==================== instruction_fetch_unit
Figure 1. The metal 4 layer (instruction_fetch_unit).
The bar under the picture is 50 µm long. Supply wires on this layer in grey.
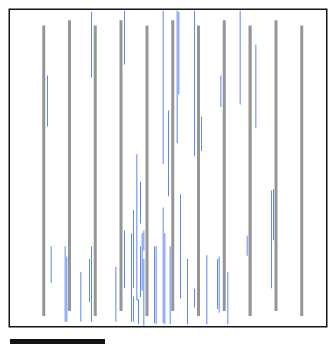

==> src/rtl/rv_fetch_pkg.sv <==
// Shared types and constants for the instruction fetch unit.
package rv_fetch_pkg;

  localparam int unsigned INSTR_W = 32;
  localparam int unsigned ADDR_W  = 64;
  localparam logic [ADDR_W-1:0] PC_STEP = 64'd4;

  typedef enum logic [0:0] {
    RUN,
    FAULT
  } fetch_state_e;

endpackage

==> src/rtl/instruction_fetch_unit.sv <==
// Instruction fetch: PC register, imem word-index drive, registered valid/ready
// output stage toward decode, redirect handling and sticky fetch-fault trap.
module instruction_fetch_unit
  import rv_fetch_pkg::*;
#(
  parameter logic [63:0] RESET_PC  = 64'd0,
  parameter int unsigned MEM_WORDS = 501
) (
  input  logic                clk,
  input  logic                rst_n,
  output logic [ADDR_W-1:0]   imem_addr,
  input  logic [INSTR_W-1:0]  imem_data,
  input  logic                redirect_valid,
  input  logic [ADDR_W-1:0]   redirect_pc,
  output logic                out_valid,
  input  logic                out_ready,
  output logic [INSTR_W-1:0]  out_instr,
  output logic [ADDR_W-1:0]   out_pc,
  output logic                fault,
  output logic [ADDR_W-1:0]   fault_addr,
  output logic [31:0]         fetch_count
);

  fetch_state_e      state;
  logic [ADDR_W-1:0] pc;
  logic              fire;
  logic              slot_free;
  logic              redirect_bad;
  logic              pc_is_bad;

  function automatic logic pc_bad(input logic [ADDR_W-1:0] a);
    return (a[1:0] != 2'b00) || (a[63:2] >= 62'(MEM_WORDS));
  endfunction

  assign imem_addr    = {2'b00, pc[63:2]};
  assign fire         = out_valid & out_ready;
  assign slot_free    = ~out_valid | out_ready;
  assign redirect_bad = pc_bad(redirect_pc);
  assign pc_is_bad    = pc_bad(pc);
  assign fault        = (state == FAULT);

  always_ff @(posedge clk or negedge rst_n) begin
    if (!rst_n) begin
      state       <= RUN;
      pc          <= RESET_PC;
      out_valid   <= 1'b0;
      out_instr   <= '0;
      out_pc      <= '0;
      fault_addr  <= '0;
      fetch_count <= '0;
    end else begin
      // A redirect flushes the output, so that handshake is not counted.
      if (fire && !(state == RUN && redirect_valid)) begin
        fetch_count <= fetch_count + 32'd1;
      end

      unique case (state)
        RUN: begin
          if (redirect_valid) begin
            out_valid <= 1'b0;
            if (redirect_bad) begin
              state      <= FAULT;
              fault_addr <= redirect_pc;
            end else begin
              pc <= redirect_pc;
            end
          end else if (slot_free && pc_is_bad) begin
            out_valid  <= 1'b0;
            state      <= FAULT;
            fault_addr <= pc;
          end else if (slot_free) begin
            out_instr <= imem_data;
            out_pc    <= pc;
            out_valid <= 1'b1;
            pc        <= pc + PC_STEP;
          end
        end
        FAULT: begin
          if (out_ready) begin
            out_valid <= 1'b0;
          end
        end
        default: state <= FAULT;
      endcase
    end
  end

endmodule

==> config.mk <==
export PLATFORM = sky130hd
export DESIGN_NAME = instruction_fetch_unit
export DESIGN_NICKNAME = d
export VERILOG_FILES = /design/src/rtl/rv_fetch_pkg.sv /design/src/rtl/instruction_fetch_unit.sv
export SDC_FILE = /design/constraint.sdc
export NUM_CORES = 1
export LEC_CHECK = 0
export ABC_AREA = 1
export ABC_CLOCK_PERIOD_IN_PS = 2300
export CORE_MARGIN = 4
export CORE_UTILIZATION = 47
export CTS_CLUSTER_DIAMETER = 120
export DETAILED_ROUTE_END_ITERATION = 12
export GPL_TIMING_DRIVEN = 0
export PLACE_DENSITY = 0.88
export SLEW_MARGIN = 10
export SYNTH_ARGS = -nofsm -noshare
export SYNTH_HDL_FRONTEND = slang
export SYNTH_SLANG_ARGS = --single-unit
==> constraint.sdc <==
create_clock -name clk -period 2.3 [get_ports clk]
set_clock_uncertainty 0.15 [all_clocks]
set_input_delay 0.23 -clock clk [delete_from_list [all_inputs] [get_ports clk]]
set_output_delay 0.23 -clock clk [all_outputs]
set_load 0.02 [all_outputs]
==================== group_serial_adder
===== src/rtl/group_serial_adder_pkg.sv =====
// Shared types and helpers for the group-serial adder/subtractor.
package group_serial_adder_pkg;

    typedef enum logic [1:0] {
        IDLE = 2'd0,
        RUN  = 2'd1,
        DONE = 2'd2
    } state_t;

    // Width of a counter that must hold 0..n-1; a single slice still needs one bit.
    function automatic int idx_width(input int n);
        return (n <= 1) ? 1 : $clog2(n);
    endfunction

endpackage


===== src/rtl/group_serial_adder_carry_lookahead_slice.sv =====
// Combinational GROUP-bit slice: per-bit generate/propagate with the carry-group equation.
module carry_lookahead_slice #(
    parameter int GROUP = 4
) (
    input  logic [GROUP-1:0] a_s,
    input  logic [GROUP-1:0] b_s,
    input  logic             c_in,
    output logic [GROUP-1:0] s,
    output logic             c_out,
    output logic             c_msb
);

    logic [GROUP-1:0] w_p;
    logic [GROUP-1:0] w_g;
    logic [GROUP:0]   w_c;

    assign w_p = a_s ^ b_s;
    assign w_g = a_s & b_s;

    always_comb begin
        w_c    = '0;
        w_c[0] = c_in;
        for (int i = 0; i < GROUP; i++) begin
            w_c[i+1] = w_g[i] | (w_p[i] & w_c[i]);
        end
    end

    assign s     = w_p ^ w_c[GROUP-1:0];
    assign c_out = w_c[GROUP];
    assign c_msb = w_c[GROUP-1];

endmodule


===== src/rtl/group_serial_adder.sv =====
// Multi-cycle adder/subtractor: one GROUP-bit slice per clock, carry held between slices.
module group_serial_adder
    import group_serial_adder_pkg::*;
#(
    parameter int WIDTH = 16,
    parameter int GROUP = 4
) (
    input  logic             clk,
    input  logic             reset,
    input  logic             start,
    input  logic             sub,
    input  logic [WIDTH-1:0] a,
    input  logic [WIDTH-1:0] b,
    input  logic             c_in,
    output logic             busy,
    output logic             done,
    output logic [WIDTH-1:0] sum,
    output logic             c_out,
    output logic             overflow
);

    localparam int SAFE_GROUP = (GROUP < 1) ? 1 : GROUP;
    localparam int NSLICE     = WIDTH / SAFE_GROUP;
    localparam int IDXW       = idx_width(NSLICE);
    localparam logic [IDXW-1:0] LAST_IDX = IDXW'(NSLICE - 1);

    generate
        if ((GROUP < 1) || (GROUP > WIDTH) || ((WIDTH % SAFE_GROUP) != 0)) begin : g_bad_params
            $error("group_serial_adder: WIDTH must be a positive multiple of GROUP");
        end
    endgenerate

    state_t           r_state;
    state_t           w_next;
    logic             w_accept;
    logic             w_last;

    logic [WIDTH-1:0] r_a;
    logic [WIDTH-1:0] r_b;
    logic             r_carry;
    logic [IDXW-1:0]  r_idx;
    logic [WIDTH-1:0] r_sum;
    logic             r_c_out;
    logic             r_ovf;

    logic [GROUP-1:0] w_a_s;
    logic [GROUP-1:0] w_b_s;
    logic [GROUP-1:0] w_s;
    logic             w_c_out;
    logic             w_c_msb;

    assign w_last = (r_idx == LAST_IDX);

    always_ff @(posedge clk) begin
        if (reset) begin
            r_state <= IDLE;
        end else begin
            r_state <= w_next;
        end
    end

    // DONE accepts a new start exactly like IDLE so operations can run back-to-back.
    always_comb begin
        w_next   = r_state;
        w_accept = 1'b0;
        case (r_state)
            IDLE: begin
                if (start) begin
                    w_next   = RUN;
                    w_accept = 1'b1;
                end
            end
            RUN: begin
                if (w_last) begin
                    w_next = DONE;
                end
            end
            DONE: begin
                if (start) begin
                    w_next   = RUN;
                    w_accept = 1'b1;
                end else begin
                    w_next = IDLE;
                end
            end
            default: w_next = IDLE;
        endcase
    end

    assign w_a_s = r_a[r_idx*GROUP +: GROUP];
    assign w_b_s = r_b[r_idx*GROUP +: GROUP];

    carry_lookahead_slice #(
        .GROUP (GROUP)
    ) u_slice (
        .a_s   (w_a_s),
        .b_s   (w_b_s),
        .c_in  (r_carry),
        .s     (w_s),
        .c_out (w_c_out),
        .c_msb (w_c_msb)
    );

    // Subtraction is folded into the operands at capture: a + ~b + 1.
    always_ff @(posedge clk) begin
        if (reset) begin
            r_a     <= '0;
            r_b     <= '0;
            r_carry <= 1'b0;
            r_idx   <= '0;
            r_sum   <= '0;
            r_c_out <= 1'b0;
            r_ovf   <= 1'b0;
        end else if (w_accept) begin
            r_a     <= a;
            r_b     <= sub ? ~b : b;
            r_carry <= sub ? 1'b1 : c_in;
            r_idx   <= '0;
            r_sum   <= '0;
        end else if (r_state == RUN) begin
            r_sum[r_idx*GROUP +: GROUP] <= w_s;
            r_carry <= w_c_out;
            r_idx   <= r_idx + 1'b1;
            if (w_last) begin
                r_c_out <= w_c_out;
                r_ovf   <= w_c_out ^ w_c_msb;
            end
        end
    end

    assign busy     = (r_state == RUN);
    assign done     = (r_state == DONE);
    assign sum      = r_sum;
    assign c_out    = r_c_out;
    assign overflow = r_ovf;

endmodule


===== config.mk =====
export PLATFORM = sky130hd
export DESIGN_NAME = group_serial_adder
export DESIGN_NICKNAME = d
export VERILOG_FILES = /design/src/rtl/group_serial_adder_pkg.sv /design/src/rtl/group_serial_adder_carry_lookahead_slice.sv /design/src/rtl/group_serial_adder.sv
export SDC_FILE = /design/constraint.sdc
export NUM_CORES = 1
export LEC_CHECK = 0
export CAP_MARGIN = 5
export CELL_PAD_IN_SITES_DETAIL_PLACEMENT = 1
export CELL_PAD_IN_SITES_GLOBAL_PLACEMENT = 2
export CORE_ASPECT_RATIO = 0.75
export CORE_UTILIZATION = 35
export CTS_BUF_LIST = sky130_fd_sc_hd__clkbuf_4 sky130_fd_sc_hd__clkbuf_8
export DETAILED_ROUTE_END_ITERATION = 10
export PLACE_DENSITY = 0.92
export SYNTH_ARGS = -nofsm -noshare
export SYNTH_HDL_FRONTEND = slang
export SYNTH_SLANG_ARGS = --single-unit

===== constraint.sdc =====
create_clock -name clk -period 4.6 [get_ports clk]
set_input_delay 0.92 -clock clk [delete_from_list [all_inputs] [get_ports clk]]
set_output_delay 0.92 -clock clk [all_outputs]
set_load 0.01 [all_outputs]

==================== s_term_frame_loader_flat
## src/rtl/s_term_frame_loader_if.sv

```systemverilog
// Bitstream word channel into the S_term frame loader: 32-bit words with valid/ready handshake.
interface s_term_frame_loader_if #(
  parameter int FRAME_BITS = 32
);
  logic [FRAME_BITS-1:0] in_data;
  logic                  in_valid;
  logic                  in_ready;

  modport master (output in_data, output in_valid, input in_ready);
  modport slave  (input in_data, input in_valid, output in_ready);
endinterface

```

## src/rtl/s_term_frame_loader.sv

```systemverilog
// Configuration frame loader for S_term_single-terminated column strips: sync hunt, WRITE/DESYNC
// decode, FrameData plus one-hot FrameStrobe. Optional checksum: define FRAME_LOADER_CHECKSUM_EN.
module s_term_frame_loader #(
  parameter int                    FRAME_BITS  = 32,
  parameter int                    NUM_COLUMNS = 4,
  parameter int                    MAX_FRAMES  = 20,
  parameter logic [FRAME_BITS-1:0] SYNC_WORD   = FRAME_BITS'(32'hFAB0FAB1)
) (
  input  logic                              CLK,
  input  logic                              reset,
  s_term_frame_loader_if.slave              word_bus,
  output logic [FRAME_BITS-1:0]             FrameData_o,
  output logic [NUM_COLUMNS*MAX_FRAMES-1:0] FrameStrobe_o,
  output logic                              busy_o,
  output logic                              done_o,
  output logic                              err_o,
  output logic [15:0]                       frame_cnt_o
);

  localparam int STROBE_W = NUM_COLUMNS * MAX_FRAMES;
  localparam int IDX_W    = $clog2(STROBE_W);

`ifdef FRAME_LOADER_CHECKSUM_EN
  typedef enum logic [2:0] {HUNT, CMD, DATA, STROBE, CHECK, CHECK_WAIT} state_t;
`else
  typedef enum logic [2:0] {HUNT, CMD, DATA, STROBE, CHECK_WAIT} state_t;
`endif

  state_t state_q, state_d;

  logic             ready;
  logic             fire;
  logic             load_cmd;
  logic             load_data;
  logic             sync_hit;
  logic             set_err;
  logic [7:0]       col_q;
  logic [4:0]       frame_q;
  logic             in_range;
  logic [IDX_W-1:0] strobe_idx;
  logic [STROBE_W-1:0] strobe_vec;
  logic [3:0]       op;

`ifdef FRAME_LOADER_CHECKSUM_EN
  logic [FRAME_BITS-1:0] csum_q;
`endif

  assign op         = word_bus.in_data[31:28];
  assign in_range   = (32'(col_q) < NUM_COLUMNS) && (32'(frame_q) < MAX_FRAMES);
  assign strobe_idx = IDX_W'(32'(col_q) * 32'(MAX_FRAMES) + 32'(frame_q));
  assign strobe_vec = STROBE_W'(1) << strobe_idx;
  assign word_bus.in_ready = ready;

  always_ff @(posedge CLK) begin
    if (reset) state_q <= HUNT;
    else       state_q <= state_d;
  end

  always_comb begin
    state_d   = state_q;
    ready     = 1'b1;
    busy_o    = (state_q != HUNT);
    done_o    = 1'b0;
    load_cmd  = 1'b0;
    load_data = 1'b0;
    sync_hit  = 1'b0;
    set_err   = 1'b0;
    if (state_q == STROBE || state_q == CHECK_WAIT) ready = 1'b0;
    fire = word_bus.in_valid & ready;
    case (state_q)
      HUNT: begin
        if (fire && word_bus.in_data == SYNC_WORD) begin
          sync_hit = 1'b1;
          state_d  = CMD;
        end
      end
      CMD: begin
        if (fire) begin
          if (op == 4'h1) begin
            load_cmd = 1'b1;
            state_d  = DATA;
          end else if (op == 4'hF) begin
`ifdef FRAME_LOADER_CHECKSUM_EN
            state_d = CHECK;
`else
            state_d = CHECK_WAIT;
`endif
          end else begin
            set_err = 1'b1;
          end
        end
      end
      DATA: begin
        if (fire) begin
          load_data = 1'b1;
          state_d   = STROBE;
        end
      end
      STROBE: state_d = CMD;
`ifdef FRAME_LOADER_CHECKSUM_EN
      CHECK: begin
        if (fire) begin
          if (word_bus.in_data == csum_q) begin
            state_d = CHECK_WAIT;
          end else begin
            set_err = 1'b1;
            state_d = HUNT;
          end
        end
      end
`endif
      CHECK_WAIT: begin
        done_o  = 1'b1;
        state_d = HUNT;
      end
      default: state_d = HUNT;
    endcase
  end

  // Strobe, error and count are registered on the data-accept edge so they line up with the
  // STROBE state; a reset on that same edge therefore drops the pending strobe.
  always_ff @(posedge CLK) begin
    if (reset) begin
      FrameData_o   <= '0;
      FrameStrobe_o <= '0;
      err_o         <= 1'b0;
      frame_cnt_o   <= '0;
      col_q         <= '0;
      frame_q       <= '0;
`ifdef FRAME_LOADER_CHECKSUM_EN
      csum_q        <= '0;
`endif
    end else begin
      FrameStrobe_o <= '0;
      if (sync_hit) begin
        err_o       <= 1'b0;
        frame_cnt_o <= '0;
`ifdef FRAME_LOADER_CHECKSUM_EN
        csum_q      <= '0;
`endif
      end
      if (set_err) err_o <= 1'b1;
      if (load_cmd) begin
        col_q   <= word_bus.in_data[23:16];
        frame_q <= word_bus.in_data[4:0];
      end
      if (load_data) begin
        FrameData_o <= word_bus.in_data;
`ifdef FRAME_LOADER_CHECKSUM_EN
        csum_q      <= csum_q ^ word_bus.in_data;
`endif
        if (in_range) begin
          FrameStrobe_o <= strobe_vec;
          if (frame_cnt_o != '1) frame_cnt_o <= frame_cnt_o + 16'd1;
        end else begin
          err_o <= 1'b1;
        end
      end
    end
  end

endmodule
```

## src/flat_wrapper.sv

```systemverilog
// flat-port wrapper written by rule: the top's interface ports become plain ports
module s_term_frame_loader_flat 
#(
  parameter int                    FRAME_BITS  = 32,
  parameter int                    NUM_COLUMNS = 4,
  parameter int                    MAX_FRAMES  = 20,
  parameter logic [FRAME_BITS-1:0] SYNC_WORD   = FRAME_BITS'(32'hFAB0FAB1)
)
  (CLK, reset, FrameData_o, FrameStrobe_o, busy_o, done_o, err_o, frame_cnt_o, word_bus_in_data, word_bus_in_valid, word_bus_in_ready);
  s_term_frame_loader_if #(.FRAME_BITS(FRAME_BITS)) word_bus_i ();
  input  logic CLK;
  input  logic reset;
  output logic [FRAME_BITS-1:0] FrameData_o;
  output logic [NUM_COLUMNS*MAX_FRAMES-1:0] FrameStrobe_o;
  output logic busy_o;
  output logic done_o;
  output logic err_o;
  output logic [15:0] frame_cnt_o;
  input wire logic [$bits(word_bus_i.in_data)-1:0] word_bus_in_data;
  input wire logic [$bits(word_bus_i.in_valid)-1:0] word_bus_in_valid;
  output wire logic [$bits(word_bus_i.in_ready)-1:0] word_bus_in_ready;
  assign word_bus_i.in_data = word_bus_in_data;
  assign word_bus_i.in_valid = word_bus_in_valid;
  assign word_bus_in_ready = word_bus_i.in_ready;
  s_term_frame_loader #(.FRAME_BITS(FRAME_BITS), .NUM_COLUMNS(NUM_COLUMNS), .MAX_FRAMES(MAX_FRAMES), .SYNC_WORD(SYNC_WORD)) u_core (.CLK(CLK), .reset(reset), .word_bus(word_bus_i), .FrameData_o(FrameData_o), .FrameStrobe_o(FrameStrobe_o), .busy_o(busy_o), .done_o(done_o), .err_o(err_o), .frame_cnt_o(frame_cnt_o));
endmodule
```

## config.mk

```make
export PLATFORM = sky130hd
export DESIGN_NAME = s_term_frame_loader_flat
export DESIGN_NICKNAME = d
export VERILOG_FILES = /design/src/rtl/s_term_frame_loader_if.sv /design/src/rtl/s_term_frame_loader.sv /design/src/flat_wrapper.sv
export SDC_FILE = /design/constraint.sdc
export NUM_CORES = 1
export LEC_CHECK = 0
export ABC_AREA = 1
export CORE_UTILIZATION = 51
export DETAILED_ROUTE_END_ITERATION = 6
export MAX_ROUTING_LAYER = met4
export PLACE_DENSITY = 0.86
export SLEW_MARGIN = 20
export SYNTH_ARGS = -nofsm -noshare
export SYNTH_HDL_FRONTEND = slang
export SYNTH_SLANG_ARGS = --single-unit
export TNS_END_PERCENT = 30
```

## constraint.sdc

```tcl
create_clock -name CLK -period 5.2 [get_ports CLK]
set_input_delay 1.56 -clock CLK [delete_from_list [all_inputs] [get_ports CLK]]
set_output_delay 1.56 -clock CLK [all_outputs]
set_load 0.05 [all_outputs]
```

==================== seg_disp_arb
<file path="src/rtl/seg_disp_arb_pkg.sv">
// ============================================================================
// Module  : seg_disp_arb_pkg
// Brief   : Shared FSM states, segment constants and magnitude-to-segment table
// Revision: 1.0
// ============================================================================
`default_nettype none

package seg_disp_arb_pkg;

  typedef enum logic [0:0] {
    ST_IDLE = 1'b0,
    ST_SHOW = 1'b1
  } state_t;

  localparam logic [7:0] SEG_BLANK = 8'hFF;
  localparam logic [7:0] SEG_MINUS = 8'hFD;

  // Active-low {a,b,c,d,e,f,g,dp}; dp is never lit.
  function automatic logic [7:0] mag_to_seg(input logic [3:0] mag);
    logic [7:0] seg;
    case (mag)
      4'd0:    seg = 8'h03;
      4'd1:    seg = 8'h9F;
      4'd2:    seg = 8'h25;
      4'd3:    seg = 8'h0D;
      4'd4:    seg = 8'h99;
      4'd5:    seg = 8'h49;
      4'd6:    seg = 8'h41;
      4'd7:    seg = 8'h1F;
      4'd8:    seg = 8'h01;
      default: seg = SEG_BLANK;
    endcase
    return seg;
  endfunction

endpackage

`default_nettype wire

</file>
<file path="src/rtl/seg_enc4.sv">
// ============================================================================
// Module  : seg_enc4
// Brief   : 4-bit signed value to {sign digit, magnitude digit} segment patterns
// Revision: 1.0
// ============================================================================
`default_nettype none

module seg_enc4
  import seg_disp_arb_pkg::*;
(
  input  logic [3:0] value,
  output logic [7:0] sign_seg,
  output logic [7:0] mag_seg
);

  logic       w_neg;
  logic [3:0] w_mag;

  // Unsigned 4-bit negation maps -8 (1000) onto magnitude 8.
  assign w_neg    = value[3];
  assign w_mag    = w_neg ? (~value + 4'd1) : value;
  assign sign_seg = w_neg ? SEG_MINUS : SEG_BLANK;
  assign mag_seg  = mag_to_seg(w_mag);

endmodule

`default_nettype wire

</file>
<file path="src/rtl/seg_disp_arb.sv">
// ============================================================================
// Module  : seg_disp_arb
// Brief   : Two-requester round-robin arbiter driving a scanned 2-digit display
// Revision: 1.0
// ============================================================================
`default_nettype none

module seg_disp_arb
  import seg_disp_arb_pkg::*;
#(
  parameter int DWELL_CYC = 16,
  parameter int SCAN_DIV  = 4
) (
  input  logic       clk,
  input  logic       rst_n,
  input  logic [1:0] req_valid,
  input  logic [3:0] req_val0,
  input  logic [3:0] req_val1,
  output logic [1:0] req_ready,
  output logic [7:0] seg_out,
  output logic [1:0] an_n,
  output logic       owner,
  output logic       busy
);

  localparam logic [7:0] c_dwell_last = 8'(DWELL_CYC - 1);
  localparam logic [7:0] c_scan_last  = 8'(SCAN_DIV - 1);

  state_t     r_state, w_state_nxt;
  logic [7:0] r_dwell_cnt, w_dwell_nxt;
  logic [7:0] r_scan_cnt, w_scan_nxt;
  logic       r_digit, w_digit_nxt;
  logic [3:0] r_value, w_value_nxt;
  logic       r_owner, w_owner_nxt;
  logic       r_prio, w_prio_nxt;
  logic [7:0] r_seg, w_seg_nxt;
  logic [1:0] r_an, w_an_nxt;

  logic [1:0] w_grant;
  logic       w_window;
  logic       w_xfer;
  logic       w_xfer_idx;
  logic [7:0] w_sign_seg;
  logic [7:0] w_mag_seg;

  // r_prio names the requester that wins a tie.
  always_comb begin
    w_grant = req_valid;
    if (req_valid == 2'b11) begin
      w_grant = r_prio ? 2'b10 : 2'b01;
    end
  end

  assign w_window   = (r_state == ST_IDLE) ||
                      ((r_state == ST_SHOW) && (r_dwell_cnt == c_dwell_last));
  assign req_ready  = w_window ? w_grant : 2'b00;
  assign w_xfer     = |req_ready;
  assign w_xfer_idx = req_ready[1];

  always_comb begin
    w_state_nxt = r_state;
    w_dwell_nxt = r_dwell_cnt;
    w_scan_nxt  = r_scan_cnt;
    w_digit_nxt = r_digit;
    w_value_nxt = r_value;
    w_owner_nxt = r_owner;
    w_prio_nxt  = r_prio;
    if (w_xfer) begin
      w_state_nxt = ST_SHOW;
      w_dwell_nxt = 8'd0;
      w_scan_nxt  = 8'd0;
      w_digit_nxt = 1'b0;
      w_value_nxt = w_xfer_idx ? req_val1 : req_val0;
      w_owner_nxt = w_xfer_idx;
      w_prio_nxt  = ~w_xfer_idx;
    end else if (r_state == ST_SHOW) begin
      if (r_dwell_cnt == c_dwell_last) begin
        w_state_nxt = ST_IDLE;
        w_dwell_nxt = 8'd0;
        w_scan_nxt  = 8'd0;
        w_digit_nxt = 1'b0;
      end else begin
        w_dwell_nxt = r_dwell_cnt + 8'd1;
        if (r_scan_cnt == c_scan_last) begin
          w_scan_nxt  = 8'd0;
          w_digit_nxt = ~r_digit;
        end else begin
          w_scan_nxt = r_scan_cnt + 8'd1;
        end
      end
    end
  end

  // Encoding the next value lets the display register update on the transfer edge.
  seg_enc4 u_enc (
    .value    (w_value_nxt),
    .sign_seg (w_sign_seg),
    .mag_seg  (w_mag_seg)
  );

  always_comb begin
    w_seg_nxt = SEG_BLANK;
    w_an_nxt  = 2'b11;
    if (w_state_nxt == ST_SHOW) begin
      w_seg_nxt = w_digit_nxt ? w_sign_seg : w_mag_seg;
      w_an_nxt  = w_digit_nxt ? 2'b01 : 2'b10;
    end
  end

  always_ff @(posedge clk or negedge rst_n) begin
    if (!rst_n) begin
      r_state <= ST_IDLE;
    end else begin
      r_state <= w_state_nxt;
    end
  end

  always_ff @(posedge clk or negedge rst_n) begin
    if (!rst_n) begin
      r_dwell_cnt <= 8'd0;
      r_scan_cnt  <= 8'd0;
      r_digit     <= 1'b0;
      r_value     <= 4'd0;
      r_owner     <= 1'b0;
      r_prio      <= 1'b0;
      r_seg       <= SEG_BLANK;
      r_an        <= 2'b11;
    end else begin
      r_dwell_cnt <= w_dwell_nxt;
      r_scan_cnt  <= w_scan_nxt;
      r_digit     <= w_digit_nxt;
      r_value     <= w_value_nxt;
      r_owner     <= w_owner_nxt;
      r_prio      <= w_prio_nxt;
      r_seg       <= w_seg_nxt;
      r_an        <= w_an_nxt;
    end
  end

  assign seg_out = r_seg;
  assign an_n    = r_an;
  assign owner   = r_owner;
  assign busy    = (r_state == ST_SHOW);

endmodule

`default_nettype wire

</file>
<file path="config.mk">
export PLATFORM = sky130hd
export DESIGN_NAME = seg_disp_arb
export DESIGN_NICKNAME = d
export VERILOG_FILES = /design/src/rtl/seg_disp_arb_pkg.sv /design/src/rtl/seg_enc4.sv /design/src/rtl/seg_disp_arb.sv
export SDC_FILE = /design/constraint.sdc
export NUM_CORES = 1
export LEC_CHECK = 0
export ABC_AREA = 0
export CORE_UTILIZATION = 50
export CTS_CLUSTER_DIAMETER = 120
export DETAILED_ROUTE_END_ITERATION = 10
export PLACE_DENSITY = 0.82
export SLEW_MARGIN = 10
export SYNTH_ARGS = -nofsm -noshare
export SYNTH_HDL_FRONTEND = slang
export SYNTH_SLANG_ARGS = --single-unit
export TNS_END_PERCENT = 1
</file>
<file path="constraint.sdc">
create_clock -name clk -period 8.46 [get_ports clk]
set_input_delay 1.269 -clock clk [delete_from_list [all_inputs] [get_ports clk]]
set_output_delay 1.269 -clock clk [all_outputs]
set_load 0.05 [all_outputs]
</file>
Figure 2. Metal 2 (instruction_fetch_unit).
Cells faint in the background.
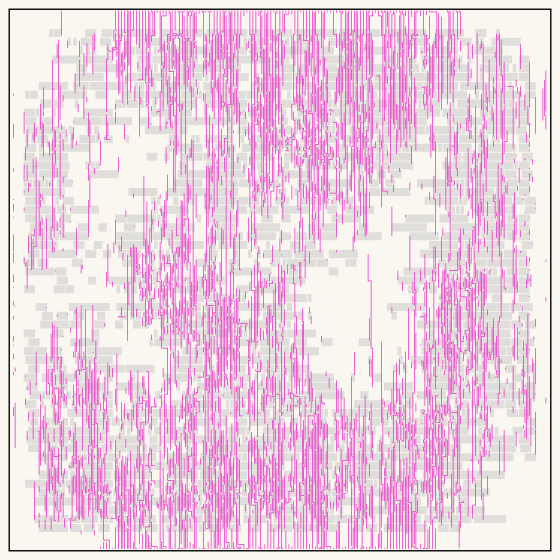
longest straight run = 55.5 µm
share of all routed wire = 49%
wire length on this layer = 18200 µm
main direction = vertical
nets with wire on the layer = 1617

Figure 3. Met3 routing (instruction_fetch_unit).
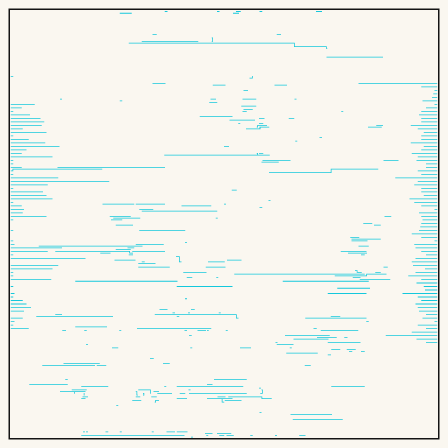
main direction = horizontal
nets with wire on the layer = 269
wire length on this layer = 2500 µm

Notes on Figure 1 above:
wire length on this layer = 1610 µm
nets with wire on the layer = 39
longest straight run = 80.2 µm
main direction = vertical
share of all routed wire = 4.3%

==> run summary, instruction_fetch_unit <==
Comb area: 3950 µm²
Pins over their slew limit: 0
Dominant logic cell type in the layout: nand2_1
Met1 Use GR: 0.342
Slew margin rel.: 0.571
Pwr dens: 634 nW/µm²
Met3 GRT Util: 0.0448
Aoi share: 0.0612
Status: completed
Diode count: 0
Worst Tran Pin Value: 0.643 ns
Area-dominant class: flip-flops and latches
Most used standard cell by instance count after synthesis: nand2_1
Area leader, netlist: dfrtp_1
Data buffer area share: 0.268
CTS Buffer Depth: 3
Most crowded layer after global routing: met2
Dominant cell area share: 0.549
WP data required: 2.63 ns
Final setup TNS: 0 ns
Yosys chip area: 11800 µm²
instruction_fetch_unit: flip-flops by register name, indices dropped and copies added (netlist names):
name	cells
out_instr	32
fault_addr	64
pc	64
out_pc	64
out_valid	1
fetch_count	32
fault	1
instruction_fetch_unit: power groups by stage:
stage	Clock [W]	Combinational, W	Sequential [W]
finish	0.00477	0.00118	0.00481
global placement	0	0.00114	0.00488
floorplan	0	0.000238	0.00508
global route	0.00506	0.00127	0.00482
CTS	0.00485	0.00119	0.00480
detailed placement	0	0.00118	0.00488
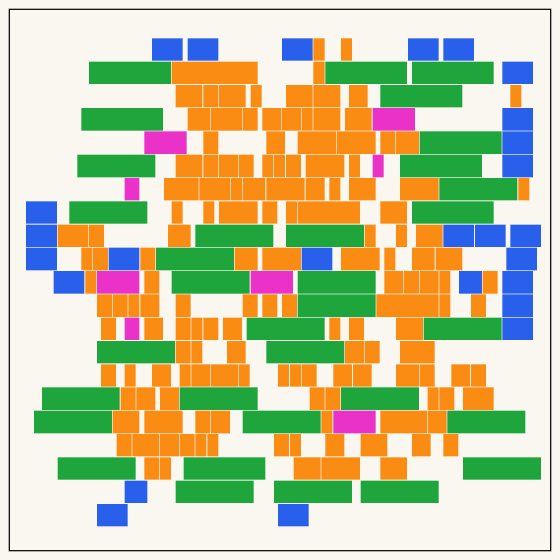
Figure 4: seg_disp_arb, cell classes on the final placement.
other buffers and delay cells -> blue  # cells 26, share of their area 12%
clock drivers and dummy loads -> magenta  # cells 8, share of their area 3.8%
flops -> green  # cells 33, share of their area 39%
all other logic -> orange  # cells 148, share of their area 46%

==> run summary, seg_disp_arb <==
Status: completed
Clock buffer count: 6
Distinct cell type count of the synthesized netlist: 48
Slowest CP cell: clkdlybuf4s50_1
Max-cap violations: 0
Flop share of the area: 0.378
Met3 GRT Util: 0.0543
Number of sequential cells: 33
Sw frac: 0.451
Vias in the first global route: 1354
Fmax achieved: 0.219 GHz
Critical path class: in2out
Yosys xor share: 0.0288
WL/cell: 14.0 µm
Met3 wire length: 199 µm
Critical path buffers and inverters: 3
M1 WL: 1850 µm
[seg_disp_arb: cell usage in the layout, fill, tap and decap left out, types with 3 or more instances in the layout]
cell,instances
nand2b_1,3
nand4_1,5
a32oi_1,3
nand3_1,7
a22o_1,3
dfstp_2,9
clkbuf_8,5
a21oi_1,4
clkdlybuf4s50_1,24
nor2_1,11
a31oi_1,7
o21ai_0,24
ha_1,7
nand2_1,14
nor3_1,4
inv_1,10
dfrtp_1,24
and3_1,7
Figure 5. Cell classes on the final placement (group_serial_adder).
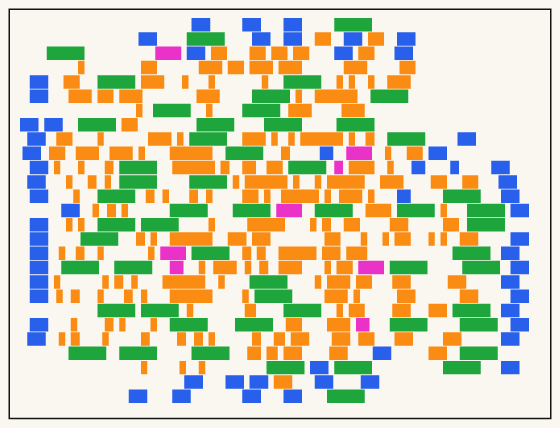
other buffers and delay cells -> blue  # cells 59, share of their area 18%
all other logic -> orange  # cells 183, share of their area 45%
clock drivers and dummy loads -> magenta  # cells 8, share of their area 2.8%
flops -> green  # cells 55, share of their area 34%

==> run summary, group_serial_adder <==
Status: completed
RSZ-0062 raised after global routing: false
Area delta synth->final: 24.6%
Post-DRT Antenna Nets: 0
Most frequent cell on the critical path: fa_1
Area-dominant class: combinational gates
Num tapcells: 101
Biggest area cells: dfxtp_1 (41%), a211oi_2 (7.5%), mux4_2 (6.8%)
Clock-cell share of area: 0.0267
Cells in synth_stat.txt: 257
Reg2Reg Capture Point: overflow
Post-Syn Area: 2670 µm²
Overall Global Routing Usage: 0.158
Dominant cell area share: 0.413
Combinational gates: 172
Avg Vias per Cell: 4.84
Asr flop ratio synth: 0
Non-Filler Instances: 406
Slew margin rel.: 0.398
==> group_serial_adder: report_power, final <==
part | total, W | leakage [nW] | internal, W | switching (W)
combinational | 0.000191 | 0.673 | 0.0000917 | 0.0000996
clock | 0.000273 | 0.0491 | 0.000119 | 0.000154
sequential | 0.000519 | 0.450 | 0.000501 | 0.0000174
total | 0.000983 | 1.17 | 0.000712 | 0.000271
==> group_serial_adder: per-layer routing <==
metal,part of all wire,GRT usage
met1,0.51,0.229
met2,0.44,0.233
met3,0.040,0.0342
met4,0.012,0.0465
met5,0,0
Figure 6. Metal 2 (s_term_frame_loader_flat).
Cells faint in the background.
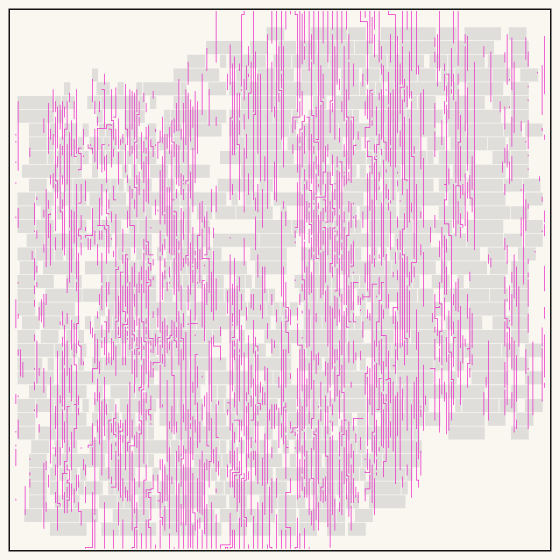
wire length on this layer = 7720 µm
share of all routed wire = 50%

==> run summary, s_term_frame_loader_flat <==
Layout Utilization: 0.753
Worst EP arrival: 2.09 ns
Top Layout Cells: nor2_1 (177), clkdlybuf4s50_1 (166), dfxtp_1 (145)
CTS Buffer Depth: 2
Overall Global Routing Usage: 0.281
Status: completed
Worst-case clock skew: 0.0112 ns
Global-route wire length before repair: 24400 µm
Dominant flop cell: dfxtp_1
Diode count: 0
Critical path buffers and inverters: 2
Final instance area: 7880 µm²
Largest net degree at the start of global routing: 61
Bufs w/o clock: 167
Most crowded layer after global routing: met2
# hold bufs at CTS: 0
Max Used Layer: met4
Aoi share: 0.0862
## s_term_frame_loader_flat: tightest hold or removal path, stage by stage, from the launching register on
cell and delay (ns):
dfxtp_1 0.32, nand2_1 0.06, a21oi_1 0.06
## s_term_frame_loader_flat: power breakdown
group          internal (W)  leakage (nW)  switching [W]
registers           0.00117          1.17      0.0000420
clock network      0.000709         0.292       0.000523
logic              0.000189          1.49       0.000423

==> gallery <==
Met1 routing.
Plate I
The bar under the picture is 50 µm long. Supply wires on this layer in grey.
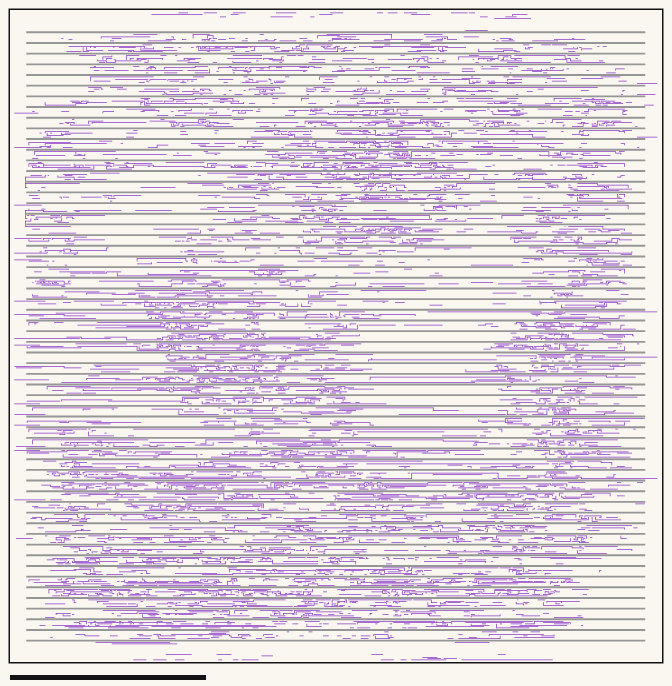
Plate II
The bar under the picture is 20 µm long. Supply wires on this layer in grey.
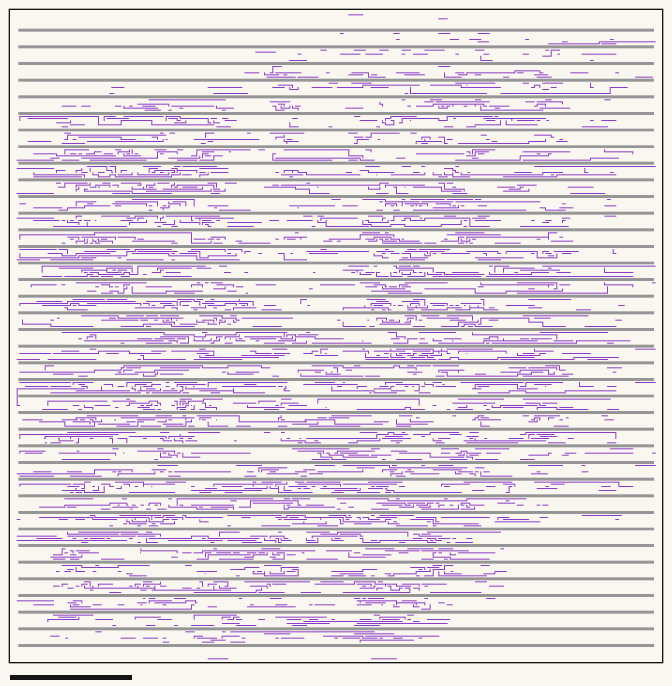
Plate III
The bar under the picture is 20 µm long. Supply wires on this layer in grey.
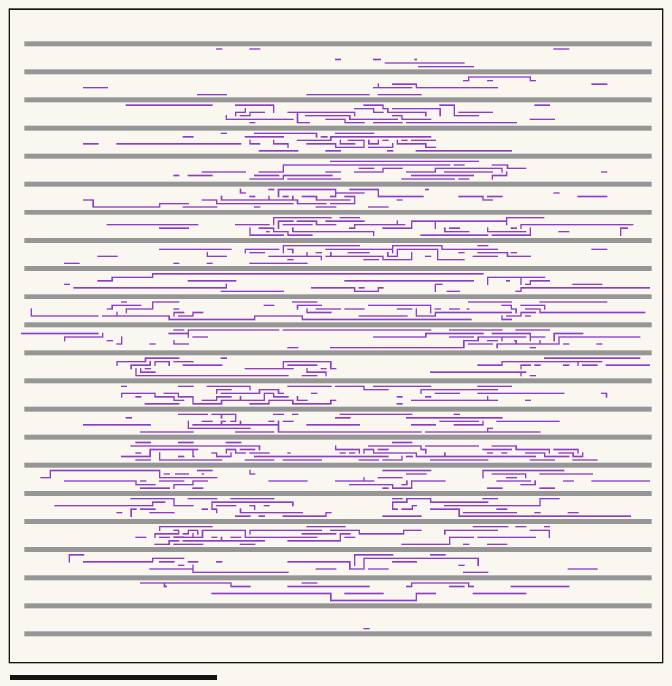
Plate IV
The bar under the picture is 20 µm long. Supply wires on this layer in grey.
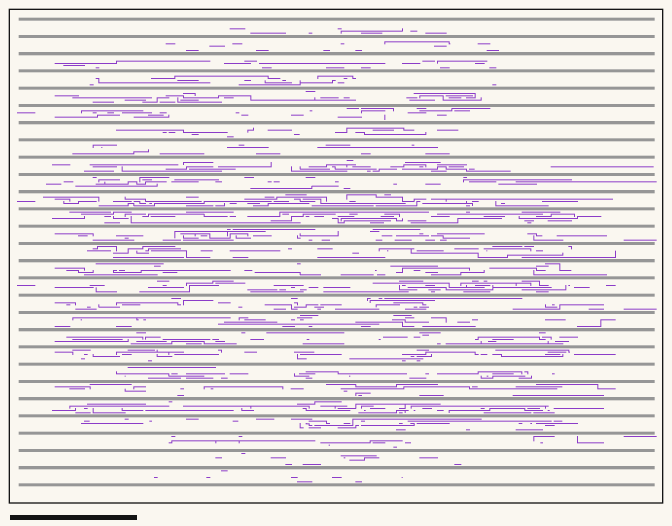
Plate I: instruction_fetch_unit
Plate II: s_term_frame_loader_flat
Plate IV: group_serial_adder
Plate III: seg_disp_arb
- largest die: Plate I
- smallest die: Plate III

Key to Plate I:
share of all routed wire = 40%
longest straight run = 54.3 µm
nets with wire on the layer = 1739
main direction = horizontal


==================== ll_multi_ch_req_arb
Figure 7. The metal 4 layer (ll_multi_ch_req_arb).
The bar under the picture is 50 µm long. Supply wires on this layer in grey.
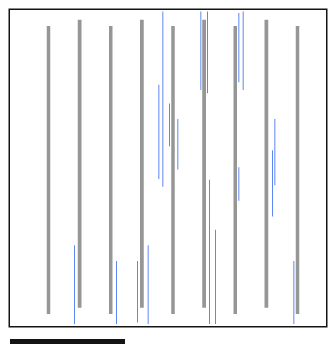

### src/rtl/ll_multi_ch_req_arb.sv
// Linked-list front end: round-robin arbitration over N_CH requesters, legality checks, wr/rd controller sequencing.
// Latency: accept->resp_vld 1 cycle for errors/RETURN_SIZE; otherwise 1 cycle after the controller completes.
// Backpressure: one request in flight; req_rdy stays low until the pending response is taken by its channel.
module ll_multi_ch_req_arb #(
    parameter int N_CH    = 4,
    parameter int PTR_WD  = 8,
    parameter int DATA_WD = 32,
    parameter int TMO_CYC = 255
) (
    input  logic                      clk,
    input  logic                      reset_n,
    input  logic [N_CH-1:0]           req_vld,
    input  logic [4*N_CH-1:0]         req_type,
    input  logic [PTR_WD*N_CH-1:0]    req_pos,
    input  logic [DATA_WD*N_CH-1:0]   req_data,
    output logic [N_CH-1:0]           req_rdy,
    output logic [N_CH-1:0]           resp_vld,
    input  logic [N_CH-1:0]           resp_taken,
    output logic [3:0]                resp_type,
    output logic [DATA_WD-1:0]        resp_data,
    output logic                      resp_data_vld,
    output logic [$clog2(N_CH)-1:0]   resp_ch,
    input  logic                      ll_empty,
    input  logic [PTR_WD-1:0]         ll_size,
    output logic                      wr_vld,
    output logic                      wr_insert,
    output logic [PTR_WD-1:0]         wr_pos,
    output logic [DATA_WD-1:0]        wr_data,
    input  logic                      wr_ready,
    output logic                      rd_vld,
    output logic                      rd_pop,
    output logic [PTR_WD-1:0]         rd_addr,
    input  logic                      rd_ready,
    input  logic                      rd_data_vld,
    input  logic [DATA_WD-1:0]        rd_data,
    output logic                      make_ll_empty,
    output logic                      busy
);

    localparam int CH_W = $clog2(N_CH);

    // Request types
    localparam logic [3:0] REQ_PUSH_HEAD   = 4'd0;
    localparam logic [3:0] REQ_PUSH_TAIL   = 4'd1;
    localparam logic [3:0] REQ_INSERT      = 4'd2;
    localparam logic [3:0] REQ_MODIFY      = 4'd3;
    localparam logic [3:0] REQ_READ_NODE   = 4'd4;
    localparam logic [3:0] REQ_DELETE_NODE = 4'd5;
    localparam logic [3:0] REQ_POP_HEAD    = 4'd6;
    localparam logic [3:0] REQ_POP_TAIL    = 4'd7;
    localparam logic [3:0] REQ_RETURN_SIZE = 4'd8;
    localparam logic [3:0] REQ_EMPTY_LL    = 4'd9;

    // Response types (0 = nothing pending)
    localparam logic [3:0] RSP_NONE      = 4'd0;
    localparam logic [3:0] RSP_OP_DONE   = 4'd1;
    localparam logic [3:0] RSP_RD_NODE   = 4'd2;
    localparam logic [3:0] RSP_DEL_NODE  = 4'd3;
    localparam logic [3:0] RSP_POP_HEAD  = 4'd4;
    localparam logic [3:0] RSP_POP_TAIL  = 4'd5;
    localparam logic [3:0] RSP_LL_SIZE   = 4'd6;
    localparam logic [3:0] RSP_ERROR     = 4'd7;

    // Error codes carried in resp_data when resp_type == RSP_ERROR
    localparam logic [3:0] ERR_NONE           = 4'd0;
    localparam logic [3:0] ERR_ILL_REQ_TYPE   = 4'd1;
    localparam logic [3:0] ERR_EMPTY_LL_EMPTY = 4'd2;
    localparam logic [3:0] ERR_POP_LL_EMPTY   = 4'd3;
    localparam logic [3:0] ERR_DEL_LL_EMPTY   = 4'd4;
    localparam logic [3:0] ERR_INS_LL_EMPTY   = 4'd5;
    localparam logic [3:0] ERR_POS_OOR        = 4'd6;
    localparam logic [3:0] ERR_TIMEOUT        = 4'd7;

    typedef enum logic [2:0] {
        S_IDLE     = 3'd0,
        S_WR_WAIT  = 3'd1,
        S_RD_ISSUE = 3'd2,
        S_RD_WAIT  = 3'd3,
        S_EMPTY    = 3'd4,
        S_RESP     = 3'd5
    } state_t;

    state_t state, state_nxt, cap_state;

    logic [3:0]         ch_type [N_CH];
    logic [PTR_WD-1:0]  ch_pos  [N_CH];
    logic [DATA_WD-1:0] ch_data [N_CH];

    logic [CH_W-1:0]    rr_ptr, gnt_idx, cand_idx, cur_ch;
    int                 cand;
    logic               gnt_found, arb_go;
    logic [3:0]         sel_type, cur_type, chk_err;
    logic [PTR_WD-1:0]  sel_pos;
    logic [DATA_WD-1:0] sel_data;
    logic               chk_hit;
    logic               wr_first;
    logic [7:0]         wd_cnt;
    logic               wd_tmo;
    logic               tmo_fire, done_fire, rd_fire;

    // Split the flat per-channel buses into indexable arrays
    for (genvar c = 0; c < N_CH; c++) begin : g_unpack
        assign ch_type[c] = req_type[c*4 +: 4];
        assign ch_pos[c]  = req_pos[c*PTR_WD +: PTR_WD];
        assign ch_data[c] = req_data[c*DATA_WD +: DATA_WD];
    end

    // Round-robin search: first valid channel at or after rr_ptr
    always_comb begin
        gnt_found = 1'b0;
        gnt_idx   = '0;
        cand      = 0;
        cand_idx  = '0;
        for (int i = 0; i < N_CH; i++) begin
            cand = int'(rr_ptr) + i;
            if (cand >= N_CH) cand = cand - N_CH;
            cand_idx = CH_W'(cand);
            if (!gnt_found && req_vld[cand_idx]) begin
                gnt_found = 1'b1;
                gnt_idx   = cand_idx;
            end
        end
    end

    assign arb_go   = reset_n && (state == S_IDLE) && gnt_found;
    assign sel_type = ch_type[gnt_idx];
    assign sel_pos  = ch_pos[gnt_idx];
    assign sel_data = ch_data[gnt_idx];

    // One-hot accept strobe; suppressed while reset is held
    always_comb begin
        req_rdy = '0;
        if (arb_go) req_rdy[gnt_idx] = 1'b1;
    end

    // Legality checks on the granted request, first hit wins
    always_comb begin
        chk_err = ERR_NONE;
        if (sel_type > REQ_EMPTY_LL)
            chk_err = ERR_ILL_REQ_TYPE;
        else if (sel_type == REQ_EMPTY_LL && ll_empty)
            chk_err = ERR_EMPTY_LL_EMPTY;
        else if ((sel_type == REQ_POP_HEAD || sel_type == REQ_POP_TAIL) && ll_empty)
            chk_err = ERR_POP_LL_EMPTY;
        else if (sel_type == REQ_DELETE_NODE && ll_empty)
            chk_err = ERR_DEL_LL_EMPTY;
        else if (sel_type == REQ_INSERT && sel_pos != '0 && ll_empty)
            chk_err = ERR_INS_LL_EMPTY;
        else if (sel_type == REQ_INSERT && sel_pos > ll_size)
            chk_err = ERR_POS_OOR;
        else if ((sel_type == REQ_MODIFY || sel_type == REQ_READ_NODE ||
                  sel_type == REQ_DELETE_NODE) && sel_pos >= ll_size)
            chk_err = ERR_POS_OOR;
        chk_hit = (chk_err != ERR_NONE);
    end

    // Where a freshly accepted request goes
    always_comb begin
        cap_state = S_RESP;
        if (!chk_hit) begin
            case (sel_type)
                REQ_PUSH_HEAD, REQ_PUSH_TAIL,
                REQ_INSERT, REQ_MODIFY:          cap_state = S_WR_WAIT;
                REQ_READ_NODE, REQ_DELETE_NODE,
                REQ_POP_HEAD, REQ_POP_TAIL:      cap_state = S_RD_ISSUE;
                REQ_EMPTY_LL:                    cap_state = S_EMPTY;
                default:                         cap_state = S_RESP;
            endcase
        end
    end

    assign wd_tmo = (wd_cnt == 8'(TMO_CYC - 1));

    // FSM state register
    always_ff @(posedge clk) begin
        if (!reset_n) state <= S_IDLE;
        else          state <= state_nxt;
    end

    // FSM next state and command/response strobes
    always_comb begin
        state_nxt     = state;
        wr_vld        = 1'b0;
        rd_vld        = 1'b0;
        make_ll_empty = 1'b0;
        resp_vld      = '0;
        tmo_fire      = 1'b0;
        done_fire     = 1'b0;
        rd_fire       = 1'b0;
        busy          = (state != S_IDLE);
        case (state)
            S_IDLE: begin
                if (arb_go) state_nxt = cap_state;
            end
            S_WR_WAIT: begin
                wr_vld = wr_first;
                if (!wr_first && wr_ready) begin
                    done_fire = 1'b1;
                    state_nxt = S_RESP;
                end else if (wd_tmo) begin
                    tmo_fire  = 1'b1;
                    state_nxt = S_RESP;
                end
            end
            S_RD_ISSUE: begin
                if (rd_ready) begin
                    rd_vld    = 1'b1;
                    state_nxt = S_RD_WAIT;
                end else if (wd_tmo) begin
                    tmo_fire  = 1'b1;
                    state_nxt = S_RESP;
                end
            end
            S_RD_WAIT: begin
                if (rd_data_vld) begin
                    rd_fire   = 1'b1;
                    state_nxt = S_RESP;
                end else if (wd_tmo) begin
                    tmo_fire  = 1'b1;
                    state_nxt = S_RESP;
                end
            end
            S_EMPTY: begin
                make_ll_empty = 1'b1;
                if (ll_empty) begin
                    done_fire = 1'b1;
                    state_nxt = S_RESP;
                end else if (wd_tmo) begin
                    tmo_fire  = 1'b1;
                    state_nxt = S_RESP;
                end
            end
            S_RESP: begin
                resp_vld[cur_ch] = 1'b1;
                if (resp_taken[cur_ch]) state_nxt = S_IDLE;
            end
            default: state_nxt = S_IDLE;
        endcase
    end

    // Capture the granted request and build controller commands
    always_ff @(posedge clk) begin
        if (!reset_n) begin
            rr_ptr    <= '0;
            cur_ch    <= '0;
            cur_type  <= '0;
            wr_insert <= 1'b0;
            wr_pos    <= '0;
            wr_data   <= '0;
            rd_pop    <= 1'b0;
            rd_addr   <= '0;
        end else if (arb_go) begin
            rr_ptr    <= (gnt_idx == CH_W'(N_CH - 1)) ? '0 : gnt_idx + 1'b1;
            cur_ch    <= gnt_idx;
            cur_type  <= sel_type;
            wr_data   <= sel_data;
            wr_insert <= (sel_type != REQ_MODIFY);
            rd_pop    <= (sel_type == REQ_DELETE_NODE) || (sel_type == REQ_POP_HEAD) ||
                         (sel_type == REQ_POP_TAIL);
            case (sel_type)
                REQ_PUSH_HEAD: wr_pos <= '0;
                REQ_PUSH_TAIL: wr_pos <= ll_size;
                default:       wr_pos <= sel_pos;
            endcase
            case (sel_type)
                REQ_POP_HEAD: rd_addr <= '0;
                REQ_POP_TAIL: rd_addr <= ll_size - PTR_WD'(1);
                default:      rd_addr <= sel_pos;
            endcase
        end
    end

    // Pulse wr_vld only on the first WR_WAIT cycle; restart watchdog on every state change
    always_ff @(posedge clk) begin
        if (!reset_n) begin
            wr_first <= 1'b0;
            wd_cnt   <= '0;
        end else begin
            wr_first <= (state != S_WR_WAIT) && (state_nxt == S_WR_WAIT);
            if (state_nxt != state)
                wd_cnt <= '0;
            else if (state == S_WR_WAIT || state == S_RD_ISSUE ||
                     state == S_RD_WAIT || state == S_EMPTY)
                wd_cnt <= wd_cnt + 8'd1;
        end
    end

    // Response fields: loaded on the way into RESP, cleared once consumed
    always_ff @(posedge clk) begin
        if (!reset_n) begin
            resp_type     <= RSP_NONE;
            resp_data     <= '0;
            resp_data_vld <= 1'b0;
        end else if (arb_go && chk_hit) begin
            resp_type     <= RSP_ERROR;
            resp_data     <= DATA_WD'(chk_err);
            resp_data_vld <= 1'b1;
        end else if (arb_go && sel_type == REQ_RETURN_SIZE) begin
            resp_type     <= RSP_LL_SIZE;
            resp_data     <= DATA_WD'(ll_size);
            resp_data_vld <= 1'b1;
        end else if (tmo_fire) begin
            resp_type     <= RSP_ERROR;
            resp_data     <= DATA_WD'(ERR_TIMEOUT);
            resp_data_vld <= 1'b1;
        end else if (done_fire) begin
            resp_type     <= RSP_OP_DONE;
            resp_data     <= '0;
            resp_data_vld <= 1'b0;
        end else if (rd_fire) begin
            case (cur_type)
                REQ_DELETE_NODE: resp_type <= RSP_DEL_NODE;
                REQ_POP_HEAD:    resp_type <= RSP_POP_HEAD;
                REQ_POP_TAIL:    resp_type <= RSP_POP_TAIL;
                default:         resp_type <= RSP_RD_NODE;
            endcase
            resp_data     <= rd_data;
            resp_data_vld <= 1'b1;
        end else if (state == S_RESP && state_nxt == S_IDLE) begin
            resp_type     <= RSP_NONE;
            resp_data     <= '0;
            resp_data_vld <= 1'b0;
        end
    end

    assign resp_ch = cur_ch;

endmodule

### config.mk
export PLATFORM = sky130hd
export DESIGN_NAME = ll_multi_ch_req_arb
export DESIGN_NICKNAME = d
export VERILOG_FILES = /design/src/rtl/ll_multi_ch_req_arb.sv
export SDC_FILE = /design/constraint.sdc
export NUM_CORES = 1
export LEC_CHECK = 0
export CAP_MARGIN = 0
export CORE_MARGIN = 3
export CORE_UTILIZATION = 38
export CTS_BUF_LIST = sky130_fd_sc_hd__clkbuf_4
export CTS_CLUSTER_SIZE = 24
export DETAILED_ROUTE_END_ITERATION = 16
export PLACE_DENSITY = 0.8
export SKIP_CTS_REPAIR_TIMING = 1
export SYNTH_ARGS = -nofsm -noshare
export SYNTH_HDL_FRONTEND = slang
export SYNTH_SLANG_ARGS = --single-unit
### constraint.sdc
create_clock -name clk -period 3.9 [get_ports clk]
set_input_delay 0.39 -clock clk [delete_from_list [all_inputs] [get_ports clk]]
set_output_delay 0.39 -clock clk [all_outputs]
set_load 0.03 [all_outputs]
==================== mult_rr_arbiter
**src/rtl/mult_pkg.sv**
```systemverilog
// Shared widths and the round-robin pick function for the shared multiplier arbiter.
package mult_pkg;

  localparam int MULT_W  = 16;
  localparam int PROD_W  = 32;
  localparam int MAX_REQ = 4;

  // Returns the first valid index searching upward from last+1, wrapping at n_req.
  function automatic logic [1:0] rr_pick(input logic [MAX_REQ-1:0] valid,
                                         input logic [1:0]         last,
                                         input int                 n_req);
    logic [1:0] pick;
    logic       found;
    int         idx;
    pick  = last;
    found = 1'b0;
    for (int k = 1; k <= MAX_REQ; k++) begin
      idx = (int'(last) + k) % n_req;
      if (k <= n_req && !found && valid[2'(idx)]) begin
        pick  = 2'(idx);
        found = 1'b1;
      end
    end
    return pick;
  endfunction

endpackage

```
**src/rtl/mult_core.sv**
```systemverilog
// Combinational signed 16x16 multiplier: radix-4 Booth partial products summed into a full 32-bit product.
module mult_core
  import mult_pkg::*;
(
  input  logic [MULT_W-1:0] a,
  input  logic [MULT_W-1:0] b,
  output logic [PROD_W-1:0] p
);

  logic        [MULT_W:0]   b_ext;
  logic signed [PROD_W-1:0] a_ext;
  logic signed [PROD_W-1:0] pp;
  logic signed [PROD_W-1:0] acc;

  assign a_ext = PROD_W'(signed'(a));

  // NOTE: every variable gets a default before the loop so no latch is inferred; blocking '=' is correct here.
  always_comb begin
    b_ext = {b, 1'b0};
    pp    = '0;
    acc   = '0;
    for (int i = 0; i < MULT_W / 2; i++) begin
      case (b_ext[2*i +: 3])
        3'b001, 3'b010: pp = a_ext;
        3'b011:         pp = a_ext <<< 1;
        3'b100:         pp = -(a_ext <<< 1);
        3'b101, 3'b110: pp = -a_ext;
        default:        pp = '0;
      endcase
      acc = acc + (pp <<< (2 * i));
    end
  end

  assign p = acc;

endmodule

```
**src/rtl/rr_arb.sv**
```systemverilog
// Round-robin picker with its last-grant pointer; grants only when the pipeline can accept.
module rr_arb
  import mult_pkg::*;
#(
  parameter  int N_REQ = 2,
  localparam int ID_W  = $clog2(N_REQ)
) (
  input  logic             clk,
  input  logic             rst,
  input  logic [N_REQ-1:0] valid,
  input  logic             accept,
  output logic [N_REQ-1:0] ready,
  output logic [ID_W-1:0]  grant
);

  logic [ID_W-1:0] last;
  logic            any;

  assign any   = |valid;
  assign grant = ID_W'(rr_pick(MAX_REQ'(valid), 2'(last), N_REQ));
  assign ready = (any && accept) ? ({{(N_REQ-1){1'b0}}, 1'b1} << grant) : '0;

  // Pointer starts at the top index so requester 0 wins first after reset.
  always_ff @(posedge clk or posedge rst) begin
    if (rst)                last <= ID_W'(N_REQ - 1);
    else if (any && accept) last <= grant;
  end

endmodule

```
**src/rtl/mult_rr_arbiter.sv**
```systemverilog
// Round-robin shared multiplier: operand register, product register, one tagged valid/ready result port.
module mult_rr_arbiter
  import mult_pkg::*;
#(
  parameter  int N_REQ = 2,
  localparam int ID_W  = $clog2(N_REQ)
) (
  input  logic                    clk,
  input  logic                    rst,
  input  logic [N_REQ-1:0]        req_valid,
  output logic [N_REQ-1:0]        req_ready,
  input  logic [MULT_W*N_REQ-1:0] req_a,
  input  logic [MULT_W*N_REQ-1:0] req_b,
  output logic                    res_valid,
  input  logic                    res_ready,
  output logic [ID_W-1:0]         res_id,
  output logic [PROD_W-1:0]       res_data
);

  logic              s1_vld, s2_vld;
  logic [MULT_W-1:0] s1_a, s1_b;
  logic [ID_W-1:0]   s1_id, s2_id;
  logic [PROD_W-1:0] s2_data, prod;
  logic              stall, adv1, accept, hs;
  logic [ID_W-1:0]   grant;
  logic [MULT_W-1:0] a_sel, b_sel;

  assign stall  = s2_vld & ~res_ready;
  assign adv1   = ~stall;
  assign accept = ~stall | ~s1_vld;
  assign hs     = |(req_valid & req_ready);

  // Gating with rst keeps req_ready at 0 while reset is held.
  rr_arb #(.N_REQ(N_REQ)) u_arb (
    .clk    (clk),
    .rst    (rst),
    .valid  (req_valid),
    .accept (accept & ~rst),
    .ready  (req_ready),
    .grant  (grant)
  );

  always_comb begin
    a_sel = '0;
    b_sel = '0;
    for (int i = 0; i < N_REQ; i++) begin
      if (grant == ID_W'(i)) begin
        a_sel = req_a[MULT_W*i +: MULT_W];
        b_sel = req_b[MULT_W*i +: MULT_W];
      end
    end
  end

  mult_core u_core (
    .a (s1_a),
    .b (s1_b),
    .p (prod)
  );

  // NOTE: data registers are reset too (they are few and drive outputs directly), so every output is 0 out of reset.
  always_ff @(posedge clk or posedge rst) begin
    if (rst) begin
      s1_vld  <= 1'b0;
      s1_a    <= '0;
      s1_b    <= '0;
      s1_id   <= '0;
      s2_vld  <= 1'b0;
      s2_data <= '0;
      s2_id   <= '0;
    end else begin
      if (accept) begin
        s1_vld <= hs;
        if (hs) begin
          s1_a  <= a_sel;
          s1_b  <= b_sel;
          s1_id <= grant;
        end
      end
      if (adv1) begin
        s2_vld  <= s1_vld;
        s2_data <= prod;
        s2_id   <= s1_id;
      end
    end
  end

  assign res_valid = s2_vld;
  assign res_data  = s2_data;
  assign res_id    = s2_id;

endmodule

```
**config.mk**
```make
export PLATFORM = sky130hd
export DESIGN_NAME = mult_rr_arbiter
export DESIGN_NICKNAME = d
export VERILOG_FILES = /design/src/rtl/mult_pkg.sv /design/src/rtl/mult_core.sv /design/src/rtl/rr_arb.sv /design/src/rtl/mult_rr_arbiter.sv
export SDC_FILE = /design/constraint.sdc
export NUM_CORES = 1
export LEC_CHECK = 0
export CAP_MARGIN = 20
export CORE_MARGIN = 2
export CORE_UTILIZATION = 25
export CTS_CLUSTER_DIAMETER = 60
export DETAILED_ROUTE_END_ITERATION = 12
export SETUP_SLACK_MARGIN = 0.05
export SLEW_MARGIN = 30
export SYNTH_ARGS = -nofsm -noshare
export SYNTH_HDL_FRONTEND = slang
export SYNTH_SLANG_ARGS = --single-unit
export TNS_END_PERCENT = 1
```
**constraint.sdc**
```tcl
create_clock -name clk -period 8.1 [get_ports clk]
set_clock_uncertainty 0.2 [all_clocks]
set_input_delay 0.81 -clock clk [delete_from_list [all_inputs] [get_ports clk]]
set_output_delay 0.81 -clock clk [all_outputs]
set_load 0.02 [all_outputs]
```
==================== tone_sequencer
$ cat src/rtl/tone_sequencer.sv
// Melody/keyboard tone scheduler: fetches {dur,tone} entries from an external ROM,
// times notes with a trailing silent gap, and lets held live keys override and pause playback.
module tone_sequencer #(
   parameter int BEAT_DIV   = 12_500_000,
   parameter int GAP_CYCLES = 1_000_000,
   parameter int SONG_LEN   = 32
) (
   input  logic        clk,
   input  logic        rst_n,
   input  logic [20:0] keys,
   input  logic        play_start,
   input  logic        play_stop,
   input  logic        loop_en,
   output logic [4:0]  rom_addr,
   input  logic [8:0]  rom_data,
   output logic [4:0]  tone_out,
   output logic        busy,
   output logic        live
);

   localparam int TW = $clog2(15 * BEAT_DIV + 1);
   localparam logic [TW-1:0] BEAT_W    = TW'(BEAT_DIV);
   localparam logic [TW-1:0] GAP_W     = TW'(GAP_CYCLES);
   localparam logic [TW-1:0] TIMER_ONE = TW'(1);
   localparam logic [4:0]    LAST_ADDR = 5'(SONG_LEN - 1);

   typedef enum logic [2:0] {S_IDLE, S_FETCH, S_LOAD, S_NOTE, S_GAP} state_t;

   state_t        state, state_nxt;
   logic [TW-1:0] timer, timer_nxt;
   logic [4:0]    addr_nxt;
   logic [4:0]    tone_cap, tone_cap_nxt;
   logic [4:0]    tone_d;
   logic          live_d;
   logic [4:0]    live_tone;
   logic          any_key;
   logic [3:0]    dur;

   assign dur     = rom_data[8:5];
   assign any_key = |keys;

   // Lowest pressed key has priority: scan from the top so the lowest index is written last.
   always_comb begin
      live_tone = '0;
      for (int i = 20; i >= 0; i--)
         if (keys[i]) live_tone = 5'(i + 1);
   end

   always_ff @(posedge clk or negedge rst_n) begin
      if (!rst_n) begin
         state    <= S_IDLE;
         rom_addr <= '0;
         timer    <= '0;
         tone_cap <= '0;
         tone_out <= '0;
         live     <= 1'b0;
      end else begin
         state    <= state_nxt;
         rom_addr <= addr_nxt;
         timer    <= timer_nxt;
         tone_cap <= tone_cap_nxt;
         tone_out <= tone_d;
         live     <= live_d;
      end
   end

   always_comb begin
      state_nxt    = state;
      addr_nxt     = rom_addr;
      timer_nxt    = timer;
      tone_cap_nxt = tone_cap;
      if (play_stop) begin
         state_nxt = S_IDLE;
         addr_nxt  = '0;
         timer_nxt = '0;
      end else if (play_start) begin
         state_nxt = S_FETCH;
         addr_nxt  = '0;
      end else begin
         case (state)
            S_FETCH: state_nxt = S_LOAD;
            S_LOAD: begin
               if (dur == 4'd0) begin
                  state_nxt = loop_en ? S_FETCH : S_IDLE;
                  addr_nxt  = '0;
               end else begin
                  // The gap is carved out of the note so each entry spans dur*BEAT_DIV cycles.
                  tone_cap_nxt = rom_data[4:0];
                  timer_nxt    = TW'(dur) * BEAT_W - GAP_W;
                  state_nxt    = S_NOTE;
               end
            end
            S_NOTE: begin
               if (!any_key) begin
                  if (timer == TIMER_ONE) begin
                     timer_nxt = GAP_W;
                     state_nxt = S_GAP;
                  end else begin
                     timer_nxt = timer - TIMER_ONE;
                  end
               end
            end
            S_GAP: begin
               if (!any_key) begin
                  if (timer == TIMER_ONE) begin
                     timer_nxt = '0;
                     if (rom_addr == LAST_ADDR) begin
                        state_nxt = loop_en ? S_FETCH : S_IDLE;
                        addr_nxt  = '0;
                     end else begin
                        state_nxt = S_FETCH;
                        addr_nxt  = rom_addr + 5'd1;
                     end
                  end else begin
                     timer_nxt = timer - TIMER_ONE;
                  end
               end
            end
            default: state_nxt = S_IDLE;
         endcase
      end
   end

   always_comb begin
      busy   = (state != S_IDLE);
      live_d = any_key;
      tone_d = '0;
      if (any_key)
         tone_d = live_tone;
      else if (state == S_NOTE)
         tone_d = tone_cap;
   end

endmodule

$ cat config.mk
export PLATFORM = sky130hd
export DESIGN_NAME = tone_sequencer
export DESIGN_NICKNAME = d
export VERILOG_FILES = /design/src/rtl/tone_sequencer.sv
export SDC_FILE = /design/constraint.sdc
export NUM_CORES = 1
export LEC_CHECK = 0
export CAP_MARGIN = 20
export CORE_ASPECT_RATIO = 0.7
export CORE_MARGIN = 4
export CORE_UTILIZATION = 58
export DETAILED_ROUTE_END_ITERATION = 7
export GPL_TIMING_DRIVEN = 0
export PLACE_DENSITY = 0.93
export SLEW_MARGIN = 40
export SYNTH_ARGS = -nofsm -noshare
export SYNTH_HDL_FRONTEND = slang
export SYNTH_SLANG_ARGS = --single-unit
$ cat constraint.sdc
create_clock -name clk -period 3.6 [get_ports clk]
set_input_delay 0.72 -clock clk [delete_from_list [all_inputs] [get_ports clk]]
set_output_delay 0.72 -clock clk [all_outputs]
set_load 0.01 [all_outputs]
==================== keccak_arbiter
File: src/rtl/keccak_arbiter.sv
// keccak_arbiter: round-robin owner of one keccak core across NUM_REQ message sources; KECCAK_ARB_TIMEOUT_EN adds an idle-absorb watchdog with Abort
module keccak_arbiter #(
  parameter int NUM_REQ = 2,
  parameter int WORDS_PER_BLOCK = 17,
  parameter int DIGEST_BEATS = 4,
`ifdef KECCAK_ARB_TIMEOUT_EN
  parameter int TIMEOUT_CYCLES = 1024,
`endif
  localparam int IN_BUF_SIZE = 64,
  localparam int OUT_BUF_SIZE = 64
) (
  input  logic                           Clock,
  input  logic                           Reset_n,
  input  logic [NUM_REQ-1:0]             Req,
  input  logic [NUM_REQ*IN_BUF_SIZE-1:0] Din,
  input  logic [NUM_REQ-1:0]             Din_valid,
  input  logic [NUM_REQ-1:0]             Last_block,
  output logic [NUM_REQ-1:0]             Grant,
  output logic [NUM_REQ-1:0]             Din_ready,
  output logic [OUT_BUF_SIZE-1:0]        Dout,
  output logic [NUM_REQ-1:0]             Dout_valid,
  output logic                           Done,
`ifdef KECCAK_ARB_TIMEOUT_EN
  output logic                           Abort,
`endif
  output logic                           Core_start,
  output logic [IN_BUF_SIZE-1:0]         Core_din,
  output logic                           Core_din_valid,
  output logic                           Core_last_block,
  input  logic                           Core_buffer_full,
  input  logic                           Core_ready,
  input  logic [OUT_BUF_SIZE-1:0]        Core_dout,
  input  logic                           Core_dout_valid
);
  localparam int PW = $clog2(NUM_REQ);
  localparam int BW = $clog2(DIGEST_BEATS) + 1;
  localparam logic [2:0] IDLE = 3'd0, START = 3'd1, ABSORB = 3'd2, LASTWAIT = 3'd3, DRAIN = 3'd4;
`ifdef KECCAK_ARB_TIMEOUT_EN
  localparam logic [2:0] START_ABORT = 3'd5;
  localparam int TW = $clog2(TIMEOUT_CYCLES + 1);
`endif
  logic [2:0] state;
  logic [PW-1:0] ptr, gidx, sel, gnxt;
  logic [NUM_REQ-1:0] grant;
  logic [4:0] wcnt;
  logic [BW-1:0] bcnt;
  logic absorb, drain, core_ok, accept, fwd, last_beat, last_word, timeout;
  assign absorb = state == ABSORB;
  assign drain = state == LASTWAIT || state == DRAIN;
  assign core_ok = Core_ready & ~Core_buffer_full;
  assign accept = absorb & Din_valid[gidx] & core_ok;
  assign last_word = wcnt == 5'(WORDS_PER_BLOCK - 1);
  assign fwd = drain & Core_dout_valid;
  assign last_beat = fwd && bcnt == BW'(DIGEST_BEATS - 1);
  assign gnxt = gidx == PW'(NUM_REQ - 1) ? '0 : gidx + 1'b1;
  assign Grant = grant;
  assign Din_ready = absorb && core_ok ? grant : '0;
  assign Core_din = absorb ? Din[int'(gidx)*IN_BUF_SIZE +: IN_BUF_SIZE] : '0;
  assign Core_din_valid = accept;
  assign Core_last_block = absorb & Last_block[gidx];
  assign Dout = drain ? Core_dout : '0;
  assign Dout_valid = fwd ? grant : '0;
  assign Done = last_beat | timeout;
`ifdef KECCAK_ARB_TIMEOUT_EN
  logic [TW-1:0] tcnt;
  assign timeout = absorb && !Din_valid[gidx] && tcnt == TW'(TIMEOUT_CYCLES - 1);
  assign Abort = timeout;
  assign Core_start = state == START || state == START_ABORT;
  always_ff @(posedge Clock)
    if (!Reset_n || !absorb || accept) tcnt <= '0;
    else if (!Din_valid[gidx]) tcnt <= tcnt + 1'b1;
`else
  assign timeout = 1'b0;
  assign Core_start = state == START;
`endif
  // scan downward so the requester closest to ptr is written last and wins
  always_comb begin
    sel = '0;
    for (int k = NUM_REQ - 1; k >= 0; k--)
      if (Req[(int'(ptr) + k) % NUM_REQ]) sel = PW'((int'(ptr) + k) % NUM_REQ);
  end
  always_ff @(posedge Clock)
    if (!Reset_n) begin
      state <= IDLE;
      ptr <= '0;
      gidx <= '0;
      grant <= '0;
      wcnt <= '0;
      bcnt <= '0;
    end else
      case (state)
        IDLE:
          if (|Req) begin
            state <= START;
            gidx <= sel;
            grant <= NUM_REQ'(1) << sel;
          end
        START: begin
          state <= ABSORB;
          wcnt <= '0;
          bcnt <= '0;
        end
        ABSORB: begin
          if (accept) wcnt <= last_word ? '0 : wcnt + 1'b1;
          if (accept && last_word && Last_block[gidx]) state <= LASTWAIT;
`ifdef KECCAK_ARB_TIMEOUT_EN
          if (timeout) begin
            state <= START_ABORT;
            grant <= '0;
            ptr <= gnxt;
          end
`endif
        end
        LASTWAIT, DRAIN:
          if (fwd) begin
            bcnt <= bcnt + 1'b1;
            state <= last_beat ? IDLE : DRAIN;
            if (last_beat) begin
              grant <= '0;
              ptr <= gnxt;
            end
          end
        default: state <= IDLE;
      endcase
endmodule

File: config.mk
export PLATFORM = sky130hd
export DESIGN_NAME = keccak_arbiter
export DESIGN_NICKNAME = d
export VERILOG_FILES = /design/src/rtl/keccak_arbiter.sv
export SDC_FILE = /design/constraint.sdc
export NUM_CORES = 1
export LEC_CHECK = 0
export ABC_CLOCK_PERIOD_IN_PS = 2800
export CORE_AREA = 2 2 134 136
export CTS_CLUSTER_DIAMETER = 120
export DETAILED_ROUTE_END_ITERATION = 6
export DIE_AREA = 0 0 136 138
export PLACE_DENSITY = 0.57
export RECOVER_POWER = 25
export SLEW_MARGIN = 30
export SYNTH_ARGS = -nofsm -noshare
export SYNTH_HDL_FRONTEND = slang
export SYNTH_SLANG_ARGS = --single-unit
File: constraint.sdc
create_clock -name Clock -period 2.8 [get_ports Clock]
set_input_delay 0.42 -clock Clock [delete_from_list [all_inputs] [get_ports Clock]]
set_output_delay 0.42 -clock Clock [all_outputs]
set_load 0.05 [all_outputs]

==> layout pictures side by side <==
Congestion heat map.
shot_01.png
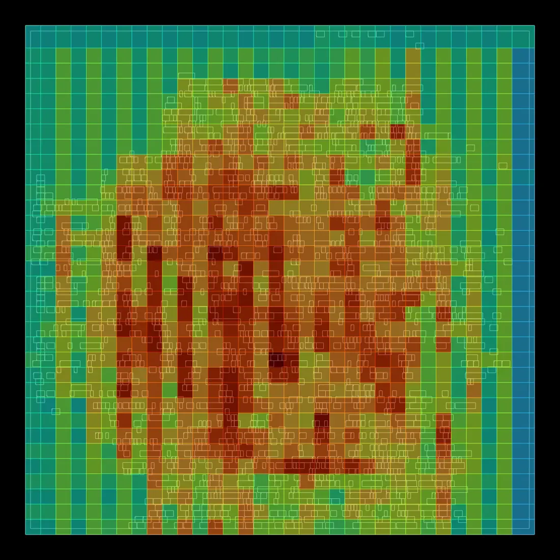
shot_02.png
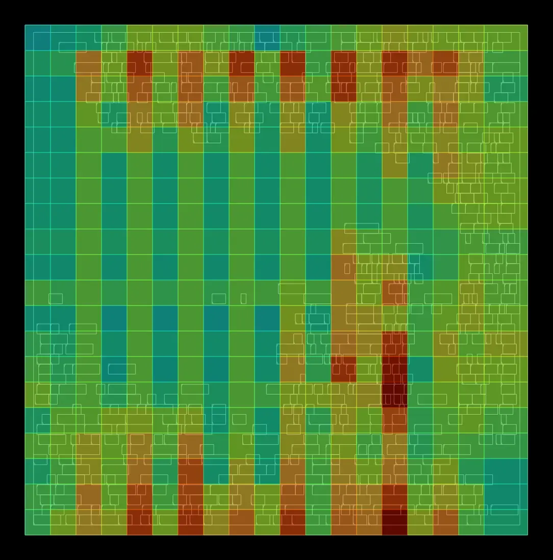
shot_03.png
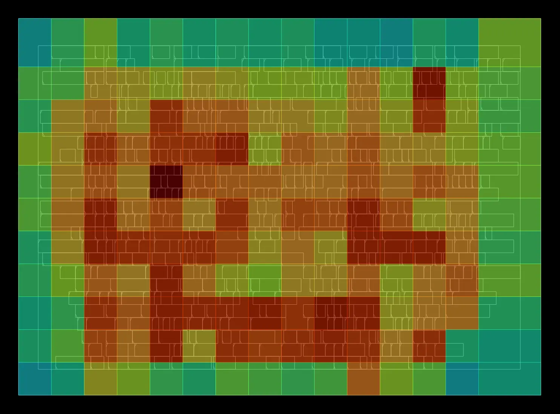
shot_04.png
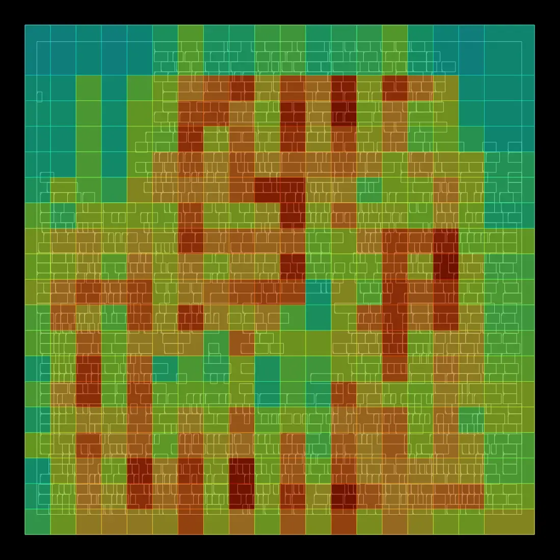
| picture | from |
|---|---|
| shot_04.png | ll_multi_ch_req_arb |
| shot_01.png | mult_rr_arbiter |
| shot_03.png | tone_sequencer |
| shot_02.png | keccak_arbiter |
Of these, most wire per cell: shot_01.png

Figure 8. Met3 routing (keccak_arbiter).
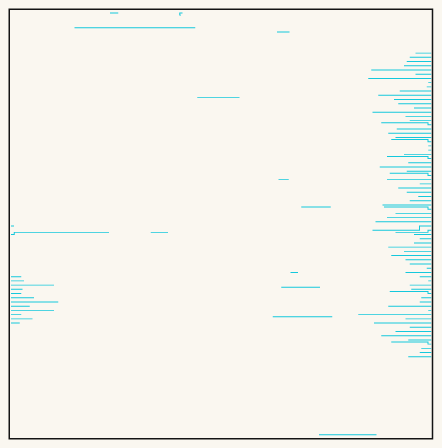
main direction = horizontal
nets with wire on the layer = 96

Figure 9. Met1 routing (keccak_arbiter).
The bar under the picture is 50 µm long. Supply wires on this layer in grey.
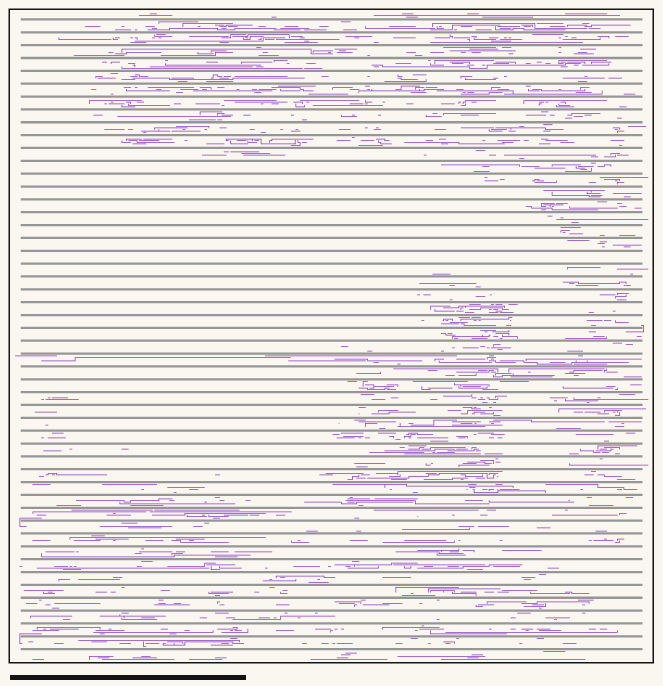
main direction = horizontal
wire length on this layer = 4920 µm
share of all routed wire = 39%
nets with wire on the layer = 703
longest straight run = 52.0 µm

==> run summary, keccak_arbiter <==
Status: completed
Placed cell areas: 6480 µm²
Worst EP arrival: 2.23 ns
Num tapcells: 229
Met1 Use GR: 0.152
Pins over their slew limit: 0
Starting DRC count in detailed routing: 175
Cells in synth_stat.txt: 324
Data buffer area share: 0.612
Final nets: 852
Total grt overflow: 0
Post-Syn Area: 2260 µm²
Yosys simple share: 0.401
# hold bufs at CTS: 0
DR WL met2: 6660 µm
CP cell instances: or3b_2 -> nor2_1 -> clkdlybuf4s50_1
Flop area: 302 µm²
Worst hold slack: 0.478 ns
Max Used Layer: met5
CP endpoint kind: output pin
Fp_density: 0.129
Yosys chip area: 2260 µm²
H-tree levels: 1
Slowest CP cell: clkdlybuf4s50_1
Diode count: 0
Io pins: 341
Non-CTS inverters: 9
Syn_area_per_cell: 6.99 µm²
I/O Buffers: 340
Max-cap violations: 0
Avg Vias per Cell: 3.73
Area-dominant class: non-clock buffers
Post-DRT Antenna Nets: 0
Crit. Startpoint: state[1]
[keccak_arbiter: synth_stat cells, types with 4 or more instances]
cell type,n
a21oi_1,6
and2_1,67
and3_1,4
buf_1,6
clkbuf_1,18
dfxtp_1,15
ha_1,4
inv_1,9
mux2i_1,70
nand2_1,9
nor2_1,73
nor3_1,4
o21ai_0,5
[keccak_arbiter: worst paths after layout]
check / end / cells past startpoint / slack [ns]
worst max-delay path: Core_din[7] / 3 / 0.15
worst min-delay path: wcnt[4] / 2 / 0.48
worst max register to register: wcnt[1] / 4 / 0.56
worst min register to register: wcnt[4] / 2 / 0.48
Figure 10. Metal 2 (mult_rr_arbiter).
Cells faint in the background.
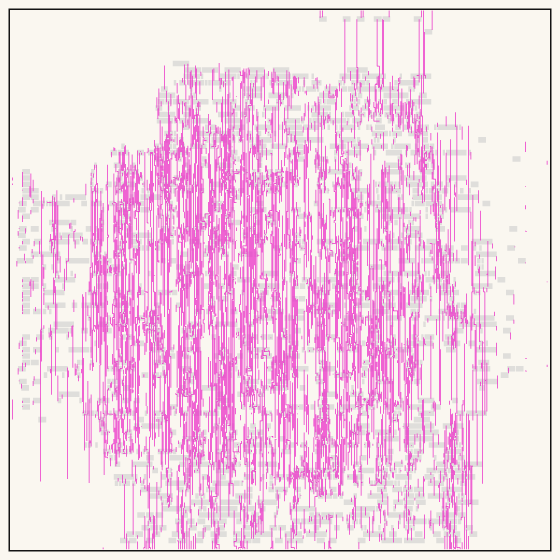
longest straight run = 92.1 µm
wire length on this layer = 26.7 mm
nets with wire on the layer = 1612
share of all routed wire = 44%
main direction = vertical

Figure 11. Met3 routing (mult_rr_arbiter).
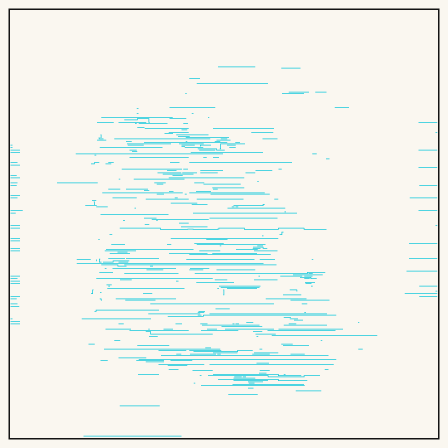
share of all routed wire = 8.3%
longest straight run = 106 µm

==> run summary, mult_rr_arbiter <==
Status: completed
Tool warnings: 26
Diode count: 1
Class of the worst hold path: reg2reg
CP Capture Point: res_data[31]
Syn_area_per_cell: 7.62 µm²
Global-route wire length before repair: 90600 µm
Placed cell areas: 15100 µm²
Fill count: 5567
Non-Filler Instances: 2465
Worst-path clk slew: 0.07 ns
Total grt overflow: 0
Post-synth seq share: 0.134
Place WS: 0.738 ns
Routed via count: 13300
Die height: 231 µm
DIE WIDTH: 231 µm
Initial antenna violation count: 1
Comb area: 10000 µm²
Non-CTS inverters: 165
Clock network latency to the later pin of the worst-skew pair: 0.40 ns
Avg Vias per Cell: 5.39
Slew margin rel.: 0.269
Share of layout cells above drive strength 1: 0.0936
Biggest area cells: fa_1 (20%), dfrtp_1 (13%), a21oi_1 (6.2%)
Clock buffer count: 10
Synthesis-stage register bit count: 69
Cells after Synth: 1690
Combinational gates: 1313
Cells in synth_stat.txt: 1690
Post-synth EDFFs: 0
Setup Viol. Count Final: 0
Drt pass-1 iters: 8
Final nets: 2028
WL/cell: 24.6 µm
I/O Buffers: 104
Final instance area: 15500 µm²
Post-Syn Area: 12900 µm²
Area leader, netlist: fa_1
WP data required: 8.16 ns
Slowest CP cell: fa_1
Vias in the first global route: 13400
Crit. Startpoint: s1_a[0]
Critical path class: reg2reg
Starting DRC count in detailed routing: 1549
Io pins: 105
Bufs w/o clock: 221
H-tree levels: 3
Area-dominant class: combinational gates
Clock-cell share of area: 0.0210
R2R cell count: 27
Adder share: 0.251
Final worst setup slack: 0.624 ns
==> mult_rr_arbiter: layer usage <==
| layer | global-route usage | vias to the layer above | part of all wire |
|---|---|---|---|
| li1 | - | 5999 | - |
| met4 | 0.0929 | 0 | 0.036 |
| met5 | 0 | - | 0 |
| met1 | 0.312 | 6581 | 0.44 |
| met3 | 0.0438 | 101 | 0.083 |
| met2 | 0.360 | 616 | 0.44 |
Figure 12. The metal 4 layer (tone_sequencer).
The bar under the picture is 20 µm long. Supply wires on this layer in grey.
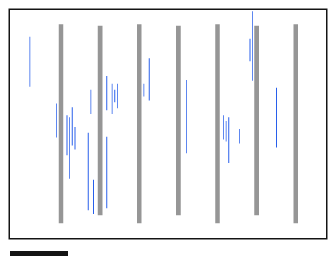
nets with wire on the layer = 23
share of all routed wire = 2.3%
longest straight run = 26.5 µm
main direction = vertical

==> run summary, tone_sequencer <==
Status: complete, but fails checks
Failing checks: setup timing
Vias in the first global route: 4446
Post-synth EDFFs: 0
Biggest area cells: dfrtp_1 (28%), ha_1 (9.2%), o21ai_0 (6.9%)
Drt pass-1 iters: 6
Post-DRT Antenna Nets: 0
Layout Utilization: 0.760
WL final: 14000 µm
Final nets: 657
Io pins: 47
Area leader, netlist: dfrtp_1
CTS Buf Count: 5
Core box area: 6880 µm²
Slew margin rel.: 0.501
H-tree levels: 2
Post-synth seq share: 0.280
Clock buffer count: 7
Setup Viol. Count Final: 10
Post-cts repair resize count: 49
Max incr delay on CP: 0.58 ns
DR WL met2: 6110 µm
Worst Tran Pin Value: 0.748 ns
Placed cell areas: 4850 µm²
Post-Syn Area: 4200 µm²
Met3 GRT Util: 0.0983
Max-cap violations: 0
Non-Filler Instances: 678
Met2 usage: 0.488
Non-CTS inverters: 21
Max FO, Critical Path: 4
Most crowded layer after global routing: met2
Overall Global Routing Usage: 0.329
Flop share of the area: 0.225
Syn_area_per_cell: 8.15 µm²
CP cell instances: buf_12 -> fa_2 -> inv_2 -> fa_1 -> inv_2 -> fa_2 -> a211oi_4 -> o211ai_1 -> a21oi_2 -> xnor2_2 -> a2111o_1 -> o21ai_1 -> nand3_2 -> a32o_1
Cells after Synth: 515
CP endpoint kind: flop
Commonest cells post-synth: o21ai_0 (58), nand2_1 (51), dfrtp_1 (47)
WP data required: 3.80 ns
Max Used Layer: met4
Worst hold slack: 0.234 ns
DRC viols: 0
DP Cell Count: 656
Data buffer area share: 0.128
I/O Buffers: 46
Final worst setup slack: -0.640 ns
Num tapcells: 94
Reg2Reg Capture Point: timer[20]
Hold Vio Cnt, Final: 0
## tone_sequencer: kinds of logic (layout without fill, tap and decap cells)
logic type,count (synthesis),count (layout),synth area share
compound gates,172,172,0.258
xor+xnor,31,31,0.0647
mux,6,6,0.0158
buf+inv,36,105,0.0322
simple gates,184,184,0.218
fa+ha+maj,39,39,0.131
flops,47,47,0.280
## tone_sequencer: worst reg2reg max path, cell delays in order (launching register included)
cell and delay [ns]:
dfrtp_1 0.45, or3_1 0.43, nor4_4 0.50, nand3_1 0.48, nand3_1 0.34, clkbuf_1 0.50, o21ai_0 0.22, nand2_1 0.12
o211ai_1 0.10
Figure 13. Metal 2 (ll_multi_ch_req_arb).
Cells faint in the background.
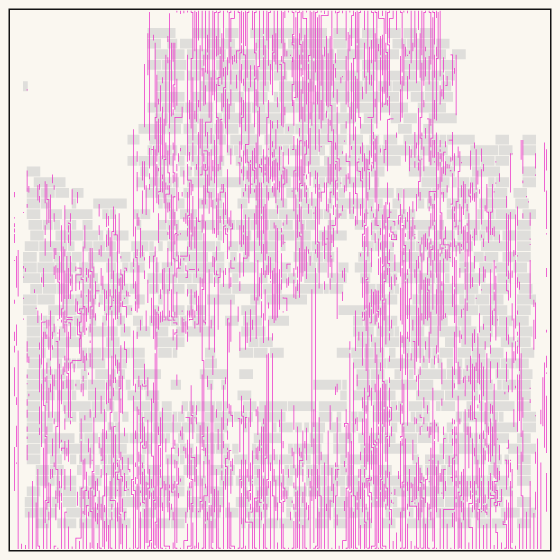
share of all routed wire = 49%
nets with wire on the layer = 1215
main direction = vertical
longest straight run = 58.8 µm
wire length on this layer = 13000 µm

Notes on Figure 7 above:
nets with wire on the layer = 18
wire length on this layer = 614 µm
share of all routed wire = 2.3%

==> run summary, ll_multi_ch_req_arb <==
Combinational gates: 695
DIE AREA: 19000 µm²
Area leader, netlist: dfxtp_1
Fmax achieved: 0.260 GHz
DP Cell Count: 1440
Class of the worst hold path: reg2reg
Top non-seq family: simple AND/OR/NAND/NOR gates
Top Layout Cells: clkdlybuf4s50_1 (324), nand2_1 (185), nand3_1 (117)
Distinct cell type count of the synthesized netlist: 67
Comb area: 4230 µm²
Place WS: -0.629 ns
Total grt overflow: 0
Number of sequential cells: 106
Hold path start: wr_data[15]
Cells in synth_stat.txt: 902
Worst EP arrival: 4.22 ns
Drt pass-1 iters: 8
GP Congestion: 0.906
Most used standard cell by instance count after synthesis: nand2_1
WP depth: 20
Cells after Synth: 902
Share of layout cells above drive strength 1: 0.125
DRC viols: 0
Status: completed
Critical path class: reg2reg
Final nets: 1483
Biggest area cells: dfxtp_1 (32%), nand2_1 (11%), nand3_1 (8.9%)
CP endpoint kind: flop
Logic share of the area: 0.393
CTS tree: yes
Num tapcells: 220
Fill count: 1422
Dominant logic cell type in the layout: clkdlybuf4s50_1
Clk sinks: 106
Flop share of the area: 0.197
Vias in the first global route: 7222
Period Utilization, post-route: 0.987
Critical path buffers and inverters: 5
Core box area: 16800 µm²
Non-Filler Instances: 1465
CTS Buffer Depth: 2
Placed cell areas: 10400 µm²
Layout Utilization: 0.643
Final HPWL DP: 19600 µm
Crit. Startpoint: rr_ptr[0]
CTS Buf Count: 9
Worst-case clock skew: 0.0239 ns
ll_multi_ch_req_arb: flip-flops by register name (all words and copies together), names as in the netlist:
name           cells
resp_data         32
wr_data           32
rd_addr            8
wd_cnt             8
wr_pos             8
cur_type           4
resp_type          3
state              3
resp_ch            2
rr_ptr             2
rd_pop             1
resp_data_vld      1
wr_first           1
wr_insert          1


## Gallery

Met3 routing.
image #1
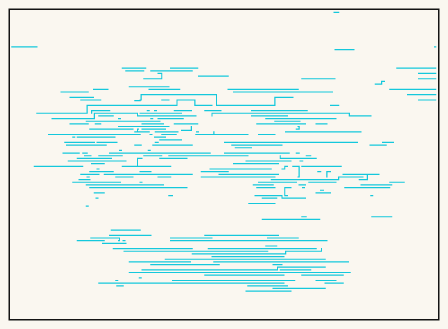
image #2
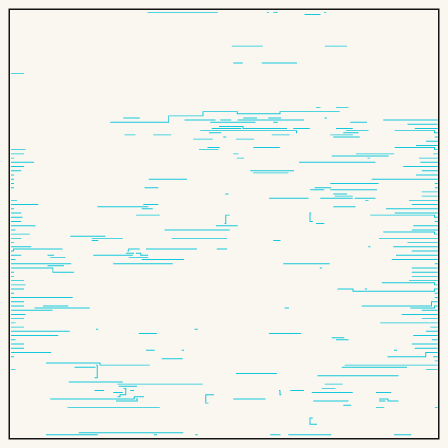
image #3
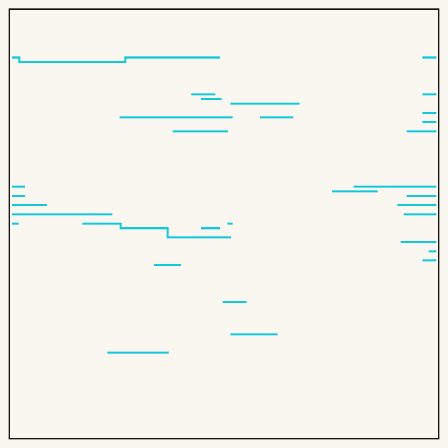
image #4
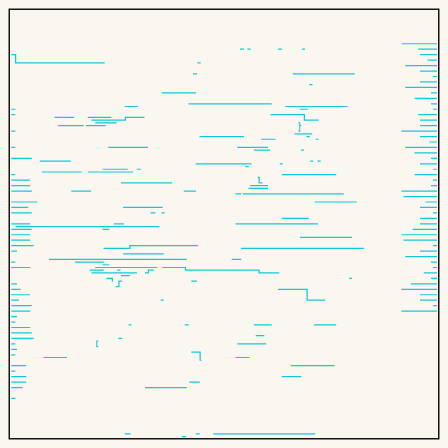
image #5
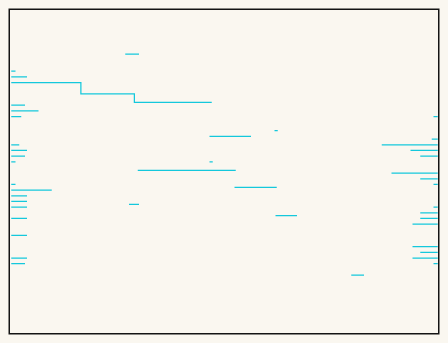
- image #4 = s_term_frame_loader_flat
- image #1 = tone_sequencer
- image #3 = seg_disp_arb
- image #2 = ll_multi_ch_req_arb
- image #5 = group_serial_adder

Key to image #2:
main direction = horizontal
longest straight run = 33.3 µm
share of all routed wire = 7.6%


==> layout pictures side by side <==
Met1 routing.
(a)
The bar under the picture is 50 µm long. Supply wires on this layer in grey.
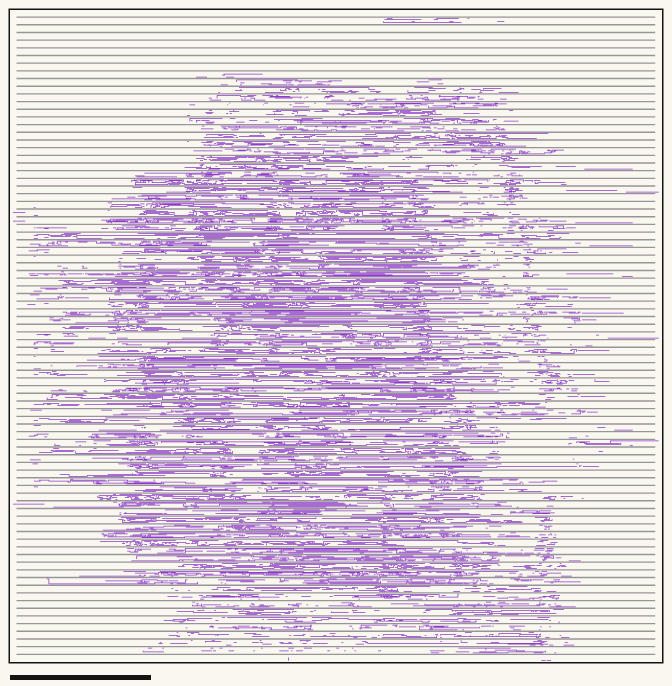
(b)
The bar under the picture is 20 µm long. Supply wires on this layer in grey.
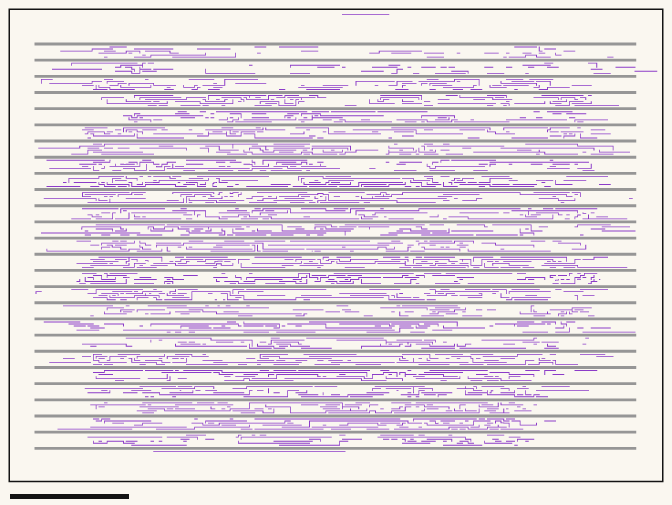
(c)
The bar under the picture is 50 µm long. Supply wires on this layer in grey.
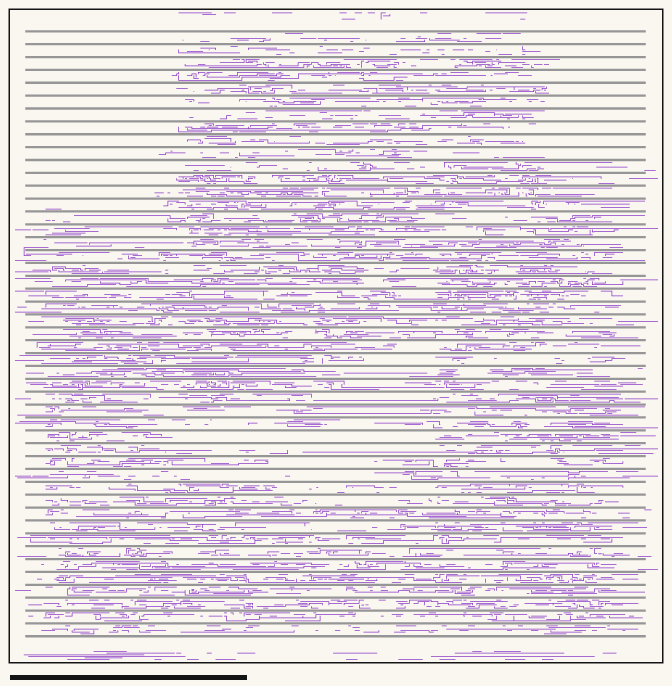
- (a) = mult_rr_arbiter
- (c) = ll_multi_ch_req_arb
- (b) = tone_sequencer
The one with the smallest die is (b).

Key to (a):
share of all routed wire = 44%
nets with wire on the layer = 1879
longest straight run = 83.3 µm

No activity file was given, so power comes from the tool's default toggle rates.
